==================== design 1
Design 1, routed metal, one color a layer:
Drawn at 4 px/um.
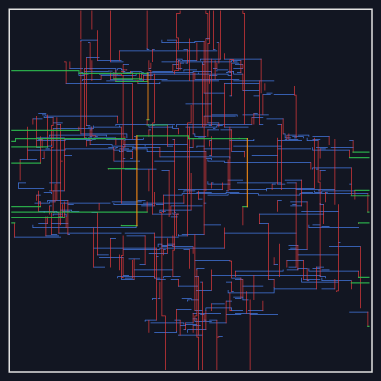

### config.mk
export PLATFORM = sky130hd
export DESIGN_NAME = serial_adder
export DESIGN_NICKNAME = d
export VERILOG_FILES = /design/src/rtl/serial_adder.sv
export SDC_FILE = /design/constraint.sdc
export NUM_CORES = 1
export LEC_CHECK = 0
export CELL_PAD_IN_SITES_DETAIL_PLACEMENT = 0
export CELL_PAD_IN_SITES_GLOBAL_PLACEMENT = 1
export CORE_MARGIN = 2
export CORE_UTILIZATION = 25
export CTS_CLUSTER_DIAMETER = 120
export DETAILED_ROUTE_END_ITERATION = 16
export DONT_BUFFER_PORTS = 1
export GPL_TIMING_DRIVEN = 0
export HOLD_SLACK_MARGIN = 0.15
export PLACE_DENSITY = 0.44
export SYNTH_ARGS = -nofsm -noshare
export SYNTH_HDL_FRONTEND = slang
export SYNTH_SLANG_ARGS = --single-unit
### constraint.sdc
create_clock -name clk -period 3.3 [get_ports clk]
set_clock_uncertainty 0.15 [all_clocks]
set_input_delay 0.495 -clock clk [delete_from_list [all_inputs] [get_ports clk]]
set_output_delay 0.495 -clock clk [all_outputs]
set_load 0.02 [all_outputs]
### src/rtl/serial_adder.sv
// Area-lean multi-cycle adder/subtractor: BITS_PER_CYCLE bits per clock, LSB slice first,
// with the inter-slice carry kept in a flop and results held until the next completion.
module serial_adder #(
  parameter int WIDTH          = 8,
  parameter int BITS_PER_CYCLE = 1
) (
  input  logic             clk,
  input  logic             rst_n,
  input  logic             start,
  input  logic             sub,
  input  logic [WIDTH-1:0] a,
  input  logic [WIDTH-1:0] b,
  input  logic             cin,
  output logic             busy,
  output logic             done,
  output logic [WIDTH-1:0] sum,
  output logic             cout,
  output logic             overflow
);

  localparam int N  = WIDTH / BITS_PER_CYCLE;
  localparam int CW = (N > 1) ? $clog2(N) : 1;
  localparam logic [CW-1:0] LAST = CW'(N - 1);

  typedef enum logic {IDLE, RUN} state_t;

  state_t                    state_q;
  logic [WIDTH-1:0]          a_q, b_q;
  logic                      carry_q;
  logic                      a_msb_q, b_msb_q;
  logic [CW-1:0]             cnt_q;
  logic                      busy_q, done_q, cout_q, ovf_q;
  logic [WIDTH-1:0]          sum_q;
  logic [BITS_PER_CYCLE:0]   slice_d;
  logic [WIDTH-1:0]          full_d;

  // One shared full-adder slice: {carry, s} = a_slice + b_slice + carry.
  always_comb begin
    slice_d = {1'b0, a_q[BITS_PER_CYCLE-1:0]}
            + {1'b0, b_q[BITS_PER_CYCLE-1:0]}
            + {{BITS_PER_CYCLE{1'b0}}, carry_q};
  end

  // Partial result register only needs the bits still to be completed; the
  // newest slice is prepended from the MSB side to form the full word.
  generate
    if (N > 1) begin : g_multi
      logic [WIDTH-BITS_PER_CYCLE-1:0] res_q;
      assign full_d = {slice_d[BITS_PER_CYCLE-1:0], res_q};
      always_ff @(posedge clk or negedge rst_n) begin
        if (!rst_n) begin
          res_q <= '0;
        end else if (state_q == RUN) begin
          res_q <= full_d[WIDTH-1:BITS_PER_CYCLE];
        end
      end
    end else begin : g_single
      assign full_d = slice_d[BITS_PER_CYCLE-1:0];
    end
  endgenerate

  always_ff @(posedge clk or negedge rst_n) begin
    if (!rst_n) begin
      state_q <= IDLE;
      a_q     <= '0;
      b_q     <= '0;
      carry_q <= 1'b0;
      a_msb_q <= 1'b0;
      b_msb_q <= 1'b0;
      cnt_q   <= '0;
      busy_q  <= 1'b0;
      done_q  <= 1'b0;
      sum_q   <= '0;
      cout_q  <= 1'b0;
      ovf_q   <= 1'b0;
    end else begin
      done_q <= 1'b0;
      case (state_q)
        IDLE: begin
          if (start) begin
            a_q     <= a;
            b_q     <= sub ? ~b : b;
            carry_q <= sub ? 1'b1 : cin;
            a_msb_q <= a[WIDTH-1];
            b_msb_q <= sub ? ~b[WIDTH-1] : b[WIDTH-1];
            cnt_q   <= '0;
            busy_q  <= 1'b1;
            state_q <= RUN;
          end
        end
        RUN: begin
          a_q     <= a_q >> BITS_PER_CYCLE;
          b_q     <= b_q >> BITS_PER_CYCLE;
          carry_q <= slice_d[BITS_PER_CYCLE];
          cnt_q   <= cnt_q + CW'(1);
          if (cnt_q == LAST) begin
            sum_q   <= full_d;
            cout_q  <= slice_d[BITS_PER_CYCLE];
            ovf_q   <= (a_msb_q == b_msb_q) && (full_d[WIDTH-1] != a_msb_q);
            done_q  <= 1'b1;
            busy_q  <= 1'b0;
            state_q <= IDLE;
          end
        end
        default: state_q <= IDLE;
      endcase
    end
  end

  assign busy     = busy_q;
  assign done     = done_q;
  assign sum      = sum_q;
  assign cout     = cout_q;
  assign overflow = ovf_q;

endmodule

==================== design 2
`src/rtl/imem_loader.sv`:
```
`default_nettype none
// ============================================================================
//  Module      : imem_loader
//  Description : Instruction-memory write-side loader. Packs an 8-bit
//                valid/ready byte stream MSB-first into 32-bit words, writes
//                them to consecutive word addresses from 0 and holds the CPU
//                until the whole program has been written.
//  Revision    : 1.0 - initial release
// ============================================================================
module imem_loader #(
    parameter int ADDR_W = 10
) (
    input  logic              clk,
    input  logic              reset_n,
    input  logic              start,
    input  logic [ADDR_W:0]   len_words,
    input  logic [7:0]        in_data,
    input  logic              in_valid,
    output logic              in_ready,
    output logic              mem_we,
    output logic [ADDR_W-1:0] mem_addr,
    output logic [31:0]       mem_wdata,
    output logic              cpu_hold,
    output logic              busy,
    output logic              done
);

    localparam logic [1:0] c_IDLE    = 2'd0;
    localparam logic [1:0] c_COLLECT = 2'd1;
    localparam logic [1:0] c_WRITE   = 2'd2;
    localparam logic [1:0] c_DONE    = 2'd3;

    // Memory depth in words; the largest load length that does not wrap.
    localparam logic [ADDR_W:0] c_DEPTH = {1'b1, {ADDR_W{1'b0}}};
    localparam logic [ADDR_W:0] c_ONE   = {{ADDR_W{1'b0}}, 1'b1};

    logic [1:0]      r_state;
    logic [1:0]      w_state_nxt;
    logic [ADDR_W:0] r_len;
    logic [ADDR_W:0] r_word_cnt;
    logic [1:0]      r_byte_cnt;
    logic [31:0]     r_shift;
    logic            r_zero_pend;
    logic            r_cpu_hold;
    logic            r_done;

    logic            w_start_ok;
    logic            w_len_zero;
    logic [ADDR_W:0] w_len_clamped;
    logic            w_accept;
    logic [ADDR_W:0] w_word_cnt_inc;
    logic            w_last_word;

    // A zero-length start spends one extra cycle in IDLE (r_zero_pend) so
    // that DONE is entered on the second edge after the start pulse; a new
    // start is not taken while that pending transition is outstanding.
    assign w_start_ok     = start & (((r_state == c_IDLE) & ~r_zero_pend) |
                                     (r_state == c_DONE));
    assign w_len_zero     = (len_words == '0);
    assign w_len_clamped  = (len_words > c_DEPTH) ? c_DEPTH : len_words;
    assign w_accept       = (r_state == c_COLLECT) & in_valid;
    assign w_word_cnt_inc = r_word_cnt + c_ONE;
    assign w_last_word    = (w_word_cnt_inc == r_len);

    // Next-state decode.
    always_comb begin
        w_state_nxt = r_state;
        case (r_state)
            c_IDLE: begin
                if (r_zero_pend) begin
                    w_state_nxt = c_DONE;
                end else if (w_start_ok) begin
                    w_state_nxt = w_len_zero ? c_IDLE : c_COLLECT;
                end
            end
            c_COLLECT: begin
                if (w_accept && (r_byte_cnt == 2'd3)) begin
                    w_state_nxt = c_WRITE;
                end
            end
            c_WRITE: begin
                w_state_nxt = w_last_word ? c_DONE : c_COLLECT;
            end
            c_DONE: begin
                if (w_start_ok) begin
                    w_state_nxt = w_len_zero ? c_IDLE : c_COLLECT;
                end
            end
            default: begin
                w_state_nxt = c_IDLE;
            end
        endcase
    end

    // State register.
    always_ff @(posedge clk) begin
        if (!reset_n) begin
            r_state <= c_IDLE;
        end else begin
            r_state <= w_state_nxt;
        end
    end

    // Registered CPU hold / done: both change on the edge that enters or leaves DONE.
    always_ff @(posedge clk) begin
        if (!reset_n) begin
            r_cpu_hold <= 1'b1;
            r_done     <= 1'b0;
        end else begin
            r_cpu_hold <= (w_state_nxt != c_DONE);
            r_done     <= (w_state_nxt == c_DONE);
        end
    end

    // Length latch, word/byte counters and the byte packing shift register.
    always_ff @(posedge clk) begin
        if (!reset_n) begin
            r_len       <= '0;
            r_word_cnt  <= '0;
            r_byte_cnt  <= '0;
            r_shift     <= '0;
            r_zero_pend <= 1'b0;
        end else begin
            if (w_start_ok) begin
                r_len       <= w_len_clamped;
                r_word_cnt  <= '0;
                r_byte_cnt  <= '0;
                r_zero_pend <= w_len_zero;
            end else if ((r_state == c_IDLE) && r_zero_pend) begin
                r_zero_pend <= 1'b0;
            end

            if (w_accept) begin
                r_shift    <= {r_shift[23:0], in_data};
                r_byte_cnt <= r_byte_cnt + 2'd1;
            end

            if (r_state == c_WRITE) begin
                r_word_cnt <= w_word_cnt_inc;
                r_byte_cnt <= '0;
            end
        end
    end

    assign in_ready  = (r_state == c_COLLECT);
    assign busy      = (r_state == c_COLLECT) | (r_state == c_WRITE);
    assign mem_we    = (r_state == c_WRITE);
    assign mem_addr  = (r_state == c_WRITE) ? r_word_cnt[ADDR_W-1:0] : '0;
    assign mem_wdata = (r_state == c_WRITE) ? r_shift : '0;
    assign cpu_hold  = r_cpu_hold;
    assign done      = r_done;

endmodule
`default_nettype wire

```
`config.mk`:
```
export PLATFORM = sky130hd
export DESIGN_NAME = imem_loader
export DESIGN_NICKNAME = d
export VERILOG_FILES = /design/src/rtl/imem_loader.sv
export SDC_FILE = /design/constraint.sdc
export NUM_CORES = 1
export LEC_CHECK = 0
export ABC_AREA = 1
export CORE_MARGIN = 8
export CORE_UTILIZATION = 30
export DETAILED_ROUTE_END_ITERATION = 16
export HOLD_SLACK_MARGIN = 0.08
export SYNTH_ARGS = -nofsm -noshare
export SYNTH_HDL_FRONTEND = slang
export SYNTH_SLANG_ARGS = --single-unit
```
`constraint.sdc`:
```
create_clock -name clk -period 4.9 [get_ports clk]
set_clock_uncertainty 0.15 [all_clocks]
set_input_delay 0.98 -clock clk [delete_from_list [all_inputs] [get_ports clk]]
set_output_delay 0.98 -clock clk [all_outputs]
set_load 0.02 [all_outputs]
```
==================== design 3
`config.mk`:
```
export PLATFORM = sky130hd
export DESIGN_NAME = md_unit
export DESIGN_NICKNAME = d
export VERILOG_FILES = /design/src/rtl/md_unit.sv
export SDC_FILE = /design/constraint.sdc
export NUM_CORES = 2
export LEC_CHECK = 0
export CAP_MARGIN = 20
export CELL_PAD_IN_SITES_DETAIL_PLACEMENT = 2
export CELL_PAD_IN_SITES_GLOBAL_PLACEMENT = 2
export CORE_AREA = 8 8 443 445
export CTS_BUF_LIST = sky130_fd_sc_hd__clkbuf_2
export CTS_CLUSTER_DIAMETER = 80
export CTS_CLUSTER_SIZE = 14
export DETAILED_ROUTE_END_ITERATION = 8
export DIE_AREA = 0 0 451 453
export GPL_ROUTABILITY_DRIVEN = 0
export HOLD_SLACK_MARGIN = 0.06
export PLACE_DENSITY_LB_ADDON = 0.1
export SYNTH_ARGS = -nofsm -noshare
export SYNTH_HDL_FRONTEND = slang
export SYNTH_SLANG_ARGS = --single-unit
```
`constraint.sdc`:
```
create_clock -name clk -period 94.7 [get_ports clk]
set_input_delay 18.94 -clock clk [delete_from_list [all_inputs] [get_ports clk]]
set_output_delay 18.94 -clock clk [all_outputs]
set_load 0.005 [all_outputs]
```
`src/rtl/md_unit.sv`:
```
// Purpose : multi-cycle MULT/MULTU/DIV/DIVU unit holding the architectural HI/LO registers.
// Latency : MD ops finish MULT_CYCLES/DIV_CYCLES edges after acceptance; MTHI/MTLO take effect at the accepting edge.
// Backpressure: busy=1 while an op is in flight; any start seen during that time is dropped.
//
// Ports:
//   clk   - rising-edge clock
//   reset - asynchronous, active-low
//   start - EX holds a valid MD instruction this cycle
//   op    - 0 MULT, 1 MULTU, 2 DIV, 3 DIVU, 4 MTHI, 5 MTLO, 6-7 no-op
//   a, b  - rs / rt operands
//   busy  - operation in flight
//   hi,lo - HI/LO registers
module md_unit #(
    parameter int MULT_CYCLES = 5,
    parameter int DIV_CYCLES  = 10
) (
    input  logic        clk,
    input  logic        reset,
    input  logic        start,
    input  logic [2:0]  op,
    input  logic [31:0] a,
    input  logic [31:0] b,
    output logic        busy,
    output logic [31:0] hi,
    output logic [31:0] lo
);

    localparam int MAX_CYCLES = (MULT_CYCLES > DIV_CYCLES) ? MULT_CYCLES : DIV_CYCLES;
    localparam int CW         = $clog2(MAX_CYCLES + 1);

    typedef enum logic {
        S_IDLE = 1'b0,
        S_RUN  = 1'b1
    } state_t;

    state_t        state;
    logic [CW-1:0] cnt;
    logic [2:0]    op_q;
    logic [31:0]   a_q;
    logic [31:0]   b_q;

    // Result datapath works on the latched operands only, so it is stable
    // for the whole run and consumed at the final edge.
    logic          is_signed;
    logic          neg_a;
    logic          neg_b;
    logic [31:0]   mag_a;
    logic [31:0]   mag_b;
    logic [31:0]   dvsr;
    logic [31:0]   q_mag;
    logic [31:0]   r_mag;
    logic [63:0]   prod_mag;
    logic [63:0]   prod;
    logic [31:0]   res_hi;
    logic [31:0]   res_lo;
    logic          res_wr;

    always_comb begin
        is_signed = ~op_q[0];
        neg_a     = is_signed & a_q[31];
        neg_b     = is_signed & b_q[31];
        mag_a     = neg_a ? (32'd0 - a_q) : a_q;
        mag_b     = neg_b ? (32'd0 - b_q) : b_q;

        // Sign-magnitude multiply: magnitude product then negate if signs differ.
        prod_mag  = {32'd0, mag_a} * {32'd0, mag_b};
        prod      = (neg_a ^ neg_b) ? (64'd0 - prod_mag) : prod_mag;

        // Divide-by-zero is steered to a harmless divisor; its result is
        // never written. 0x80000000 / -1 falls out naturally: magnitude
        // 0x80000000 negated wraps back to 0x80000000, remainder 0.
        dvsr      = (b_q == 32'd0) ? 32'd1 : mag_b;
        q_mag     = mag_a / dvsr;
        r_mag     = mag_a % dvsr;

        if (op_q[1] == 1'b0) begin
            res_hi = prod[63:32];
            res_lo = prod[31:0];
            res_wr = 1'b1;
        end else begin
            res_lo = (neg_a ^ neg_b) ? (32'd0 - q_mag) : q_mag;
            res_hi = neg_a ? (32'd0 - r_mag) : r_mag;
            res_wr = (b_q != 32'd0);
        end
    end

    always_ff @(posedge clk or negedge reset) begin
        if (!reset) begin
            state <= S_IDLE;
            busy  <= 1'b0;
            cnt   <= '0;
            op_q  <= 3'd0;
            a_q   <= 32'd0;
            b_q   <= 32'd0;
            hi    <= 32'd0;
            lo    <= 32'd0;
        end else begin
            case (state)
                S_IDLE: begin
                    if (start) begin
                        if (op[2] == 1'b0) begin
                            op_q  <= op;
                            a_q   <= a;
                            b_q   <= b;
                            cnt   <= op[1] ? CW'(DIV_CYCLES) : CW'(MULT_CYCLES);
                            state <= S_RUN;
                            busy  <= 1'b1;
                        end else if (op == 3'd4) begin
                            hi <= a;
                        end else if (op == 3'd5) begin
                            lo <= a;
                        end
                    end
                end
                S_RUN: begin
                    // Counter reaches 0 at this edge: commit and release.
                    if (cnt <= CW'(1)) begin
                        cnt   <= '0;
                        state <= S_IDLE;
                        busy  <= 1'b0;
                        if (res_wr) begin
                            hi <= res_hi;
                            lo <= res_lo;
                        end
                    end else begin
                        cnt <= cnt - CW'(1);
                    end
                end
                default: begin
                    state <= S_IDLE;
                    busy  <= 1'b0;
                end
            endcase
        end
    end

endmodule

```
==================== design 4
==> src/rtl/ntt_stage_scheduler.sv <==
// rtl/ntt_stage_scheduler.sv - row/stage sequencer for the NTT butterfly array and coefficient banks
// Optional feature: define NTT_SCHED_PERF_EN to add the cycle_count output.
// Ports:
//   clk, reset (async, active-low)
//   start, op, swap_cfg        : command (sampled in IDLE only)
//   busy, done                 : status (done is a one-cycle pulse)
//   rd_en, rd_addr, w_idx      : bank read row and twiddle ROM index, aligned
//   bf_mode, bf_swap, stage    : held per operation / per stage
//   wr_en, wr_addr             : write-back, PIPE cycles after the matching read
//   cycle_count                : busy-cycle counter (NTT_SCHED_PERF_EN only)
module ntt_stage_scheduler #(
    parameter int ADDR_W     = 6,
    parameter int ROWS       = 64,
    parameter int NUM_STAGES = 8,
    parameter int LUT_SIZE   = 1360,
    parameter int W_MUL_BASE = 1024,
    parameter int BF_LATENCY = 4,
    localparam int W_IDX_W   = $clog2(LUT_SIZE),
    localparam int STAGE_W   = (NUM_STAGES > 1) ? $clog2(NUM_STAGES) : 1
) (
    input  logic               clk,
    input  logic               reset,
    input  logic               start,
    input  logic               op,
    input  logic               swap_cfg,
    output logic               busy,
    output logic               done,
    output logic               rd_en,
    output logic [ADDR_W-1:0]  rd_addr,
    output logic [W_IDX_W-1:0] w_idx,
    output logic               bf_mode,
    output logic               bf_swap,
    output logic [STAGE_W-1:0] stage,
    output logic               wr_en,
    output logic [ADDR_W-1:0]  wr_addr
`ifdef NTT_SCHED_PERF_EN
    ,
    output logic [31:0]        cycle_count
`endif
);

    // One cycle of bank read plus the butterfly-array latency.
    localparam int PIPE    = BF_LATENCY + 1;
    localparam int DRAIN_W = $clog2(PIPE + 1);

    typedef enum logic [1:0] {S_IDLE, S_RUN, S_DRAIN, S_DONE} state_t;

    state_t               state;
    state_t               state_nxt;
    logic                 op_q;
    logic [ADDR_W-1:0]    row_q;
    logic [STAGE_W-1:0]   stage_q;
    logic [DRAIN_W-1:0]   drain_q;
    logic [ADDR_W:0]      wr_pipe [PIPE];
    logic [31:0]          idx_full;
    logic                 last_row;
    logic                 last_stage;
    logic                 last_drain;

    assign last_row   = (row_q == ADDR_W'(ROWS - 1));
    assign last_stage = (stage_q == STAGE_W'(NUM_STAGES - 1));
    assign last_drain = (drain_q == DRAIN_W'(PIPE - 1));
    assign stage      = stage_q;

    // State register
    always_ff @(posedge clk or negedge reset) begin
        if (!reset) begin
            state <= S_IDLE;
        end else begin
            state <= state_nxt;
        end
    end

    // Next-state logic
    always_comb begin
        state_nxt = state;
        case (state)
            S_IDLE:  if (start) state_nxt = S_RUN;
            S_RUN:   if (last_row) state_nxt = S_DRAIN;
            S_DRAIN: if (last_drain) state_nxt = (!op_q && !last_stage) ? S_RUN : S_DONE;
            S_DONE:  state_nxt = S_IDLE;
            default: state_nxt = S_IDLE;
        endcase
    end

    // Output logic
    always_comb begin
        busy     = (state != S_IDLE);
        done     = (state == S_DONE);
        rd_en    = (state == S_RUN);
        idx_full = op_q ? (W_MUL_BASE + 32'(row_q))
                        : (32'(stage_q) * ROWS + 32'(row_q));
        rd_addr  = rd_en ? row_q : '0;
        w_idx    = rd_en ? idx_full[W_IDX_W-1:0] : '0;
    end

    // Row, stage and drain counters; mode/swap only move when a start is accepted,
    // stage only moves on the DRAIN -> RUN transition.
    always_ff @(posedge clk or negedge reset) begin
        if (!reset) begin
            op_q    <= 1'b0;
            bf_mode <= 1'b0;
            bf_swap <= 1'b0;
            stage_q <= '0;
            row_q   <= '0;
            drain_q <= '0;
        end else begin
            case (state)
                S_IDLE: begin
                    if (start) begin
                        op_q    <= op;
                        bf_mode <= op;
                        bf_swap <= op & swap_cfg;
                        stage_q <= '0;
                        row_q   <= '0;
                    end
                end
                S_RUN: begin
                    row_q   <= last_row ? '0 : row_q + 1'b1;
                    drain_q <= '0;
                end
                S_DRAIN: begin
                    drain_q <= drain_q + 1'b1;
                    if (last_drain && !op_q && !last_stage) begin
                        stage_q <= stage_q + 1'b1;
                    end
                end
                default: ;
            endcase
        end
    end

    // Write-back delay line: each read reappears as a write exactly PIPE cycles later.
    always_ff @(posedge clk or negedge reset) begin
        if (!reset) begin
            for (int i = 0; i < PIPE; i++) begin
                wr_pipe[i] <= '0;
            end
        end else begin
            wr_pipe[0] <= {rd_en, rd_addr};
            for (int i = 1; i < PIPE; i++) begin
                wr_pipe[i] <= wr_pipe[i-1];
            end
        end
    end

    assign wr_en   = wr_pipe[PIPE-1][ADDR_W];
    assign wr_addr = wr_pipe[PIPE-1][ADDR_W-1:0];

`ifdef NTT_SCHED_PERF_EN
    always_ff @(posedge clk or negedge reset) begin
        if (!reset) begin
            cycle_count <= '0;
        end else if (state == S_IDLE && start) begin
            cycle_count <= '0;
        end else if (busy && cycle_count != 32'hFFFF_FFFF) begin
            cycle_count <= cycle_count + 32'd1;
        end
    end
`endif

`ifndef SYNTHESIS
    // Stage twiddles must sit below the multiply constants, which must fit the ROM.
    localparam bit CFG_OK = (NUM_STAGES * ROWS <= W_MUL_BASE) &&
                            (W_MUL_BASE + ROWS <= LUT_SIZE) &&
                            (ROWS <= 2 ** ADDR_W) && (ROWS >= 1);
    cfg_legal_a: assert property (@(posedge clk) CFG_OK);
`endif

endmodule

==> config.mk <==
export PLATFORM = sky130hd
export DESIGN_NAME = ntt_stage_scheduler
export DESIGN_NICKNAME = d
export VERILOG_FILES = /design/src/rtl/ntt_stage_scheduler.sv
export SDC_FILE = /design/constraint.sdc
export NUM_CORES = 1
export LEC_CHECK = 0
export CAP_MARGIN = 20
export CORE_AREA = 2 2 64 66
export DETAILED_ROUTE_END_ITERATION = 8
export DIE_AREA = 0 0 66 68
export PLACE_DENSITY_LB_ADDON = 0.2
export REMOVE_ABC_BUFFERS = 1
export SLEW_MARGIN = 15
export SYNTH_ARGS = -nofsm -noshare
export SYNTH_HDL_FRONTEND = slang
export SYNTH_SLANG_ARGS = --single-unit
==> constraint.sdc <==
create_clock -name clk -period 4.4 [get_ports clk]
set_clock_uncertainty 0.05 [all_clocks]
set_input_delay 0.44 -clock clk [delete_from_list [all_inputs] [get_ports clk]]
set_output_delay 0.44 -clock clk [all_outputs]
set_load 0.03 [all_outputs]
Design 2, register map, names as in the netlist:
Drawn at 2 px/um. Other sequential cells in the stronger gray, the rest of the logic in the fainter gray.
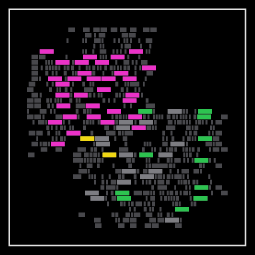
legend:
  `r_state`:
    color: yellow
    sequential_cells: 2
  `r_word_cnt`:
    color: green
    sequential_cells: 11
  `r_shift`:
    color: magenta
    sequential_cells: 32
not colored: 16
sequential cell area: 1221 um^2
final standard cell utilization of the core: 40.07%

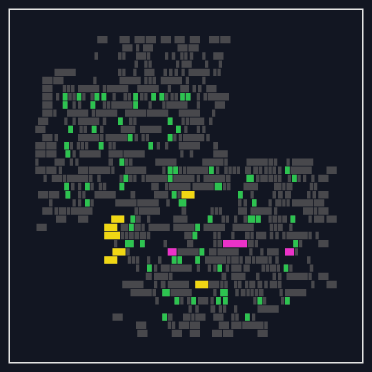
Design 2: selected gate families
Drawn at 3 px/um.
legend:
  fa/ha/maj cells:
    color: yellow
    cells: 7
    most_used: ha_1
  aoi and oai cells:
    color: green
    cells: 70
    most_used: o21ai_0
  xor and xnor cells:
    color: magenta
    cells: 3
most frequently placed logic cell in the final layout: sky130_fd_sc_hd__nand2_1
post-route non-filler standard cell count: 677
share of the final layout cell area in multi-input gates: 37.42%

==> run notes, design 2 <==
Ranking logic cells in the layout by count gives the top entries sky130_fd_sc_hd__nand2_1 (115), sky130_fd_sc_hd__nor2_1 (82), sky130_fd_sc_hd__clkdlybuf4s50_1 (69), sky130_fd_sc_hd__inv_1 (68), sky130_fd_sc_hd__dfxtp_1 (61). The last timing report of the flow puts the setup violation total at 0. The final instance area is 4063 um^2. Among cell families on the critical path, the largest total delay comes from buffers and inverters.

The tree is rooted in a sky130_fd_sc_hd__clkbuf_8. In this run the worst path has a maximum fanout of 35. Final worst hold slack: 0.3333 ns.

The count of nets left with antenna violations once routing finished came out at 0. 70 I/O pins were placed. Sorting the synthesis cell report by count puts at the top sky130_fd_sc_hd__nand2_1. The flow ran to the end, and the final reports show no timing, DRC or antenna violations. The region available for standard cell placement spans 10140 um^2.

STA lists the endpoint of the worst register-to-register path as cpu_hold. Counting instances, the worst hold path has a depth of 2. The shortest period the worst path allows is 3.737 ns, and the level count of the clock H-tree is 3. The total of flip-flops plus latches after synthesis works out to 61.

Compared with the post-synthesis result, the final layout area differs by 31.88%.
-- design 2: registers in the layout, indices dropped and copies added (netlist names) --
signal       count
r_shift         32
r_len           11
r_word_cnt      11
r_byte_cnt       2
r_state          2
cpu_hold         1
done             1
r_zero_pend      1
-- design 2: area by class of cell --
class                           instances  area, um^2
Clock inverter                          7       51.30
Timing Repair Buffer                   72       713.2
Sequential cell                        61        1221
Inverter                               70       262.8
Fill cell                            1084        6076
Tap cell                              136       170.2
Multi-Input combinational cell        322        1520
Clock buffer                            9       123.9
-- design 2: per-layer routing --
layer	track usage (%)	vias to the layer above	share of wire (%)
met5	0	-	0
met4	4.136	0	1.1
met3	4.892	8	6.3
met2	18.54	68	45
met1	14.45	1306	48
li1	-	1593	-
-- design 2: logic make-up after synthesis --
group / count (synthesis) / synth area share, %
AND/OR/NAND/NOR: 242 / 33.14
AND-OR/OR-AND: 70 / 11.98
XOR/XNOR: 3 / 1.300
adder cells (fa/ha/maj): 7 / 2.843
buffers and inverters: 90 / 11.09
flip-flops: 61 / 39.64
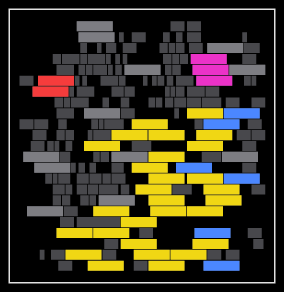
Design 4: register map, names as in the netlist
Drawn at 4 px/um. Other sequential cells in the stronger gray, the rest of the logic in the fainter gray.
legend:
  `wr_pipe`:
    color: yellow
    sequential_cells: 28
  `state`:
    color: red
    sequential_cells: 2
  `stage`:
    color: magenta
    sequential_cells: 3
  `wr_addr`:
    color: blue
    sequential_cells: 6
sequential share of cell area: 53.24%

==> run notes, design 4 <==
The slew of the pin with the lowest slew margin came out at 0.7831 ns. The buffer_ports step reported a buffer count of 35. Remaining antenna violation count after routing: 0. After routing, the total negative slack on setup checks comes to 0 ns. The final weighted congestion recorded by global placement is 0.7617. The starting density of the core is 51.49%, and the buffer levels on the longest clock path is 2. The number of setup buffers added after CTS is 0.

The total wire length after detailed routing was 3395 um; the combined area of all synthesized cells was 1986 um^2. Ranked by flip-flop count, first place goes to wr_pipe. In the detailed route, the total length drawn on met3 is 126 um.

The register with the most flip-flops in the layout has 28 of them. For this run, global-route usage on met3 was measured as 4.770%. The cell taking the most area after synthesis was sky130_fd_sc_hd__dfrtp_1.

The layout cell share with drive strength beyond 1 is 6.952%, and the global-route congestion overflow total is 0. The script logs the mean routed wire length per placed instance as 14.32 um. The post-detailed-route DRC marker count is 0, and the core region area is 3856 um^2.

The flow ran to the end, and the final reports show no timing, DRC or antenna violations. The die is 68 um tall. The run gives 64.27% for the fraction of post-synthesis cell area in the top cell type by area. The worst hold-check path type was input port to async pin. The tools report the count of final hold-check violations as 0. The shortest period the worst path allows works out to 2.942 ns. The critical path ends at w_idx[7].

The number of design-rule violations left by the first detailed-router iteration came out at 107. Highest-delay cell along the critical path: sky130_fd_sc_hd__clkdlybuf4s50_1. For the worst setup path, the data required time is 3.91 ns.

The logs give 2.45 ns for the data arrival time of the worst path and 0 for the number of buffers added to fix hold violations after cts. The critical path starts at state[1]. Clock slew seen by the registers of the worst setup and hold paths: 0.09 ns. Listed in order, past its start point the critical path passes inv_1, ha_1, nor2b_1, and2_1, clkdlybuf4s50_1.
## design 4: critical path: cells and delay by family (launching register included)
| kind | cells | cell delay, ns |
|---|---|---|
| DFF | 1 | 0.44 |
| buffers and inverters | 2 | 0.80 |
| and+or+nand+nor | 2 | 0.40 |
| adders and majority gates | 1 | 0.51 |
## design 4: cell type report
| cell class | count | area [um^2] |
|---|---|---|
| clock inverters | 2 | 35.03 |
| inverters | 7 | 26.28 |
| well taps | 50 | 62.56 |
| clock buffers | 6 | 82.58 |
| multi-input cells | 86 | 566.8 |
| flip-flops and latches | 51 | 1276 |
| fillers | 309 | 1459 |
| repair buffers | 35 | 347.8 |
## design 4: kinds of logic after synthesis
| family | share of synthesized area (%) |
|---|---|
| AOI/OAI and AO/OA | 8.885 |
| adders and majority gates | 6.301 |
| buffers and inverters | 7.184 |
| DFF | 64.27 |
| muxes | 1.575 |
| other | 0.1889 |
| and+or+nand+nor | 11.59 |
## design 4: stage by stage
stage	cells	hold slack [ns]	area, um^2
floorplan	144	0.09441	1869
detailed placement	229	0.2847	2277
CTS	237	0.3044	2395
global route	237	0.1505	2397
global placement	229	0.2814	2277
finish	237	0.1184	2397
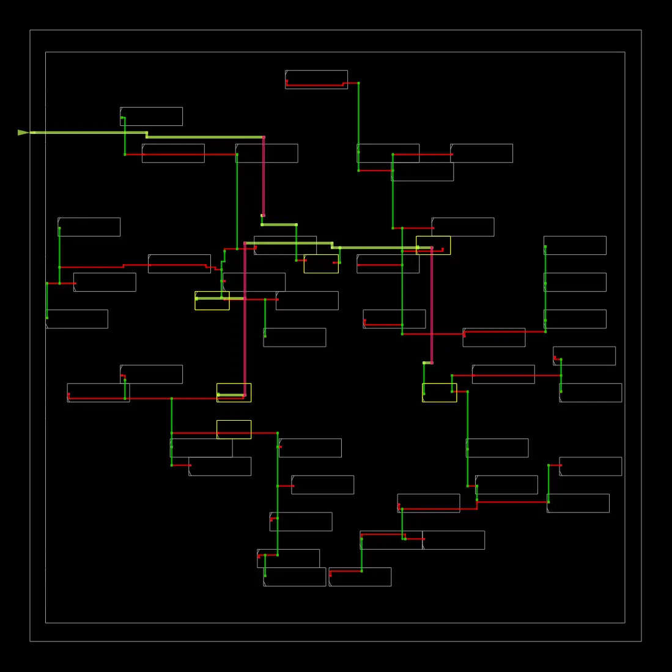
Design 1: the clock network
clock buffer count from CTS: 5
number of clock sinks: 42
Clock buffer cells: 6
source-to-sink clock delay at the later pin of the worst-skew pair: 0.29 ns

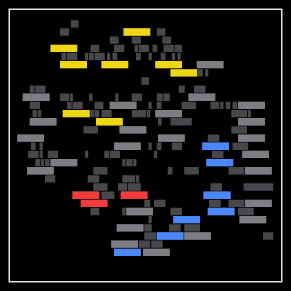
Design 1: register map, names as in the netlist
Drawn at 3 px/um. Other sequential cells in the stronger gray, the rest of the logic in the fainter gray.
legend:
  `g_multi.res_q`:
    color: blue
    sequential_cells: 7
  `b_q`:
    color: yellow
    sequential_cells: 8
  `cnt_q`:
    color: red
    sequential_cells: 3
final standard cell utilization of the core: 29.19%
sequential cell area: 1051 um^2
sequential share of cell area: 49.91%

About 'routed metal, one color a layer' of design 1:
legend:
  M1:
    color: blue
    wire_length: 1710 um
  M2:
    color: red
    wire_length: 1610 um
  M4:
    color: orange
    wire_length: 51.0 um
  M3:
    color: green
    wire_length: 238 um
WL/cell: 14.14 um
vias: 1084
gr usage total: 9.810%

==> run notes, design 1 <==
The total wire length after detailed routing is 3606 um. The run finished with clean final reports.

The total iterations of the first detailed-routing run is 4. Per the final layout report, the fraction of cells sized above drive strength 1 comes to 20.51%. Per the placement report, the placed cell count is 247. In this run the tool buffered the top-level ports with 0 buffer cells. The run gives 1.65 ns as the setup slack of the most critical reg-to-reg path. The worst hold path terminates at a_msb_q.

The logs give 0 for the Yosys warning count and 148 for the yosys cell count. Of the total synthesized cell area, the portion taken by XOR and XNOR cells is 3.763%. In this run the clock root is driven by a sky130_fd_sc_hd__clkbuf_8.

The logs give 0 for the final-report setup violation count and 1.68 ns for the data arrival time of the worst path. The count of cells in the finished layout, fillers not included, comes to 255. Per the gpl log, the routability congestion estimate is 0.6643.

The synthesized design contains 42 register bits. The sum of net half-perimeters after detailed placement came out at 2544 um.

Dominant logic cell type in the layout: sky130_fd_sc_hd__dfrtp_1. Global routing used 14.79% of the available met2 tracks. Detailed-route iteration 0 reported a violation count of 40. Highest clock rate: 0.6074 GHz.

The capturing point of the worst reg2reg path is overflow. The leading register cell type out of synthesis is sky130_fd_sc_hd__dfrtp_1. Across all setup checks in the final design, the least slack found is 1.654 ns. The run gives 0 for the number of buffers and inverters on the critical path. The aoi/oai-family share of the synthesized area was 6.855%; the fraction of registers with async set/reset was 100.0%. OpenSTA lists the critical path endpoint as overflow. The combined area of all synthesized cells is 1862 um^2, and the clock slew seen by the registers of the worst setup and hold paths is 0.08 ns.
design 1: synthesized netlist by cell type, types with 2 or more instances:
cell type	count	area share, %
sky130_fd_sc_hd__dfrtp_1	42	56
sky130_fd_sc_hd__mux2_2	11	6.7
sky130_fd_sc_hd__buf_2	2	0.54
sky130_fd_sc_hd__o21ai_1	14	3.8
sky130_fd_sc_hd__mux2_4	7	5.6
sky130_fd_sc_hd__o21ai_0	3	0.81
sky130_fd_sc_hd__a22o_1	2	0.94
sky130_fd_sc_hd__xor2_1	7	3.3
sky130_fd_sc_hd__clkbuf_1	3	0.60
sky130_fd_sc_hd__nand2_1	17	3.4
sky130_fd_sc_hd__nor2_1	6	1.2
sky130_fd_sc_hd__mux2i_1	15	8.1
sky130_fd_sc_hd__nand2b_1	2	0.67
sky130_fd_sc_hd__ha_1	3	2.0
sky130_fd_sc_hd__o22ai_1	2	0.67
sky130_fd_sc_hd__inv_1	2	0.40
sky130_fd_sc_hd__buf_4	3	1.2
design 1: cell type report:
type	instances	share of cell area, %
Inverter	2	0.3565
Buffer	9	2.614
Clock buffer	6	3.922
Sequential cell	42	49.91
Tap cell	99	5.882
Timing Repair Buffer	2	1.783
Multi-Input combinational cell	95	35.53
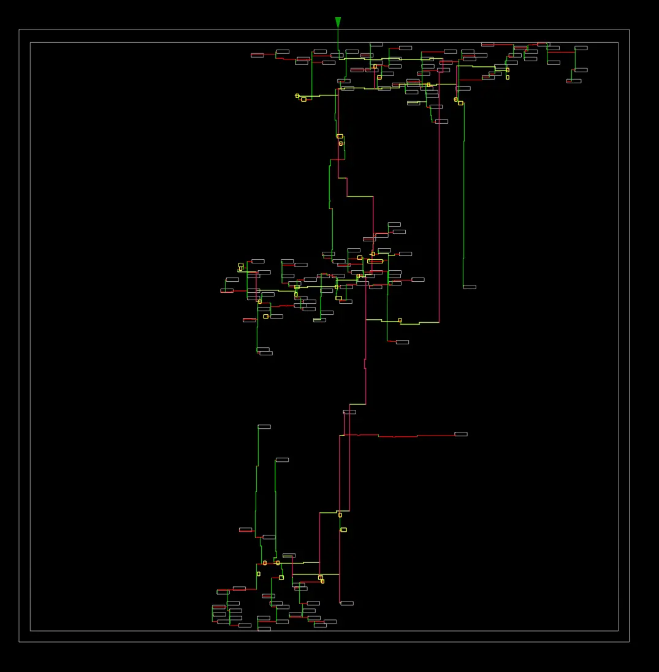
Design 3: the clock network
post-route clock skew: 0.1657 ns
source-to-sink clock delay at the later pin of the worst-skew pair: 1.29 ns
number of clock sinks: 136
number of sequential cells: 136

==> run notes, design 3 <==
The endpoint kind of the worst setup timing path is a flop. In the synthesized netlist, the cells that appear most often are sky130_fd_sc_hd__nand2_1 (1529), sky130_fd_sc_hd__inv_1 (1184), sky130_fd_sc_hd__fa_1 (897). Summing all flip-flop and latch instances after layout gives 3411 um^2.

The run gives 17 for the total clock buffers created by CTS. Routing resource usage on met3 recorded by global route was 9.837%. The area recorded from the Yosys report for this design is 75040 um^2. In the post-synthesis netlist, the cell with the most instances is sky130_fd_sc_hd__nand2_1.

The wire length on met1 came out at 161700 um. The core region area is 189200 um^2. The data arrival time of the worst path is 93.83 ns. The fraction of post-synthesis cell area in the top cell type by area is 23.93%. The largest net degree at the start of global routing was 79.

The run gives 19.49% for the aoi/oai-family share of the synthesized area. The run finished with clean final reports. The logs give 1.921 ns for the final critical-path setup slack and 22092 for the layout filler cell count. Post-CTS timing repair inserted 8 buffers for setup.

The flow reports an fmax of 0.01078 GHz. The report puts the hold buffer count at CTS at 0. After detailed routing, the met2 layer carries 186800 um of wire. The shortest period the worst path allows was 92.78 ns.

The cell that appears most often on the critical path is sky130_fd_sc_hd__ha_1. The die boundary height works out to 453 um. The tightest hold path in the finished design has a slack of 0.5137 ns. The clock slew seen by the registers of the worst setup and hold paths works out to 0.32 ns.
design 3: cells in the final DEF (no fill, tap or decap), drive strengths merged, types with 24 or more instances in the layout:
cell           instances
a211oi                70
a21boi                29
a21o                 186
a21oi                661
a31oi                 92
and2                  67
and3                  54
buf                  266
clkdlybuf4s50        133
dfrtp                136
fa                   897
ha                   799
inv                 1206
mux2                  89
mux2i                 39
nand2               1530
nand2b                75
nand3                191
nand4                 99
nor2                 867
nor2b                 80
nor3                 214
nor4                  72
o211ai                89
o21a                 128
o21ai                504
o21bai                63
o22ai                 24
o31a                  24
o31ai                 61
or2                   68
or3                   86
xnor2                385
xor2                 232
design 3: per-stage QoR:
stage,std cells,instance area [um^2],setup TNS (ns),utilization [%]
after floorplan,9968,75040,0,-
after global placement,12417,79940,-17.40,42.25
after detailed placement,12424,79980,-218.37,42.28
after CTS,12465,80390,0,42.50
after global routing,12490,80830,-1.713,42.72
final,12508,80870,0,42.75
design 3: worst max-delay path, delay by kind of cell, from the launching register on:
family          cells  cell delay (ns)
mux                 3             1.09
compound gates    157            43.98
buf+inv            24             6.54
flops               1             0.49
fa+ha+maj          33            11.64
xor+xnor            2             0.42
simple gates      108            27.97

==================== design 5
Design 5, selected gate families:
Drawn at 4 px/um.
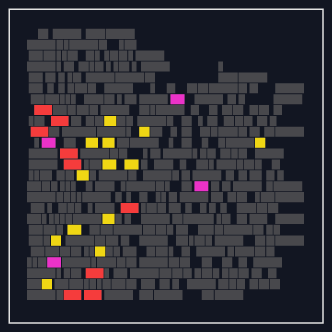

[src/rtl/game_seq_pkg.sv]
// rtl/game_seq_pkg.sv - state encodings and default constants shared by the game_seq slice
package game_seq_pkg;

    typedef enum logic [2:0] {
        S_ENTER = 3'd0,
        S_CHECK = 3'd1,
        S_P1    = 3'd2,
        S_P2    = 3'd3,
        S_SHOW  = 3'd4,
        S_LOCK  = 3'd5
    } state_t;

    localparam logic [15:0] DEF_KEY            = 16'h3153;
    localparam int unsigned DEF_MAX_FAIL       = 3;
    localparam logic [31:0] DEF_LOCK_CYCLES    = 32'd250000000;
    localparam logic [31:0] DEF_TIMEOUT_CYCLES = 32'd500000000;

endpackage

[src/rtl/game_seq_key_capture.sv]
// rtl/game_seq_key_capture.sv - 4-digit keypad capture register with index, done and key match
module game_seq_key_capture
    import game_seq_pkg::*;
#(
    parameter logic [15:0] KEY = DEF_KEY
) (
    input  logic       clk,
    input  logic       resetn,
    input  logic       store,
    input  logic       clear,
    input  logic [3:0] digit,
    output logic       done,
    output logic       match
);

    logic [15:0] digits;
    logic [1:0]  idx;

    // digit 0 lands in the top nibble so the register reads like the key literal
    always_ff @(posedge clk) begin
        if (!resetn) begin
            digits <= 16'd0;
            idx    <= 2'd0;
        end else if (clear) begin
            idx <= 2'd0;
        end else if (store) begin
            digits[{2'd3 - idx, 2'b00} +: 4] <= digit;
            idx                              <= idx + 2'd1;
        end
    end

    assign done  = store && (idx == 2'd3);
    assign match = (digits == KEY);

endmodule

[src/rtl/game_seq.sv]
// rtl/game_seq.sv - keypad-gated session and turn sequencer; optional idle timeout via IDLE_TIMEOUT_EN
module game_seq
    import game_seq_pkg::*;
#(
    parameter logic [15:0] KEY            = DEF_KEY,
    parameter int unsigned MAX_FAIL       = DEF_MAX_FAIL,
    parameter logic [31:0] LOCK_CYCLES    = DEF_LOCK_CYCLES,
    parameter logic [31:0] TIMEOUT_CYCLES = DEF_TIMEOUT_CYCLES
) (
    input  logic       CLK,
    input  logic       RST,
    input  logic [3:0] acc_data,
    input  logic       acc_bpress,
    input  logic       p1_bpress,
    input  logic       p2_bpress,
    output logic       p1_acc,
    output logic       p2_acc,
    output logic       pass_r,
    output logic       pass_g,
    output logic       sum_valid,
    output logic [2:0] acc_state,
    output logic [2:0] fail_cnt
);

    state_t      state, state_next;
    logic [2:0]  fail_next;
    logic [31:0] lock_cnt, lock_next;
    logic        p1_next, p2_next;
    logic        kc_store, kc_clear, kc_done, kc_match;

    game_seq_key_capture #(.KEY(KEY)) u_key_capture (
        .clk    (CLK),
        .resetn (RST),
        .store  (kc_store),
        .clear  (kc_clear),
        .digit  (acc_data),
        .done   (kc_done),
        .match  (kc_match)
    );

`ifdef IDLE_TIMEOUT_EN
    logic [31:0] idle_cnt;
    logic        in_session;

    assign in_session = (state == S_P1) || (state == S_P2) || (state == S_SHOW);

    // every accepted press moves the FSM, so a state change covers the press restart too
    always_ff @(posedge CLK) begin
        if (!RST || !in_session || (state_next != state)) begin
            idle_cnt <= 32'd0;
        end else begin
            idle_cnt <= idle_cnt + 32'd1;
        end
    end
`else
    logic unused_timeout;
    assign unused_timeout = ^TIMEOUT_CYCLES;
`endif

    always_comb begin
        state_next = state;
        fail_next  = fail_cnt;
        lock_next  = lock_cnt;
        p1_next    = 1'b0;
        p2_next    = 1'b0;
        kc_store   = 1'b0;
        kc_clear   = 1'b0;
        case (state)
            S_ENTER: begin
                if (acc_bpress) begin
                    kc_store = 1'b1;
                    if (kc_done) state_next = S_CHECK;
                end
            end
            S_CHECK: begin
                if (kc_match) begin
                    fail_next  = 3'd0;
                    state_next = S_P1;
                end else begin
                    fail_next = fail_cnt + 3'd1;
                    if ((32'(fail_cnt) + 32'd1) < MAX_FAIL) begin
                        state_next = S_ENTER;
                    end else begin
                        // counts down to zero inclusive, so the lock lasts LOCK_CYCLES cycles
                        lock_next  = LOCK_CYCLES - 32'd1;
                        state_next = S_LOCK;
                    end
                end
            end
            S_P1: begin
                if (p1_bpress) begin
                    p1_next    = 1'b1;
                    state_next = S_P2;
                end
            end
            S_P2: begin
                if (p2_bpress) begin
                    p2_next    = 1'b1;
                    state_next = S_SHOW;
                end
            end
            S_SHOW: begin
                if (acc_bpress) begin
                    kc_clear   = 1'b1;
                    state_next = S_ENTER;
                end else if (p1_bpress) begin
                    p1_next    = 1'b1;
                    state_next = S_P2;
                end
            end
            S_LOCK: begin
                if (lock_cnt == 32'd0) begin
                    fail_next  = 3'd0;
                    state_next = S_ENTER;
                end else begin
                    lock_next = lock_cnt - 32'd1;
                end
            end
            default: begin
                kc_clear   = 1'b1;
                state_next = S_ENTER;
            end
        endcase
`ifdef IDLE_TIMEOUT_EN
        if (in_session && (state_next == state) && (idle_cnt == TIMEOUT_CYCLES - 32'd1)) begin
            kc_clear   = 1'b1;
            state_next = S_ENTER;
        end
`endif
    end

    always_ff @(posedge CLK) begin
        if (!RST) begin
            state    <= S_ENTER;
            fail_cnt <= 3'd0;
            lock_cnt <= 32'd0;
            p1_acc   <= 1'b0;
            p2_acc   <= 1'b0;
        end else begin
            state    <= state_next;
            fail_cnt <= fail_next;
            lock_cnt <= lock_next;
            p1_acc   <= p1_next;
            p2_acc   <= p2_next;
        end
    end

    assign pass_g    = (state == S_P1) || (state == S_P2) || (state == S_SHOW);
    assign pass_r    = (state == S_LOCK) || ((state == S_ENTER) && (fail_cnt != 3'd0));
    assign sum_valid = (state == S_SHOW);
    assign acc_state = state;

endmodule

[config.mk]
export PLATFORM = sky130hd
export DESIGN_NAME = game_seq
export DESIGN_NICKNAME = d
export VERILOG_FILES = /design/src/rtl/game_seq_pkg.sv /design/src/rtl/game_seq_key_capture.sv /design/src/rtl/game_seq.sv
export SDC_FILE = /design/constraint.sdc
export NUM_CORES = 1
export LEC_CHECK = 0
export CAP_MARGIN = 15
export CORE_MARGIN = 4
export CORE_UTILIZATION = 63
export CTS_CLUSTER_DIAMETER = 80
export CTS_CLUSTER_SIZE = 24
export DETAILED_ROUTE_END_ITERATION = 7
export PLACE_DENSITY = 0.95
export SYNTH_ARGS = -nofsm -noshare
export SYNTH_HDL_FRONTEND = slang
export SYNTH_HIERARCHICAL = 1
export SYNTH_SLANG_ARGS = --single-unit
[constraint.sdc]
create_clock -name CLK -period 4.83 [get_ports CLK]
set_clock_uncertainty 0.2 [all_clocks]
set_input_delay 0.7245 -clock CLK [delete_from_list [all_inputs] [get_ports CLK]]
set_output_delay 0.7245 -clock CLK [all_outputs]
set_load 0.01 [all_outputs]
==================== design 6
$ cat src/rtl/coffee_pkg.sv
// coffee_pkg: shared states, ingredient/type codes and default recipe table
package coffee_pkg;
    typedef enum logic [1:0] {IDLE, LOAD, DISPENSE, DONE} state_e;
    localparam logic [2:0] ING_COFFEE = 3'd0;
    localparam logic [2:0] ING_WATER  = 3'd1;
    localparam logic [2:0] ING_MILK   = 3'd2;
    localparam logic [2:0] ING_FOAM   = 3'd3;
    localparam logic [2:0] ING_CHOC   = 3'd4;
    localparam logic [2:0] T_ESPRESSO  = 3'd0;
    localparam logic [2:0] T_AMERICANO = 3'd1;
    localparam logic [2:0] T_LATTE     = 3'd2;
    localparam logic [2:0] T_MOCHA     = 3'd3;
    localparam int DEF_TYPES = 4;
    localparam int DEF_STEPS = 4;
    typedef struct packed {
        logic [2:0] ing;
        logic [3:0] dur;
    } recipe_t;
    // dur == 0 terminates a recipe
    localparam recipe_t NONE = '{ING_COFFEE, 4'd0};
    localparam recipe_t RECIPES [DEF_TYPES][DEF_STEPS] = '{
        '{'{ING_COFFEE, 4'd4}, NONE, NONE, NONE},
        '{'{ING_COFFEE, 4'd4}, '{ING_WATER, 4'd6}, NONE, NONE},
        '{'{ING_COFFEE, 4'd4}, '{ING_MILK, 4'd6}, '{ING_FOAM, 4'd3}, NONE},
        '{'{ING_COFFEE, 4'd4}, '{ING_CHOC, 4'd3}, '{ING_MILK, 4'd5}, '{ING_FOAM, 4'd2}}
    };
    function automatic recipe_t recipe_lookup(input logic [7:0] t, input logic [7:0] s);
        return (t < 8'(DEF_TYPES) && s < 8'(DEF_STEPS)) ? RECIPES[t[1:0]][s[1:0]] : NONE;
    endfunction
endpackage

$ cat src/rtl/coffee_recipe_rom.sv
// coffee_recipe_rom: combinational (type, step) -> (ingredient, duration) lookup
module coffee_recipe_rom
    import coffee_pkg::*;
#(
    parameter int NUM_TYPES = 4,
    parameter int MAX_STEPS = 4,
    parameter int NUM_ING   = 5,
    parameter int DUR_W     = 4,
    localparam int TW = NUM_TYPES > 1 ? $clog2(NUM_TYPES) : 1,
    localparam int SW = $clog2(MAX_STEPS) + 1,
    localparam int IW = NUM_ING > 1 ? $clog2(NUM_ING) : 1
) (
    input  logic [TW-1:0]    typ,
    input  logic [SW-1:0]    step,
    output logic [IW-1:0]    ing,
    output logic [DUR_W-1:0] dur
);
    recipe_t e;
    assign e   = (32'(typ) < NUM_TYPES && 32'(step) < MAX_STEPS) ? recipe_lookup(8'(typ), 8'(step)) : NONE;
    assign ing = IW'(e.ing);
    assign dur = DUR_W'(e.dur);
endmodule

$ cat src/rtl/coffee_sequencer.sv
// coffee_sequencer: recipe-driven valve sequencer with internal step timer, abort and status pulses
module coffee_sequencer
    import coffee_pkg::*;
#(
    parameter int NUM_TYPES = 4,
    parameter int TYPE_W    = 3,
    parameter int NUM_ING   = 5,
    parameter int MAX_STEPS = 4,
    parameter int DUR_W     = 4,
    parameter int TICK_DIV  = 1,
    localparam int IW  = NUM_ING > 1 ? $clog2(NUM_ING) : 1,
    localparam int SIW = MAX_STEPS > 1 ? $clog2(MAX_STEPS) : 1
) (
    input  logic              clk,
    input  logic              reset,
    input  logic              ok,
    input  logic [TYPE_W-1:0] c_type,
    input  logic              abort,
    output logic [NUM_ING-1:0] ingredientes,
    output logic [IW-1:0]     ing_type,
    output logic              start_timer,
    output logic [SIW-1:0]    step_idx,
    output logic              busy,
    output logic              done,
    output logic              error,
    output logic              aborted
);
    localparam int RTW = NUM_TYPES > 1 ? $clog2(NUM_TYPES) : 1;
    // one spare bit so step can reach MAX_STEPS and end the recipe
    localparam int SW  = $clog2(MAX_STEPS) + 1;
    localparam int CW  = DUR_W + $clog2(TICK_DIV);
    state_e            state;
    logic              ok_q;
    logic [TYPE_W-1:0] typ;
    logic [SW-1:0]     step;
    logic [CW-1:0]     cnt;
    logic [IW-1:0]     ing;
    logic [IW-1:0]     rom_ing;
    logic [DUR_W-1:0]  rom_dur;
    logic              start;
    logic              valid;
    coffee_recipe_rom #(
        .NUM_TYPES(NUM_TYPES),
        .MAX_STEPS(MAX_STEPS),
        .NUM_ING(NUM_ING),
        .DUR_W(DUR_W)
    ) u_rom (
        .typ(typ[RTW-1:0]),
        .step(step),
        .ing(rom_ing),
        .dur(rom_dur)
    );
    assign start        = ok & ~ok_q;
    assign valid        = 32'(c_type) < NUM_TYPES;
    assign busy         = state != IDLE;
    assign done         = state == DONE;
    assign ingredientes = state == DISPENSE ? NUM_ING'(1) << ing : '0;
    assign ing_type     = state == DISPENSE ? ing : '0;
    assign step_idx     = step[SIW-1:0];
    always_ff @(posedge clk or negedge reset) begin
        if (!reset) begin
            state       <= IDLE;
            ok_q        <= 1'b0;
            typ         <= '0;
            step        <= '0;
            cnt         <= '0;
            ing         <= '0;
            start_timer <= 1'b0;
            error       <= 1'b0;
            aborted     <= 1'b0;
        end else begin
            ok_q        <= ok;
            error       <= state == IDLE && start && !valid;
            aborted     <= state != IDLE && abort;
            start_timer <= 1'b0;
            if (abort && state != IDLE) state <= IDLE;
            else case (state)
                IDLE: if (start && valid) begin
                    typ   <= c_type;
                    step  <= '0;
                    state <= LOAD;
                end
                LOAD: if (rom_dur != '0 && 32'(step) < MAX_STEPS) begin
                    cnt         <= CW'(rom_dur) * CW'(TICK_DIV) - CW'(1);
                    ing         <= rom_ing;
                    start_timer <= 1'b1;
                    state       <= DISPENSE;
                end else state <= DONE;
                DISPENSE: if (cnt == '0) begin
                    step  <= step + SW'(1);
                    state <= LOAD;
                end else cnt <= cnt - CW'(1);
                default: state <= IDLE;
            endcase
        end
    end
endmodule

$ cat config.mk
export PLATFORM = sky130hd
export DESIGN_NAME = coffee_sequencer
export DESIGN_NICKNAME = d
export VERILOG_FILES = /design/src/rtl/coffee_pkg.sv /design/src/rtl/coffee_recipe_rom.sv /design/src/rtl/coffee_sequencer.sv
export SDC_FILE = /design/constraint.sdc
export NUM_CORES = 1
export LEC_CHECK = 0
export CAP_MARGIN = 20
export CORE_MARGIN = 2
export CORE_UTILIZATION = 40
export CTS_BUF_LIST = sky130_fd_sc_hd__clkbuf_4
export DETAILED_ROUTE_END_ITERATION = 7
export PLACE_DENSITY_LB_ADDON = 0.3
export SYNTH_ARGS = -nofsm -noshare
export SYNTH_HDL_FRONTEND = slang
export SYNTH_SLANG_ARGS = --single-unit
$ cat constraint.sdc
create_clock -name clk -period 3.46 [get_ports clk]
set_clock_uncertainty 0.1 [all_clocks]
set_input_delay 0.865 -clock clk [delete_from_list [all_inputs] [get_ports clk]]
set_output_delay 0.865 -clock clk [all_outputs]
set_load 0.02 [all_outputs]

==> notes/layouts.md <==
Pictures saved along the way, in no particular order.

The clock network.
Plate I
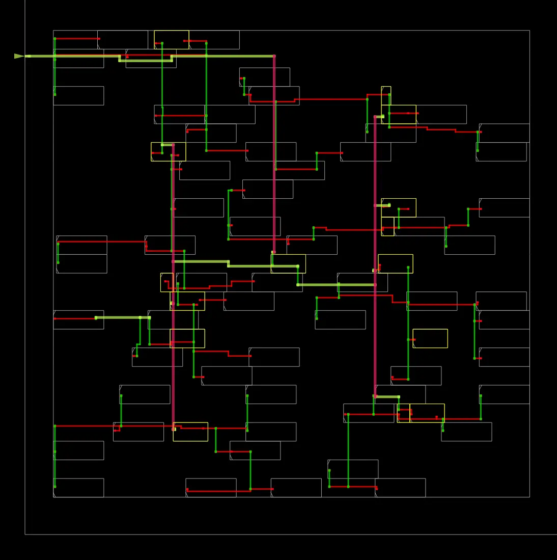
Plate II
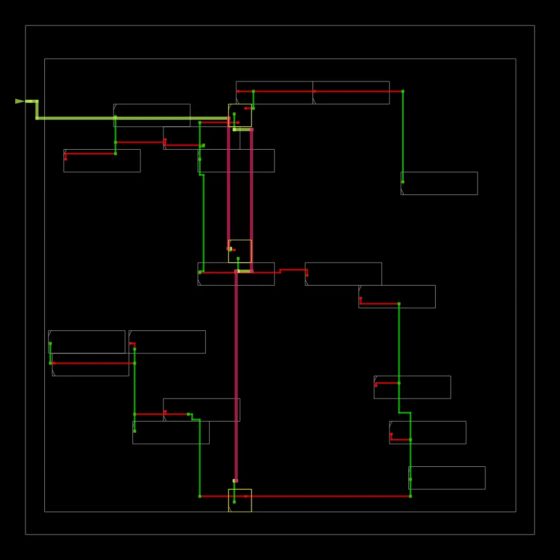
- most sequential cells: Plate I
Design 5 is Plate I.
Design 6 is Plate II.

Design 6, register map, names as in the netlist:
Drawn at 4 px/um. Other sequential cells in the stronger gray, the rest of the logic in the fainter gray.
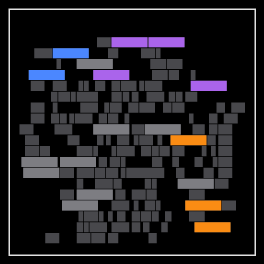
legend:
  `ing`:
    color: orange
    sequential_cells: 3
  `state`:
    color: blue
    sequential_cells: 2
  `cnt`:
    color: purple
    sequential_cells: 4
    where: top middle
sequential cell area: 450.4 um^2
Seq. pwr: 370 uW
sequential share of cell area: 28.89%
final standard cell utilization of the core: 50.65%

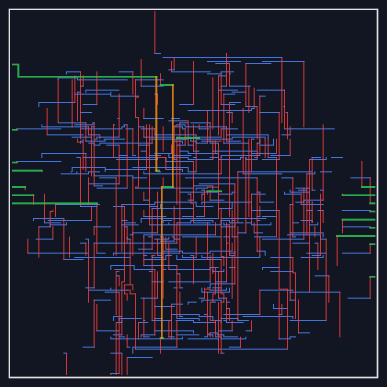
Design 6: routed metal, one color a layer
Drawn at 6 px/um.
legend:
  M2:
    color: red
    wire_length: 1250 um
  M3:
    color: green
    wire_length: 84.4 um
  M1:
    color: blue
    wire_length: 1260 um
  M4:
    color: orange
    wire_length: 57.8 um
gr usage total: 17.80%
vias: 1066
routed wire length: 2654 um

==> run notes, design 6 <==
In this run the power spent charging and discharging nets is 503.5 uW. The critical path endpoint has a required time of 2.49 ns. Power spread over the standard cell area amounts to 706.5 nW/um^2.

With the part of the Yosys area used for sequential elements at 34.52%, the site row count is 20. For this design, the sink count on the clock tree is 18. In this run the worst path has a maximum fanout of 12.

After detailed routing, the wire length on met1 is 1258 um. The detail-routed net length per standard cell came out at 13.34 um. In the post-synthesis netlist, the cell with the most instances is sky130_fd_sc_hd__dfrtp_1. The layout summary lists the proportion of cells stronger than drive strength 1 as 11.61%. Excluding fillers, the count of instances in the completed layout stands at 199.

The number of cell instances on the worst register-to-register path works out to 9. The most critical hold endpoint after final layout shows a slack of 0.4338 ns. Uppermost layer routed: met4. As logged by OpenROAD, the buffers inserted on ports number 21. Number of antenna violations at the first check in global routing: 0.

The largest combinational cell category by area was simple AND/OR/NAND/NOR gates. In the setup report, the worst path falls into the class flop to output pin. The top cell types in the final layout, fill and taps aside, are sky130_fd_sc_hd__clkdlybuf4s50_1 (21), sky130_fd_sc_hd__dfrtp_1 (18), sky130_fd_sc_hd__ha_1 (10), sky130_fd_sc_hd__inv_1 (9), sky130_fd_sc_hd__nor2_1 (9). The run gives 0 as the max-slew violation count.

The synthesis report gives the async set-or-reset register share as 100.0%. Overall power consumption after layout is estimated at 1.101 mW. The count of final hold-check violations is 0, and the global-route met1 utilization is 22.34%. The run gives 1559 um^2 for the final instance area. The power report lists cell-internal power as 597.9 uW. The flow ran to the end, and the final reports show no timing, DRC or antenna violations.

The top cell type by area accounts for 34.52% of the synthesized area. TritonCTS built the clock tree. TritonRoute reported its final design rule violation total as 0. Counting the warning lines in the Yosys log gives 0.
[design 6: how the worst max path moves through the flow]
| stage | end | depth (start not counted) |
|---|---|---|
| global route | ingredientes[2] | 5 |
| CTS | ingredientes[2] | 5 |
| detailed placement | ingredientes[2] | 5 |
| floorplan | ingredientes[4] | 5 |
| finish | ingredientes[2] | 5 |
| global placement | ingredientes[2] | 5 |
[design 6: final cells by class]
class | count | area [um^2]
Sequential cell | 18 | 450.4
Timing Repair Buffer | 21 | 210.2
Clock buffer | 3 | 22.52
Multi-Input combinational cell | 101 | 775.7
Fill cell | 320 | 1519
Inverter | 12 | 45.04
Tap cell | 44 | 55.05
[design 6: worst max-delay path, stage by stage (launching register included)]
cell                              delay, ns
sky130_fd_sc_hd__dfrtp_1               0.45
sky130_fd_sc_hd__inv_1                 0.10
sky130_fd_sc_hd__ha_2                  0.32
sky130_fd_sc_hd__inv_2                 0.15
sky130_fd_sc_hd__nor4b_1               0.32
sky130_fd_sc_hd__clkdlybuf4s50_1       0.66
[design 6: state kept, by name, indices dropped and copies added (netlist names)]
name / cells
ing: 3
state: 2
typ: 2
error: 1
cnt: 4
step: 3
ok_q: 1
start_timer: 1
aborted: 1
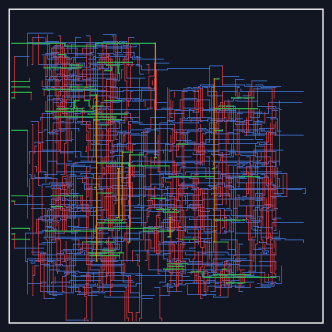
Design 5: routed metal, one color a layer
Drawn at 4 px/um.
legend:
  M4:
    color: orange
    wire_length: 167 um
  M1:
    color: blue
    wire_length: 3230 um
  M2:
    color: red
    wire_length: 3690 um
  M3:
    color: green
    wire_length: 419 um
gr usage total: 25.55%
vias: 2994
WL/cell: 16.83 um
routed wire length: 7507 um

About 'selected gate families' of design 5:
legend:
  mux cells:
    color: magenta
    cells: 4
    most_used: mux2i_1
  fa/ha/maj cells:
    color: red
    cells: 9
    most_used: ha_1
  non-inverting ao/oa cells:
    color: yellow
    cells: 13
    most_used: a31o_1
most frequently placed logic cell in the final layout: sky130_fd_sc_hd__dfxtp_1
share of the final layout cell area in multi-input gates: 52.09%

==> run notes, design 5 <==
The run finished with clean final reports. The placement stage leaves a total instance area of 3306 um^2. Buffers placed on the I/O ports in this run total 19. The number of diodes added for antenna fixing is 0, and the unique cell type count in the Yosys netlist is 54.

The post-cts sizing count was 0; the max-slew violation count was 0. The launching element of the worst setup path is lock_cnt[11]. The run gives 205.8 uV for the highest ir drop seen on vdd. Category of the worst setup path launch point: a flop. The layout report gives the register share of total cell area as 33.41%.

Final instance area: 3476 um^2. The power attributed to the clock group was 396 uW; the global placement routability congestion was 0.8755. The master cell of the clock root buffer is sky130_fd_sc_hd__clkbuf_8.

Entering global routing, the biggest net connects 32 pins. The tools report the worst hold path endpoint as u_key_capture/digits[5]. The tools report the combined area of all synthesized cells as 3092 um^2. The floorplan step defined a die boundary enclosing 6093 um^2.

The post-synthesis instance total was 362.
design 5: kinds of logic after synthesis:
kind of cell	share of synthesized area, %
xor gates and xnor gates	0.2833
and+or+nand+nor	31.65
buffers and inverters	3.885
adders and majority gates	3.642
AOI/OAI and AO/OA	21.69
muxes	1.295
DFF	37.56
design 5: placed cells by master, fill, tap and decap left out, drive strengths merged, types with 12 or more instances in the layout:
master,instances
dfxtp,58
nand2,29
a21oi,20
nor2,19
o31ai,19
clkdlybuf4s50,19
or4,19
or3,16
a31oi,15
nand3,14
inv,12
clkbuf,12
design 5: per-layer routing:
layer	vias up	part of all wire, %	GRT usage, %
li1	1424	-	-
met1	1417	43	31.96
met2	134	49	42.55
met3	19	5.6	5.505
met4	0	2.2	10.84
met5	-	0	0
design 5: critical path: cells and delay by family, from the launching register on:
family,cells,cell delay (ns)
and+or+nand+nor,3,1.95
AOI/OAI and AO/OA,2,0.63
DFF,1,0.34
design 5: flip-flops by register name, summed over array words and instances (netlist names):
name                  count
u_key_capture/idx         2
u_key_capture/digits     16
fail_cnt                  3
acc_state                 3
p1_acc                    1
lock_cnt                 32
p2_acc                    1

==================== design 7
Design 7, routed metal, one color a layer:
Drawn at 2 px/um.
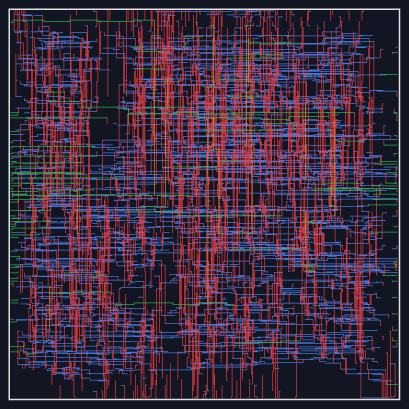

--- src/rtl/lsu_if.sv ---
// ---------------------------------------------------------------------------
// lsu_if -- request/response handshake between the pipeline MEM stage and
// the load/store unit.
//
// Signals:
//   req_valid   pipeline request present
//   req_ready   load/store unit can accept a request
//   req_we      1 = store, 0 = load
//   req_funct3  RV32I size/sign code (B, H, W, BU, HU)
//   req_addr    byte address
//   req_wdata   store data, right-aligned
//   rsp_valid   one-cycle response pulse
//   rsp_rdata   load result (0 for stores and errors)
//   rsp_err     request rejected
//
// Modports:
//   master  pipeline side
//   slave   load/store unit side
// ---------------------------------------------------------------------------
interface lsu_if;
    logic        req_valid;
    logic        req_ready;
    logic        req_we;
    logic [2:0]  req_funct3;
    logic [31:0] req_addr;
    logic [31:0] req_wdata;
    logic        rsp_valid;
    logic [31:0] rsp_rdata;
    logic        rsp_err;

    modport master (
        output req_valid, req_we, req_funct3, req_addr, req_wdata,
        input  req_ready, rsp_valid, rsp_rdata, rsp_err
    );

    modport slave (
        input  req_valid, req_we, req_funct3, req_addr, req_wdata,
        output req_ready, rsp_valid, rsp_rdata, rsp_err
    );
endinterface

--- src/rtl/lsu_ctrl.sv ---
// ---------------------------------------------------------------------------
// lsu_ctrl -- load/store unit between the MEM stage and a word-only data
// memory with a 1-cycle registered read. Byte/halfword loads are extracted
// and extended here; SB/SH are built by read-modify-write. Every accepted
// request gets exactly one rsp_valid pulse.
//
// Ports:
//   clk       rising-edge clock
//   rst_n     asynchronous active-low reset
//   lsu       lsu_if.slave request/response handshake
//   mem_ad    word-aligned byte address to the data memory
//   writ_dat  write word to the data memory
//   mem_wrt   data memory write enable
//   red_dat   data memory read data (valid the cycle after mem_ad)
//
// Parameter:
//   WORDS     data memory depth in 32-bit words
//
// Build option:
//   LSU_MISALIGN_TRAP_EN  defined: misaligned H/HU/SH/W/SW are rejected.
//                         undefined: low address bits are simply truncated.
//
// All outputs are registered. Memory-side outputs are loaded on entry to
// RD/WR so they are valid during that state; the response outputs are loaded
// when leaving RESP/ERR, so rsp_valid is high in the cycle after those states.
// ---------------------------------------------------------------------------
module lsu_ctrl #(
    parameter int WORDS = 64
) (
    input  logic        clk,
    input  logic        rst_n,
    lsu_if.slave        lsu,
    output logic [31:0] mem_ad,
    output logic [31:0] writ_dat,
    output logic        mem_wrt,
    input  logic [31:0] red_dat
);

    typedef enum logic [2:0] {IDLE, RD, RD_DATA, WR, RESP, ERR} state_t;

    state_t      state;
    logic        we_q;
    logic [2:0]  funct3_q;
    logic [31:0] addr_q;
    logic [15:0] wdata_q;   // only the sub-word part is needed after accept
    logic [31:0] rdata_q;

    logic funct3_bad;
    logic range_bad;
    logic misalign;
    logic req_err;

    // Extract a byte/halfword from a memory word and sign/zero-extend it.
    function automatic logic [31:0] load_extract(input logic [31:0] word,
                                                 input logic [1:0]  lane,
                                                 input logic [2:0]  funct3);
        logic [7:0]  b;
        logic [15:0] h;
        case (lane)
            2'd0:    b = word[7:0];
            2'd1:    b = word[15:8];
            2'd2:    b = word[23:16];
            default: b = word[31:24];
        endcase
        h = lane[1] ? word[31:16] : word[15:0];
        case (funct3)
            3'b000:  return {{24{b[7]}}, b};
            3'b001:  return {{16{h[15]}}, h};
            3'b100:  return {24'd0, b};
            3'b101:  return {16'd0, h};
            default: return word;
        endcase
    endfunction

    // Merge SB/SH store data into the word read back from memory.
    function automatic logic [31:0] store_merge(input logic [31:0] word,
                                                input logic [15:0] wd,
                                                input logic [1:0]  lane,
                                                input logic [2:0]  funct3);
        logic [31:0] res;
        res = word;
        if (funct3[0] == 1'b0) begin
            case (lane)
                2'd0:    res[7:0]   = wd[7:0];
                2'd1:    res[15:8]  = wd[7:0];
                2'd2:    res[23:16] = wd[7:0];
                default: res[31:24] = wd[7:0];
            endcase
        end else if (lane[1]) begin
            res[31:16] = wd;
        end else begin
            res[15:0] = wd;
        end
        return res;
    endfunction

    // NOTE: every variable assigned in always_comb gets a default first so no
    // latch is inferred.
    always_comb begin
        funct3_bad = 1'b0;
        case (lsu.req_funct3)
            3'b011, 3'b110, 3'b111: funct3_bad = 1'b1;
            default:                funct3_bad = 1'b0;
        endcase
        // Stores only exist as SB/SH/SW.
        if (lsu.req_we && lsu.req_funct3[2])
            funct3_bad = 1'b1;
    end

    assign range_bad = {2'b00, lsu.req_addr[31:2]} >= 32'(WORDS);

`ifdef LSU_MISALIGN_TRAP_EN
    assign misalign = ((lsu.req_funct3[1:0] == 2'b01) && lsu.req_addr[0]) ||
                      ((lsu.req_funct3[1:0] == 2'b10) && (lsu.req_addr[1:0] != 2'b00));
`else
    assign misalign = 1'b0;
`endif

    assign req_err = funct3_bad || range_bad || misalign;

    // NOTE: sequential state uses non-blocking assignments only, so every
    // register samples the values from before the edge.
    always_ff @(posedge clk or negedge rst_n) begin
        if (!rst_n) begin
            state         <= IDLE;
            we_q          <= 1'b0;
            funct3_q      <= 3'd0;
            addr_q        <= 32'd0;
            wdata_q       <= 16'd0;
            rdata_q       <= 32'd0;
            lsu.req_ready <= 1'b1;
            lsu.rsp_valid <= 1'b0;
            lsu.rsp_rdata <= 32'd0;
            lsu.rsp_err   <= 1'b0;
            mem_ad        <= 32'd0;
            writ_dat      <= 32'd0;
            mem_wrt       <= 1'b0;
        end else begin
            lsu.rsp_valid <= 1'b0;
            case (state)
                IDLE: begin
                    if (lsu.req_valid) begin
                        we_q          <= lsu.req_we;
                        funct3_q      <= lsu.req_funct3;
                        addr_q        <= lsu.req_addr;
                        wdata_q       <= lsu.req_wdata[15:0];
                        rdata_q       <= 32'd0;
                        lsu.req_ready <= 1'b0;
                        if (req_err) begin
                            state <= ERR;
                        end else if (lsu.req_we && lsu.req_funct3 == 3'b010) begin
                            state    <= WR;
                            mem_ad   <= {lsu.req_addr[31:2], 2'b00};
                            writ_dat <= lsu.req_wdata;
                            mem_wrt  <= 1'b1;
                        end else begin
                            state  <= RD;
                            mem_ad <= {lsu.req_addr[31:2], 2'b00};
                        end
                    end
                end
                RD: begin
                    // Memory samples mem_ad at this edge; data arrives in RD_DATA.
                    state  <= RD_DATA;
                    mem_ad <= 32'd0;
                end
                RD_DATA: begin
                    if (we_q) begin
                        state    <= WR;
                        mem_ad   <= {addr_q[31:2], 2'b00};
                        writ_dat <= store_merge(red_dat, wdata_q, addr_q[1:0], funct3_q);
                        mem_wrt  <= 1'b1;
                    end else begin
                        state   <= RESP;
                        rdata_q <= load_extract(red_dat, addr_q[1:0], funct3_q);
                    end
                end
                WR: begin
                    state    <= RESP;
                    mem_ad   <= 32'd0;
                    writ_dat <= 32'd0;
                    mem_wrt  <= 1'b0;
                end
                RESP: begin
                    state         <= IDLE;
                    lsu.req_ready <= 1'b1;
                    lsu.rsp_valid <= 1'b1;
                    lsu.rsp_err   <= 1'b0;
                    lsu.rsp_rdata <= we_q ? 32'd0 : rdata_q;
                end
                ERR: begin
                    state         <= IDLE;
                    lsu.req_ready <= 1'b1;
                    lsu.rsp_valid <= 1'b1;
                    lsu.rsp_err   <= 1'b1;
                    lsu.rsp_rdata <= 32'd0;
                end
                default: begin
                    state         <= IDLE;
                    lsu.req_ready <= 1'b1;
                end
            endcase
        end
    end

endmodule

--- src/flat_wrapper.sv ---
// flat-port wrapper written by rule: the top's interface ports become plain ports
module lsu_ctrl_flat 
#(
    parameter int WORDS = 64
)
  (clk, rst_n, mem_ad, writ_dat, mem_wrt, red_dat, lsu_req_valid, lsu_req_we, lsu_req_funct3, lsu_req_addr, lsu_req_wdata, lsu_req_ready, lsu_rsp_valid, lsu_rsp_rdata, lsu_rsp_err);
  lsu_if lsu_i ();
  input  logic clk;
  input  logic rst_n;
  output logic [31:0] mem_ad;
  output logic [31:0] writ_dat;
  output logic mem_wrt;
  input  logic [31:0] red_dat;
  input wire logic [$bits(lsu_i.req_valid)-1:0] lsu_req_valid;
  input wire logic [$bits(lsu_i.req_we)-1:0] lsu_req_we;
  input wire logic [$bits(lsu_i.req_funct3)-1:0] lsu_req_funct3;
  input wire logic [$bits(lsu_i.req_addr)-1:0] lsu_req_addr;
  input wire logic [$bits(lsu_i.req_wdata)-1:0] lsu_req_wdata;
  output wire logic [$bits(lsu_i.req_ready)-1:0] lsu_req_ready;
  output wire logic [$bits(lsu_i.rsp_valid)-1:0] lsu_rsp_valid;
  output wire logic [$bits(lsu_i.rsp_rdata)-1:0] lsu_rsp_rdata;
  output wire logic [$bits(lsu_i.rsp_err)-1:0] lsu_rsp_err;
  assign lsu_i.req_valid = lsu_req_valid;
  assign lsu_i.req_we = lsu_req_we;
  assign lsu_i.req_funct3 = lsu_req_funct3;
  assign lsu_i.req_addr = lsu_req_addr;
  assign lsu_i.req_wdata = lsu_req_wdata;
  assign lsu_req_ready = lsu_i.req_ready;
  assign lsu_rsp_valid = lsu_i.rsp_valid;
  assign lsu_rsp_rdata = lsu_i.rsp_rdata;
  assign lsu_rsp_err = lsu_i.rsp_err;
  lsu_ctrl #(.WORDS(WORDS)) u_core (.clk(clk), .rst_n(rst_n), .lsu(lsu_i), .mem_ad(mem_ad), .writ_dat(writ_dat), .mem_wrt(mem_wrt), .red_dat(red_dat));
endmodule
--- config.mk ---
export PLATFORM = sky130hd
export DESIGN_NAME = lsu_ctrl_flat
export DESIGN_NICKNAME = d
export VERILOG_FILES = /design/src/rtl/lsu_if.sv /design/src/rtl/lsu_ctrl.sv /design/src/flat_wrapper.sv
export SDC_FILE = /design/constraint.sdc
export NUM_CORES = 1
export LEC_CHECK = 0
export ABC_AREA = 1
export CAP_MARGIN = 20
export CELL_PAD_IN_SITES_DETAIL_PLACEMENT = 0
export CELL_PAD_IN_SITES_GLOBAL_PLACEMENT = 2
export CORE_UTILIZATION = 26
export DETAILED_ROUTE_END_ITERATION = 8
export PLACE_DENSITY_LB_ADDON = 0.1
export SYNTH_ARGS = -nofsm -noshare
export SYNTH_HDL_FRONTEND = slang
export SYNTH_SLANG_ARGS = --single-unit
--- constraint.sdc ---
create_clock -name clk -period 1.5 [get_ports clk]
set_input_delay 0.225 -clock clk [delete_from_list [all_inputs] [get_ports clk]]
set_output_delay 0.225 -clock clk [all_outputs]
set_load 0.05 [all_outputs]
==================== design 8
File: src/rtl/stopwatch_ctrl.sv
// Stopwatch run/pause/clear controller.
// Each raw pushbutton goes through a two-flop synchronizer, a counter-based
// debouncer and a rising-edge detector. The one-cycle press pulses then drive
// a three-state run/pause/clear machine. Its outputs are registered so that
// the downstream digit-place chain sees glitch-free stop/clear levels.

// Per-button front end: synchronize, debounce, and emit one pulse per press.
module stopwatch_debounce #(
  parameter int DB_BITS  = 18,
  parameter int DB_LIMIT = 250000
) (
  input  logic clk_base,
  input  logic reset,
  input  logic btn,
  output logic pr
);

  // The debounced level flips once the counter has seen DB_LIMIT
  // consecutive disagreeing samples, so it is compared against DB_LIMIT-1.
  localparam logic [DB_BITS-1:0] LIMIT_M1 = DB_BITS'(DB_LIMIT - 1);

  logic               s1_q, s1_d;
  logic               s2_q, s2_d;
  logic               db_q, db_d;
  logic               db_prev_q, db_prev_d;
  logic [DB_BITS-1:0] cnt_q, cnt_d;

  // Next-state logic for the synchronizer, debounce counter and edge detector.
  always_comb begin
    s1_d      = btn;
    s2_d      = s1_q;
    db_prev_d = db_q;
    db_d      = db_q;
    cnt_d     = cnt_q;
    if (s2_q == db_q) begin
      cnt_d = '0;
    end else if (cnt_q == LIMIT_M1) begin
      db_d  = s2_q;
      cnt_d = '0;
    end else begin
      cnt_d = cnt_q + DB_BITS'(1);
    end
  end

  // Front-end registers; reset drops any half-counted press and pending pulse.
  always_ff @(posedge clk_base) begin
    if (reset) begin
      s1_q      <= 1'b0;
      s2_q      <= 1'b0;
      db_q      <= 1'b0;
      db_prev_q <= 1'b0;
      cnt_q     <= '0;
    end else begin
      s1_q      <= s1_d;
      s2_q      <= s2_d;
      db_q      <= db_d;
      db_prev_q <= db_prev_d;
      cnt_q     <= cnt_d;
    end
  end

  // Only the accepted rising level produces a pulse; releases are silent.
  assign pr = db_q & ~db_prev_q;

endmodule

module stopwatch_ctrl #(
  parameter int DB_BITS  = 18,
  parameter int DB_LIMIT = 250000
) (
  input  logic       clk_base,
  input  logic       reset,
  input  logic       btn_startstop,
  input  logic       btn_clear,
  output logic       stop,
  output logic       clear,
  output logic       running,
  output logic [1:0] state
);

  typedef enum logic [1:0] {
    ST_CLEARED = 2'b00,
    ST_RUNNING = 2'b01,
    ST_PAUSED  = 2'b10
  } state_t;

  logic   pr_ss;
  logic   pr_clr;
  state_t state_q, state_d;
  logic   stop_q, stop_d;
  logic   clear_q, clear_d;
  logic   running_q, running_d;

  stopwatch_debounce #(
    .DB_BITS  (DB_BITS),
    .DB_LIMIT (DB_LIMIT)
  ) u_db_ss (
    .clk_base (clk_base),
    .reset    (reset),
    .btn      (btn_startstop),
    .pr       (pr_ss)
  );

  stopwatch_debounce #(
    .DB_BITS  (DB_BITS),
    .DB_LIMIT (DB_LIMIT)
  ) u_db_clr (
    .clk_base (clk_base),
    .reset    (reset),
    .btn      (btn_clear),
    .pr       (pr_clr)
  );

  // Transition rules; clearing is only honoured while paused, and it wins
  // over a simultaneous start/stop press. Outputs are decoded from the next
  // state so the registered outputs change on the same edge as the state.
  always_comb begin
    state_d = state_q;
    case (state_q)
      ST_CLEARED: if (pr_ss) state_d = ST_RUNNING;
      ST_RUNNING: if (pr_ss) state_d = ST_PAUSED;
      ST_PAUSED: begin
        if (pr_clr) begin
          state_d = ST_CLEARED;
        end else if (pr_ss) begin
          state_d = ST_RUNNING;
        end
      end
      default: state_d = ST_CLEARED;
    endcase
    stop_d    = (state_d != ST_RUNNING);
    clear_d   = (state_d == ST_CLEARED);
    running_d = (state_d == ST_RUNNING);
  end

  // State and Moore output registers.
  always_ff @(posedge clk_base) begin
    if (reset) begin
      state_q   <= ST_CLEARED;
      stop_q    <= 1'b1;
      clear_q   <= 1'b1;
      running_q <= 1'b0;
    end else begin
      state_q   <= state_d;
      stop_q    <= stop_d;
      clear_q   <= clear_d;
      running_q <= running_d;
    end
  end

  assign stop    = stop_q;
  assign clear   = clear_q;
  assign running = running_q;
  assign state   = state_q;

endmodule

File: config.mk
export PLATFORM = sky130hd
export DESIGN_NAME = stopwatch_ctrl
export DESIGN_NICKNAME = d
export VERILOG_FILES = /design/src/rtl/stopwatch_ctrl.sv
export SDC_FILE = /design/constraint.sdc
export NUM_CORES = 1
export LEC_CHECK = 0
export CORE_ASPECT_RATIO = 1.1
export CORE_MARGIN = 2
export CORE_UTILIZATION = 52
export CTS_CLUSTER_SIZE = 40
export DETAILED_ROUTE_END_ITERATION = 8
export PLACE_DENSITY = 0.8
export SKIP_LAST_GASP = 1
export SYNTH_ARGS = -nofsm -noshare
export SYNTH_HDL_FRONTEND = slang
export SYNTH_SLANG_ARGS = --single-unit
File: constraint.sdc
create_clock -name clk_base -period 3.65 [get_ports clk_base]
set_input_delay 0.73 -clock clk_base [delete_from_list [all_inputs] [get_ports clk_base]]
set_output_delay 0.73 -clock clk_base [all_outputs]
set_load 0.02 [all_outputs]
==================== design 9
--- config.mk ---
export PLATFORM = sky130hd
export DESIGN_NAME = camera_downsampler_flat
export DESIGN_NICKNAME = d
export VERILOG_FILES = /design/src/rtl/camera_downsampler_if.sv /design/src/rtl/camera_downsampler.sv /design/src/flat_wrapper.sv
export SDC_FILE = /design/constraint.sdc
export NUM_CORES = 1
export LEC_CHECK = 0
export ABC_AREA = 1
export CORE_MARGIN = 4
export CORE_UTILIZATION = 55
export CTS_BUF_LIST = sky130_fd_sc_hd__clkbuf_16
export CTS_CLUSTER_DIAMETER = 80
export DETAILED_ROUTE_END_ITERATION = 12
export GPL_TIMING_DRIVEN = 0
export PLACE_DENSITY = 0.76
export SLEW_MARGIN = 20
export SYNTH_ARGS = -nofsm -noshare
export SYNTH_HDL_FRONTEND = slang
export SYNTH_SLANG_ARGS = --single-unit
export TNS_END_PERCENT = 50
--- constraint.sdc ---
create_clock -name CLK -period 2 [get_ports CLK]
set_clock_uncertainty 0.05 [all_clocks]
set_input_delay 0.5 -clock CLK [delete_from_list [all_inputs] [get_ports CLK]]
set_output_delay 0.5 -clock CLK [all_outputs]
set_load 0.005 [all_outputs]
--- src/rtl/camera_downsampler_if.sv ---
// camera_downsampler_if
//   Bundles the OV7670 capture bus and the frame-buffer write bus seen by
//   camera_downsampler.
//   Camera side : CAM_DATA[7:0], CAM_HREF, CAM_VSYNC
//   Buffer side : PIXEL_OUT[7:0] (RGB332), W_EN, WRITE_ADDR[ADDR_W-1:0],
//                 FRAME_DONE
//   Modports:
//     slave  - the downsampler: consumes camera signals, drives buffer signals
//     master - the environment: drives camera signals, observes buffer signals
interface camera_downsampler_if #(
  parameter int ADDR_W = 15
);
  logic [7:0]        CAM_DATA;
  logic              CAM_HREF;
  logic              CAM_VSYNC;
  logic [7:0]        PIXEL_OUT;
  logic              W_EN;
  logic [ADDR_W-1:0] WRITE_ADDR;
  logic              FRAME_DONE;

  modport slave (
    input  CAM_DATA, CAM_HREF, CAM_VSYNC,
    output PIXEL_OUT, W_EN, WRITE_ADDR, FRAME_DONE
  );

  modport master (
    output CAM_DATA, CAM_HREF, CAM_VSYNC,
    input  PIXEL_OUT, W_EN, WRITE_ADDR, FRAME_DONE
  );
endinterface

--- src/rtl/camera_downsampler.sv ---
// camera_downsampler
//   Captures the OV7670 8-bit parallel bus (RGB565, high byte first, framed by
//   HREF/VSYNC), packs each pixel to RGB332 and writes it into a
//   SCREEN_WIDTH x SCREEN_HEIGHT frame buffer at address Y*SCREEN_WIDTH + X.
//   Pixels beyond the stored width/height are dropped (X and Y saturate).
//   A frame starts on a VSYNC falling edge; a VSYNC rising edge ends it and
//   pulses FRAME_DONE if at least one line carried a pixel.
//
//   Ports:
//     CLK   - camera pixel clock (PCLK), rising edge
//     RESET - synchronous, active-high; returns to waiting for a frame start
//     bus   - camera_downsampler_if.slave (camera bus in, buffer write bus out)
//
//   Build option:
//     DOWNSAMPLER_TEST_PATTERN_EN - when defined, PIXEL_OUT ignores the camera
//     data and shows horizontal red/green/blue bars by line; timing,
//     addressing and W_EN are unchanged.
module camera_downsampler #(
  parameter int SCREEN_WIDTH  = 176,
  parameter int SCREEN_HEIGHT = 144,
  parameter int ADDR_W        = 15
) (
  input  logic                  CLK,
  input  logic                  RESET,
  camera_downsampler_if.slave   bus
);

  localparam int X_W = $clog2(SCREEN_WIDTH + 1);
  localparam int Y_W = $clog2(SCREEN_HEIGHT + 1);

  localparam logic [X_W-1:0]    X_MAX    = X_W'(SCREEN_WIDTH);
  localparam logic [Y_W-1:0]    Y_MAX    = Y_W'(SCREEN_HEIGHT);
  localparam logic [ADDR_W-1:0] LINE_INC = ADDR_W'(SCREEN_WIDTH);

`ifdef DOWNSAMPLER_TEST_PATTERN_EN
  localparam logic [Y_W-1:0] BAR_GREEN = Y_W'(48);
  localparam logic [Y_W-1:0] BAR_BLUE  = Y_W'(96);
`endif

  localparam logic [1:0] WAIT_FRAME = 2'd0;
  localparam logic [1:0] IDLE_LINE  = 2'd1;
  localparam logic [1:0] BYTE_LO    = 2'd2;
  localparam logic [1:0] BYTE_HI    = 2'd3;

  logic [1:0]        state_q, state_d;
  logic              href_q, href_d;
  logic              vsync_q, vsync_d;
  // Only the high-byte bits that survive RGB332 packing are kept.
  logic [5:0]        hi_q, hi_d;
  logic [X_W-1:0]    x_q, x_d;
  logic [Y_W-1:0]    y_q, y_d;
  // Running Y*SCREEN_WIDTH, so the write address needs no multiplier.
  logic [ADDR_W-1:0] base_q, base_d;
  logic              line_had_pixel_q, line_had_pixel_d;
  logic              frame_had_line_q, frame_had_line_d;
  logic [7:0]        pixel_q, pixel_d;
  logic              w_en_q, w_en_d;
  logic [ADDR_W-1:0] addr_q, addr_d;
  logic              frame_done_q, frame_done_d;

  logic vsync_rise, vsync_fall, href_fall;
  logic [7:0] pixel_new;

  assign vsync_rise = bus.CAM_VSYNC & ~vsync_q;
  assign vsync_fall = ~bus.CAM_VSYNC & vsync_q;
  assign href_fall  = ~bus.CAM_HREF & href_q;

`ifdef DOWNSAMPLER_TEST_PATTERN_EN
  always_comb begin
    if (y_q < BAR_GREEN)     pixel_new = 8'hE0;
    else if (y_q < BAR_BLUE) pixel_new = 8'h1C;
    else                     pixel_new = 8'h03;
  end
`else
  assign pixel_new = {hi_q, bus.CAM_DATA[4:3]};
`endif

  always_comb begin
    state_d          = state_q;
    href_d           = bus.CAM_HREF;
    vsync_d          = bus.CAM_VSYNC;
    hi_d             = hi_q;
    x_d              = x_q;
    y_d              = y_q;
    base_d           = base_q;
    line_had_pixel_d = line_had_pixel_q;
    frame_had_line_d = frame_had_line_q;
    pixel_d          = pixel_q;
    w_en_d           = 1'b0;
    addr_d           = addr_q;
    frame_done_d     = 1'b0;

    if (state_q == WAIT_FRAME) begin
      if (vsync_fall) begin
        state_d          = IDLE_LINE;
        x_d              = '0;
        y_d              = '0;
        base_d           = '0;
        line_had_pixel_d = 1'b0;
        frame_had_line_d = 1'b0;
      end
    end else if (vsync_rise) begin
      // End of frame wins over any byte or line event in the same cycle,
      // which also drops a half-captured pixel.
      state_d          = WAIT_FRAME;
      frame_done_d     = frame_had_line_q;
      line_had_pixel_d = 1'b0;
      frame_had_line_d = 1'b0;
    end else begin
      case (state_q)
        IDLE_LINE: begin
          if (bus.CAM_HREF) begin
            hi_d    = {bus.CAM_DATA[7:5], bus.CAM_DATA[2:0]};
            state_d = BYTE_LO;
          end
        end
        BYTE_LO: begin
          if (bus.CAM_HREF) begin
            pixel_d          = pixel_new;
            addr_d           = base_q + ADDR_W'(x_q);
            w_en_d           = (x_q < X_MAX) && (y_q < Y_MAX);
            x_d              = (x_q < X_MAX) ? x_q + X_W'(1) : x_q;
            line_had_pixel_d = 1'b1;
            state_d          = BYTE_HI;
          end else begin
            state_d = IDLE_LINE;
          end
        end
        BYTE_HI: begin
          if (bus.CAM_HREF) begin
            hi_d    = {bus.CAM_DATA[7:5], bus.CAM_DATA[2:0]};
            state_d = BYTE_LO;
          end else begin
            state_d = IDLE_LINE;
          end
        end
        default: ;
      endcase

      // HREF is low on a falling edge, so this never coincides with a
      // pixel completing above.
      if (href_fall) begin
        line_had_pixel_d = 1'b0;
        if (line_had_pixel_q) begin
          x_d              = '0;
          frame_had_line_d = 1'b1;
          if (y_q < Y_MAX) begin
            y_d    = y_q + Y_W'(1);
            base_d = base_q + LINE_INC;
          end
        end
      end
    end
  end

  always_ff @(posedge CLK) begin
    if (RESET) begin
      state_q          <= WAIT_FRAME;
      href_q           <= 1'b0;
      vsync_q          <= 1'b0;
      hi_q             <= '0;
      x_q              <= '0;
      y_q              <= '0;
      base_q           <= '0;
      line_had_pixel_q <= 1'b0;
      frame_had_line_q <= 1'b0;
      pixel_q          <= '0;
      w_en_q           <= 1'b0;
      addr_q           <= '0;
      frame_done_q     <= 1'b0;
    end else begin
      state_q          <= state_d;
      href_q           <= href_d;
      vsync_q          <= vsync_d;
      hi_q             <= hi_d;
      x_q              <= x_d;
      y_q              <= y_d;
      base_q           <= base_d;
      line_had_pixel_q <= line_had_pixel_d;
      frame_had_line_q <= frame_had_line_d;
      pixel_q          <= pixel_d;
      w_en_q           <= w_en_d;
      addr_q           <= addr_d;
      frame_done_q     <= frame_done_d;
    end
  end

  assign bus.PIXEL_OUT  = pixel_q;
  assign bus.W_EN       = w_en_q;
  assign bus.WRITE_ADDR = addr_q;
  assign bus.FRAME_DONE = frame_done_q;

endmodule

--- src/flat_wrapper.sv ---
// flat-port wrapper written by rule: the top's interface ports become plain ports
module camera_downsampler_flat 
#(
  parameter int SCREEN_WIDTH  = 176,
  parameter int SCREEN_HEIGHT = 144,
  parameter int ADDR_W        = 15
)
  (CLK, RESET, bus_CAM_DATA, bus_CAM_HREF, bus_CAM_VSYNC, bus_PIXEL_OUT, bus_W_EN, bus_WRITE_ADDR, bus_FRAME_DONE);
  camera_downsampler_if #(.ADDR_W(ADDR_W)) bus_i ();
  input  logic CLK;
  input  logic RESET;
  input wire logic [$bits(bus_i.CAM_DATA)-1:0] bus_CAM_DATA;
  input wire logic [$bits(bus_i.CAM_HREF)-1:0] bus_CAM_HREF;
  input wire logic [$bits(bus_i.CAM_VSYNC)-1:0] bus_CAM_VSYNC;
  output wire logic [$bits(bus_i.PIXEL_OUT)-1:0] bus_PIXEL_OUT;
  output wire logic [$bits(bus_i.W_EN)-1:0] bus_W_EN;
  output wire logic [$bits(bus_i.WRITE_ADDR)-1:0] bus_WRITE_ADDR;
  output wire logic [$bits(bus_i.FRAME_DONE)-1:0] bus_FRAME_DONE;
  assign bus_i.CAM_DATA = bus_CAM_DATA;
  assign bus_i.CAM_HREF = bus_CAM_HREF;
  assign bus_i.CAM_VSYNC = bus_CAM_VSYNC;
  assign bus_PIXEL_OUT = bus_i.PIXEL_OUT;
  assign bus_W_EN = bus_i.W_EN;
  assign bus_WRITE_ADDR = bus_i.WRITE_ADDR;
  assign bus_FRAME_DONE = bus_i.FRAME_DONE;
  camera_downsampler #(.SCREEN_WIDTH(SCREEN_WIDTH), .SCREEN_HEIGHT(SCREEN_HEIGHT), .ADDR_W(ADDR_W)) u_core (.CLK(CLK), .RESET(RESET), .bus(bus_i));
endmodule
==================== design 10
<file path="src/rtl/qos_fpga_pkg.sv">
// Shared definitions for the FPGA front-end control path.
// Holds the mode encoding, the LED error pattern and the controller state enum.
package qos_fpga_pkg;

  localparam int unsigned MODE_W = 4;

  localparam logic [MODE_W-1:0] MODE_GOLDEN    = 4'd0;
  localparam logic [MODE_W-1:0] MODE_QSIM      = 4'd14;
  localparam logic [MODE_W-1:0] MODE_ROUNDTRIP = 4'd15;

  localparam int unsigned LED_W = 8;
  localparam logic [LED_W-1:0] LED_ERROR = '1;

  typedef enum logic [1:0] {
    ST_WAIT  = 2'd0,
    ST_START = 2'd1,
    ST_RUN   = 2'd2,
    ST_SHOW  = 2'd3
  } ctrl_state_e;

endpackage

</file>
<file path="src/rtl/btn_debounce.sv">
// Pushbutton conditioner: 2-flop synchronizer, level debounce, press pulse.
// Ports:
//   clk, rst_n   : clock, async active-low reset
//   i_btn_n      : raw active-low button, asynchronous to clk
//   o_press_evt  : registered one-cycle pulse on a debounced press (1->0)
module btn_debounce #(
  parameter int unsigned DEBOUNCE_CYCLES = 20
) (
  input  logic clk,
  input  logic rst_n,
  input  logic i_btn_n,
  output logic o_press_evt
);

  localparam int unsigned CNT_W = $clog2(DEBOUNCE_CYCLES + 1);

  logic             r_sync1;
  logic             r_sync2;
  logic             r_stable;
  logic             r_stable_d;
  logic             r_press;
  logic [CNT_W-1:0] r_cnt;

  // Counter measures how long the synchronized level has disagreed with stable.
  always_ff @(posedge clk or negedge rst_n) begin
    if (!rst_n) begin
      r_sync1    <= 1'b1;
      r_sync2    <= 1'b1;
      r_stable   <= 1'b1;
      r_stable_d <= 1'b1;
      r_press    <= 1'b0;
      r_cnt      <= '0;
    end else begin
      r_sync1    <= i_btn_n;
      r_sync2    <= r_sync1;
      r_stable_d <= r_stable;
      // Edge detect on the delayed copy so the pulse trails the stable change by one cycle.
      r_press    <= r_stable_d & ~r_stable;
      if (r_sync2 == r_stable) begin
        r_cnt <= '0;
      end else if (r_cnt == CNT_W'(DEBOUNCE_CYCLES - 1)) begin
        r_stable <= r_sync2;
        r_cnt    <= '0;
      end else begin
        r_cnt <= r_cnt + CNT_W'(1);
      end
    end
  end

  assign o_press_evt = r_press;

endmodule

</file>
<file path="src/rtl/button_mode_ctrl.sv">
// Front-end control: debounced mode stepping plus start/done handshake with the core.
// Ports:
//   WF_CLK, rst_n  : 12 MHz clock, async active-low reset
//   WF_BUTTON      : raw active-low pushbutton
//   mode           : current mode index to the core (stable from START through RUN)
//   core_start     : one-cycle start pulse
//   core_done      : one-cycle completion pulse, core_result valid with it
//   WF_LED         : latched result, or all ones on watchdog timeout
//   busy           : high while starting or running the core
module button_mode_ctrl
  import qos_fpga_pkg::*;
#(
  parameter int unsigned       DEBOUNCE_CYCLES = 20,
  parameter logic [MODE_W-1:0] RESET_MODE      = MODE_QSIM,
  parameter int unsigned       AUTOSTART_DELAY = 20,
  parameter int unsigned       TIMEOUT_CYCLES  = 4096,
  parameter int unsigned       RESULT_W        = LED_W
) (
  input  logic                WF_CLK,
  input  logic                rst_n,
  input  logic                WF_BUTTON,
  output logic [MODE_W-1:0]   mode,
  output logic                core_start,
  input  logic                core_done,
  input  logic [RESULT_W-1:0] core_result,
  output logic [RESULT_W-1:0] WF_LED,
  output logic                busy
);

  localparam int unsigned WAIT_W = $clog2(AUTOSTART_DELAY + 1);
  localparam int unsigned WD_W   = $clog2(TIMEOUT_CYCLES + 1);

  ctrl_state_e         r_state;
  logic [WAIT_W-1:0]   r_wait_cnt;
  logic [WD_W-1:0]     r_wd;
  logic [MODE_W-1:0]   r_mode;
  logic [RESULT_W-1:0] r_led;
  logic                r_start;
  logic                r_busy;
  logic                r_pending;
  logic                w_press_evt;

  btn_debounce #(
    .DEBOUNCE_CYCLES(DEBOUNCE_CYCLES)
  ) u_debounce (
    .clk        (WF_CLK),
    .rst_n      (rst_n),
    .i_btn_n    (WF_BUTTON),
    .o_press_evt(w_press_evt)
  );

  // Controller FSM; all outputs are registered alongside the state.
  always_ff @(posedge WF_CLK or negedge rst_n) begin
    if (!rst_n) begin
      r_state    <= ST_WAIT;
      r_wait_cnt <= '0;
      r_wd       <= '0;
      r_mode     <= RESET_MODE;
      r_led      <= '0;
      r_start    <= 1'b0;
      r_busy     <= 1'b0;
      r_pending  <= 1'b0;
    end else begin
      r_start <= 1'b0;
      case (r_state)
        ST_WAIT: begin
          if (w_press_evt) r_pending <= 1'b1;
          // A pending press never shortens the autostart delay.
          if (r_wait_cnt == WAIT_W'(AUTOSTART_DELAY - 1)) begin
            r_state <= ST_START;
            r_start <= 1'b1;
            r_busy  <= 1'b1;
          end else begin
            r_wait_cnt <= r_wait_cnt + WAIT_W'(1);
          end
        end
        ST_START: begin
          if (w_press_evt) r_pending <= 1'b1;
          r_wd    <= WD_W'(TIMEOUT_CYCLES - 1);
          r_state <= ST_RUN;
        end
        ST_RUN: begin
          if (w_press_evt) r_pending <= 1'b1;
          // Completion takes priority over a coincident watchdog expiry.
          if (core_done) begin
            r_led   <= core_result;
            r_state <= ST_SHOW;
            r_busy  <= 1'b0;
          end else if (r_wd == '0) begin
            r_led   <= '1;
            r_state <= ST_SHOW;
            r_busy  <= 1'b0;
          end else begin
            r_wd <= r_wd - WD_W'(1);
          end
        end
        ST_SHOW: begin
          if (w_press_evt || r_pending) begin
            r_mode    <= r_mode + MODE_W'(1);
            r_pending <= 1'b0;
            r_state   <= ST_START;
            r_start   <= 1'b1;
            r_busy    <= 1'b1;
          end
        end
        default: begin
          r_state <= ST_WAIT;
          r_busy  <= 1'b0;
        end
      endcase
    end
  end

  assign mode       = r_mode;
  assign core_start = r_start;
  assign WF_LED     = r_led;
  assign busy       = r_busy;

endmodule

</file>
<file path="config.mk">
export PLATFORM = sky130hd
export DESIGN_NAME = button_mode_ctrl
export DESIGN_NICKNAME = d
export VERILOG_FILES = /design/src/rtl/qos_fpga_pkg.sv /design/src/rtl/btn_debounce.sv /design/src/rtl/button_mode_ctrl.sv
export SDC_FILE = /design/constraint.sdc
export NUM_CORES = 1
export LEC_CHECK = 0
export ABC_CLOCK_PERIOD_IN_PS = 1900
export CORE_MARGIN = 3
export CORE_UTILIZATION = 28
export DETAILED_ROUTE_END_ITERATION = 8
export PLACE_DENSITY = 0.47
export SLEW_MARGIN = 20
export SYNTH_ARGS = -nofsm -noshare
export SYNTH_HDL_FRONTEND = slang
export SYNTH_HIERARCHICAL = 1
export SYNTH_SLANG_ARGS = --single-unit
</file>
<file path="constraint.sdc">
create_clock -name WF_CLK -period 1.9 [get_ports WF_CLK]
set_input_delay 0.285 -clock WF_CLK [delete_from_list [all_inputs] [get_ports WF_CLK]]
set_output_delay 0.285 -clock WF_CLK [all_outputs]
set_load 0.02 [all_outputs]
</file>
Design 8, routed metal, one color a layer:
Drawn at 6 px/um.
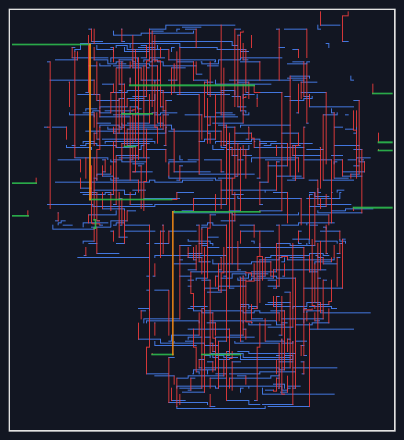
legend:
  M1:
    color: blue
    wire_length: 1690 um
  M2:
    color: red
    wire_length: 1610 um
  M3:
    color: green
    wire_length: 101 um
  M4:
    color: orange
    wire_length: 49.6 um
vias: 1545
routed wire length: 3453 um
gr usage total: 17.28%

==> run notes, design 8 <==
The tools report the number of global-route vias before repair as 1421. The later pin in the worst-skew pair is clocked with a latency of 0.30 ns. The run finished with clean final reports. The number of multi-input combinational cells in the layout was 165.

STA reports a reg2reg setup slack of 1.48 ns. Multi-input gates account for 44.30% of the area. With the layout cell share with drive strength beyond 1 at 7.083%, the die area is 4481 um^2. The run gives 42.56% for the sequential cell area share. The commonest cells after synthesis are sky130_fd_sc_hd__dfxtp_1 (49), sky130_fd_sc_hd__nor2_1 (42), sky130_fd_sc_hd__xnor2_1 (25).

The area added between synthesis and finish came out at 11.91%. The total of flip-flops plus latches after synthesis is 49. For this sky-water flow run, the detailed-routed wirelength per cell is reported as 11.83 um. Data on the critical path arrives at its endpoint at 2.31 ns. The tools report the yosys cell count as 227. Among all flip-flop cells after synthesis, the most frequent one is sky130_fd_sc_hd__dfxtp_1. The fraction of post-synthesis cell area in the top cell type by area was 47.63%. Launching point of the worst reg2reg path: u_db_ss.cnt_q[0].

The pin closest to its max-slew limit shows a slew of 1.023 ns. TritonCTS built the clock tree. The run gives 2185 um^2 for the standard cell area after detailed placement.

The clock slew seen by the registers of the worst setup and hold paths works out to 0.09 ns. The source of the worst hold timing path is u_db_clr.s1_q. The worst setup path is launched from a flop. The number of maximum-capacitance constraint violations was 0. The power density over the cells works out to 412.2 nW/um^2.
## design 8: how the worst max path moves through the flow
stage,from,end,slack [ns],depth (start not counted)
2_1_floorplan,u_db_clr.cnt_q[0],u_db_clr.cnt_q[10],1.87,6
3_3_place_gp,reset,u_db_ss.cnt_q[15],1.24,4
3_5_place_dp,reset,u_db_ss.cnt_q[7],1.19,4
4_1_cts,u_db_ss.cnt_q[0],u_db_ss.cnt_q[7],1.45,5
5_1_grt,u_db_ss.cnt_q[0],u_db_ss.cnt_q[12],1.23,5
6_report,u_db_ss.cnt_q[0],u_db_ss.cnt_q[3],1.48,5
## design 8: layer usage
layer	vias to the layer above	track usage [%]	wire, um
li1	801	-	-
met1	720	22.03	1691
met2	20	26.16	1611
met3	4	5.475	100
met4	0	8.696	49
met5	-	0	0
## design 8: cell families after synthesis
| kind of cell | count (synthesis) | synth area share (%) |
|---|---|---|
| compound gates | 18 | 5.650 |
| xor+xnor | 30 | 12.76 |
| fa+ha+maj | 2 | 1.215 |
| buf+inv | 13 | 2.794 |
| flops | 49 | 47.63 |
| mux | 1 | 0.4860 |
| simple gates | 114 | 29.47 |
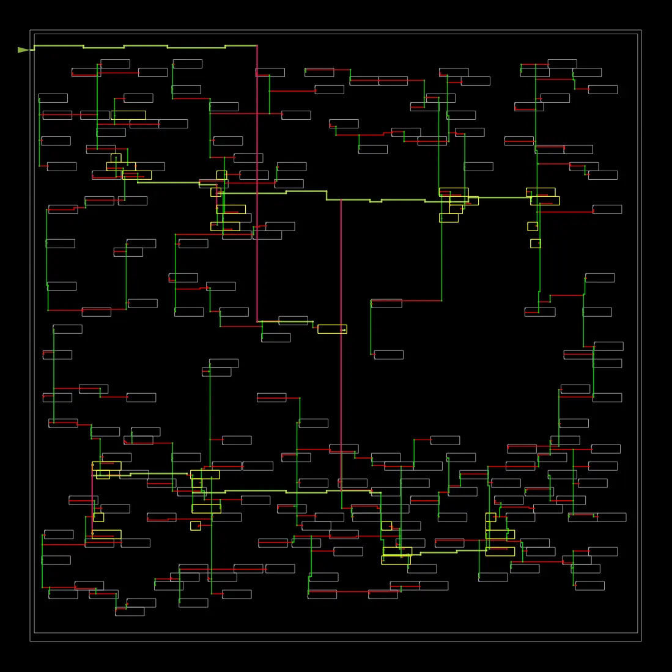
Design 7: the clock network
Clock buffer cells: 18
post-route clock skew: 0.01500 ns

About 'routed metal, one color a layer' of design 7:
legend:
  M2:
    color: red
    wire_length: 21.4 mm
  M3:
    color: green
    wire_length: 1850 um
  M4:
    color: orange
    wire_length: 699 um
  M1:
    color: blue
    wire_length: 18900 um
WL/cell: 19.97 um
vias: 10155
gr usage total: 19.93%
routed wire length: 42900 um

==> run notes, design 7 <==
The run gives 1180 uV for the highest ir drop seen on vdd. In this run the critical register-to-register path is launched from u_core.state[1]. The run gives -0.09 ns as the setup slack of the most critical reg-to-reg path.

The final critical-path setup slack is -0.09404 ns, and the XOR/XNOR share of the synthesized area is 0%. Data arrival time of the worst path: 1.98 ns. After layout, the worst path uses 106.3% of the clock period. The capturing point of the worst reg2reg path was u_core.writ_dat[19].

The sequential cells in the finished layout cover a total of 4633 um^2. For the global-route congestion overflow total, the log shows 0. The final reports fail on setup timing.

The number of antenna violations at the first check in global routing came out at 0. The highest-delay cell along the critical path was sky130_fd_sc_hd__dfrtp_1. Clock net sink count: 185.

The highest clock rate was 0.6273 GHz. Leaving out filler cells and counting taps, the final layout contains 2148. The die area came out at 37790 um^2. The layout report lists the non-clock buffer share of cell area as 32.26%.

The run finished, with violations left. Per the finish-stage timing summary, setup violations number 114. Cells with a size suffix above 1 make up 31.43% of the layout.
[design 7: cells in the mapped netlist, drive strengths merged]
cell type | n | area (um^2)
conb | 1 | 3.750
inv | 149 | 559.3
nand3 | 172 | 870.8
a22oi | 1 | 7.510
nor3 | 3 | 26.28
buf | 37 | 225.2
nor2 | 52 | 210.2
dfrtp | 184 | 4604
o31ai | 1 | 7.510
nand2 | 438 | 1662
o22ai | 38 | 237.7
clkbuf | 41 | 153.9
or2 | 1 | 6.260
and2 | 6 | 37.54
o21ai | 146 | 730.7
nand4 | 9 | 56.30
o211ai | 8 | 60.06
a21oi | 26 | 130.1
clkinv | 2 | 7.510
dfstp | 1 | 26.28
[design 7: timing repair]
action                                  CTS  global route
cloned                                    4            34
endpoints found under the setup margin  150           181
hold buffers                              1             0
endpoints found under the hold margin    30             0
pin swaps                                15            67
setup buffers                             9            18
resized                                  52           290
[design 7: layer usage]
metal	vias to the layer above	wire length, um	global-route usage, %
li1	4947	-	-
met1	4951	18910	24.84
met2	223	21440	34.79
met3	34	1853	4.217
met4	0	698	5.173
met5	-	0	0
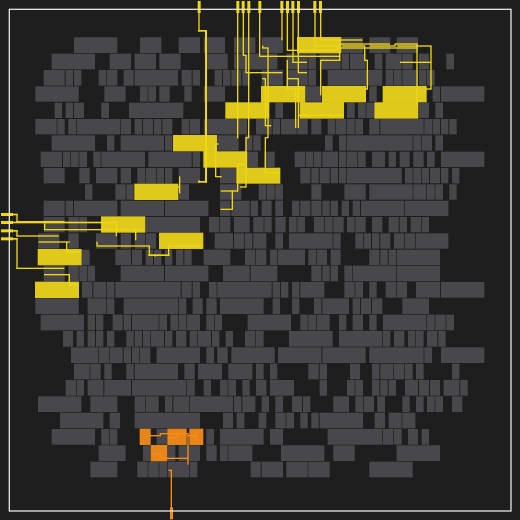
Design 9: nets reached from selected ports
Drawn at 6 px/um.
legend:
  `bus_WRITE_ADDR`:
    color: yellow
    bits: 15
    direction: output
    edge: 11 top, 4 left
    end_cells: 15
    buffers: 15
    wire: 462 um
  `bus_CAM_HREF`:
    color: orange
    bits: 1
    direction: input
    edge: bottom
    end_cells: 5
    buffers: 1
    wire: 29.4 um
Port Buf Inserts: 35
number of top-level design ports: 37

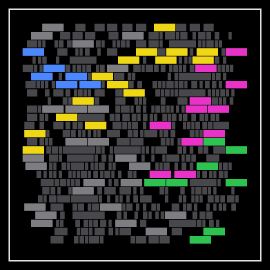
Design 9: register map, names as in the netlist
Drawn at 3 px/um. Other sequential cells in the stronger gray, the rest of the logic in the fainter gray.
legend:
  `u_core.hi_q`:
    color: blue
    sequential_cells: 6
    where: top left
  `u_core.y_q`:
    color: green
    sequential_cells: 8
  `u_core.bus.WRITE_ADDR`:
    color: yellow
    sequential_cells: 15
  `u_core.base_q`:
    color: magenta
    sequential_cells: 11
sequential cell area: 1281 um^2
final standard cell utilization of the core: 70.94%
Seq. pwr: 1.40 mW
sequential share of cell area: 32.80%

==> run notes, design 9 <==
The slew of the pin with the lowest slew margin was 0.5195 ns; the total number of sequential cells was 64. The final timing summary puts the cycle share of the worst path at 95.57%. For this run, the detailed router's first-pass iteration total came to 4. The type of the worst setup path is flop to flop.

The number of multi-input combinational cells in the layout is 306, and the multi-input combinational area share is 39.65%. The endpoint kind of the worst setup timing path is a flop. The highest ir drop seen on vdd is 985.7 uV. The flow reports that sequential cells draw 37.0% of the design power.

The H-tree was split into 3 levels. With the detailed-route vias per instance at 5.278, the share of final layout cell area taken by non-clock buffers is 10.86%. For the post-synthesis instance total, the log shows 442. The synthesis run shows the most used standard cells to be sky130_fd_sc_hd__nand2_1 (89), sky130_fd_sc_hd__dfxtp_1 (64), sky130_fd_sc_hd__nor2_1 (61). In this run the core area contains 27 standard-cell rows. The synthesized area per cell came out at 7.068 um^2.

The layout filler cell count is 461. The final-report setup violation count is 0. The run finished with clean final reports.

The CTS report gives the tree buffer count as 9. Excluding fillers, the count of instances in the completed layout stands at 565. The amount of wire on met2 after detailed routing was 3522 um. The run gives 9 as the total of clock buffers placed in the layout.
[design 9: how the worst max path moves through the flow]
stage          slack [ns]                        to               from  cells past startpoint
6_report             0.09  u_core.bus.WRITE_ADDR[7]  u_core.state_q[0]                      9
5_1_grt            -0.008  u_core.bus.WRITE_ADDR[5]  u_core.state_q[0]                      8
4_1_cts              0.07            u_core.hi_q[3]  u_core.state_q[0]                      8
3_5_place_dp        -0.14            u_core.hi_q[4]      bus_CAM_VSYNC                      7
3_3_place_gp        -0.12         u_core.base_q[13]      bus_CAM_VSYNC                      9
2_1_floorplan        0.41             u_core.y_q[6]  u_core.state_q[0]                     11
[design 9: through the flow]
stage | area, um^2 | power, mW | TNS, ns | worst slack, ns
after floorplan | 3124 | 1.804 | 0 | 0.4111
after CTS | 3901 | 3.783 | 0 | 0.06730
after detailed placement | 3565 | 2.021 | -3.348 | -0.1445
after global routing | 3906 | 3.929 | -0.008625 | -0.007857
final | 3906 | 3.773 | 0 | 0.08859
after global placement | 3565 | 2.006 | -2.773 | -0.1227
[design 9: timing repair]
action | CTS | global route
hold buffers | 0 | 0
gates resized | 0 | 3
endpoints found under the setup margin | 0 | 7
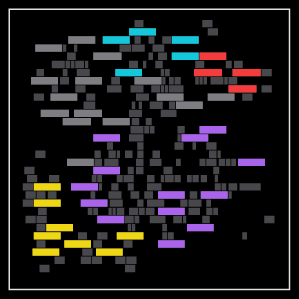
Design 10: register map, names as in the netlist
Drawn at 3 px/um. Other sequential cells in the stronger gray, the rest of the logic in the fainter gray.
legend:
  `WF_LED`:
    color: yellow
    sequential_cells: 8
    where: bottom left
  `r_wd`:
    color: purple
    sequential_cells: 13
  `mode`:
    color: red
    sequential_cells: 4
    where: top right
  `r_wait_cnt`:
    color: cyan
    sequential_cells: 5
    where: top middle
sequential cell area: 1135 um^2
sequential share of cell area: 42.56%
final standard cell utilization of the core: 36.56%

==> run notes, design 10 <==
The run finished with clean final reports. STA classifies the critical path startpoint as a flop. The post-cts sizing count is 0, and the number of cells on the worst hold path is 0.

Post-synthesis chip area from yosys: 2117 um^2. Clock tree synthesis selected as its root buffer the cell sky130_fd_sc_hd__clkbuf_8. The run gives 323 as the non-filler instance count after layout. Per the placement report, the placed cell count is 314. The sequential power share came out at 42.6%. The core region area is 7292 um^2.

In the final timing run, aggregate negative setup slack is 0 ns. The number of logged tool warnings was 31. The detail route stage leaves a number of antenna-violating nets equal to 0.

After synthesis, the largest family of logic cells by area is simple AND/OR/NAND/NOR gates. The power report puts the net switching power at 1.034 mW. TritonCTS built the clock tree. The synthesis run shows multiplexers occupying 2.246% of the cell area.

For the completed layout, the total cell area is recorded as 2666 um^2. The run gives 182 as the post-synthesis instance total. XOR/XNOR share of the synthesized area: 4.965%. The tools report the number of design-rule violations left by the first detailed-router iteration as 31.

The critical path endpoint has a required time of 1.62 ns. The longest incremental delay of any stage on the critical path is reported as 0.60 ns. The critical path starts at mode[1].

The area added between synthesis and finish was 25.95%. Per the skew report, the later register of the worst-skew pair sees a clock latency of 0.29 ns. The leading register cell type out of synthesis is sky130_fd_sc_hd__dfrtp_1.

The run gives 0 for the number of maximum-capacitance constraint violations. As logged by OpenROAD, the buffers inserted on ports number 25. The first-pass GRT wire length is 7251 um, and the clock net sink count is 45. With the clock slew seen by the registers of the worst setup and hold paths at 0.09 ns, the total clock buffers created by CTS is 5. In the final layout, the fill cell count is 794. Endpoints with negative setup slack in the final report add up to 0.

The final hold violation count recorded for this run is 0. The routed design could run at a clock period as short as 1.754 ns. Entering global routing, the biggest net connects 27 pins.
design 10: per-layer routing:
metal / vias up / track usage, % / wire [um]
li1: 738 / - / -
met1: 730 / 13.81 / 2103
met2: 23 / 16.68 / 1876
met3: 6 / 3.331 / 140
met4: 0 / 3.663 / 60
met5: - / 0 / 0
design 10: power by group through the flow:
stage	clock [mW]	sequential, mW	combinational (mW)
detailed placement	0	1.30	1.15
floorplan	0	1.41	0.601
global placement	0	1.30	1.14
CTS	0.621	1.29	1.15
finish	0.590	1.29	1.14
global route	0.664	1.32	1.26
design 10: sequential cells by signal, summed over array words and instances (netlist names):
name and flops:
r_wait_cnt 5, u_debounce/r_stable 1, r_wd 13, r_state 2, u_debounce/r_sync1 1, u_debounce/r_cnt 5
core_start 1, WF_LED 8, u_debounce/o_press_evt 1, mode 4, busy 1, u_debounce/r_stable_d 1
u_debounce/r_sync2 1, r_pending 1


==> gallery <==
Register map, names as in the netlist.
image #1
Drawn at 1 px/um. Other sequential cells in the stronger gray, the rest of the logic in the fainter gray.
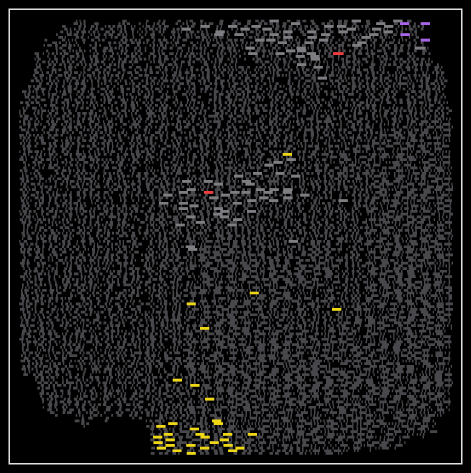
image #2
Drawn at 4 px/um. Other sequential cells in the stronger gray, the rest of the logic in the fainter gray.
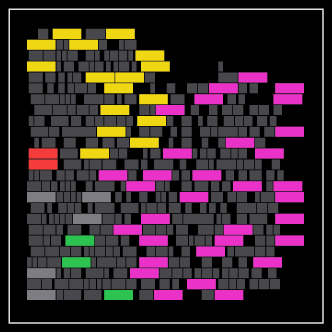
image #3
Drawn at 1.5 px/um. Other sequential cells in the stronger gray, the rest of the logic in the fainter gray.
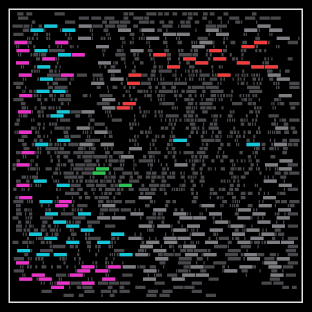
image #4
Drawn at 4 px/um. Other sequential cells in the stronger gray, the rest of the logic in the fainter gray.
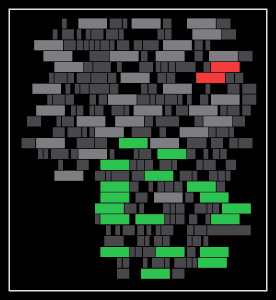
- largest die: image #1
- most cells: image #1
design 7: image #3
design 3: image #1
design 8: image #4
design 5: image #2


==> layout pictures side by side <==
The clock network.
picture 1
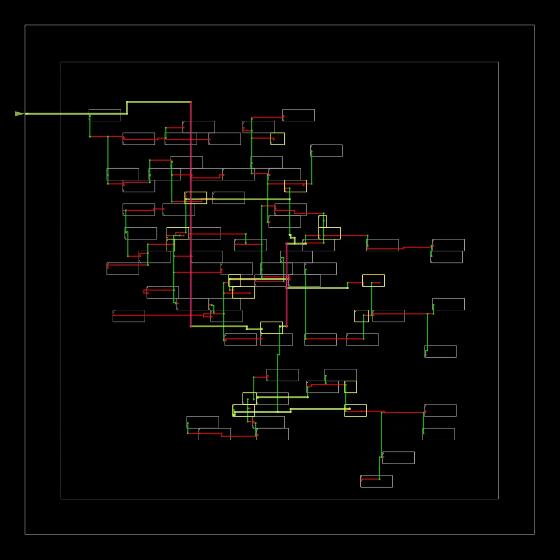
picture 2
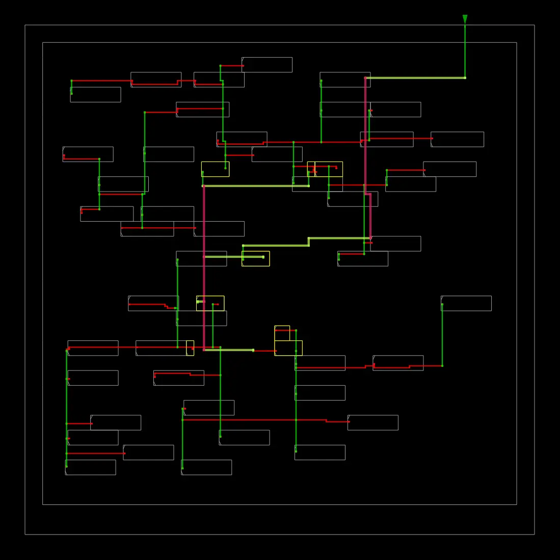
picture 3
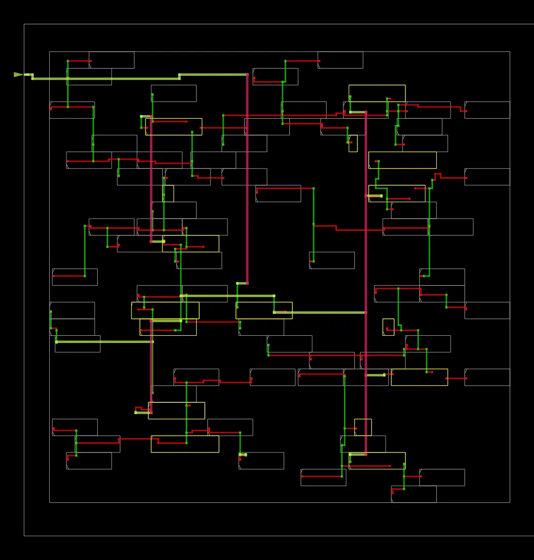
picture 4
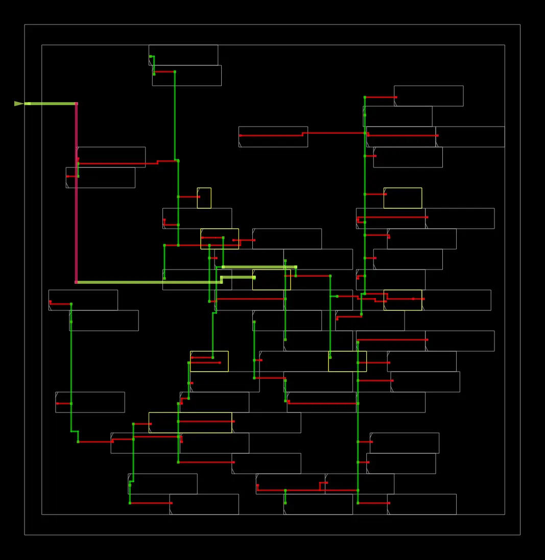
picture 5
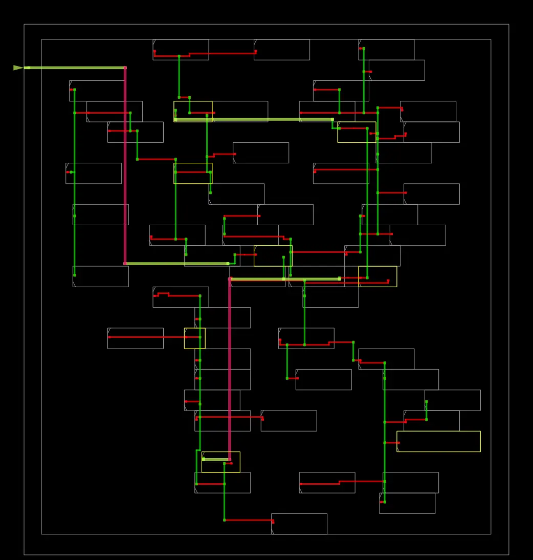
Picture 2 is design 10.
Picture 1 is design 2.
Picture 3 is design 9.
Picture 4 is design 4.
Picture 5 is design 8.

No activity file was given, so power comes from the tool's default toggle rates.
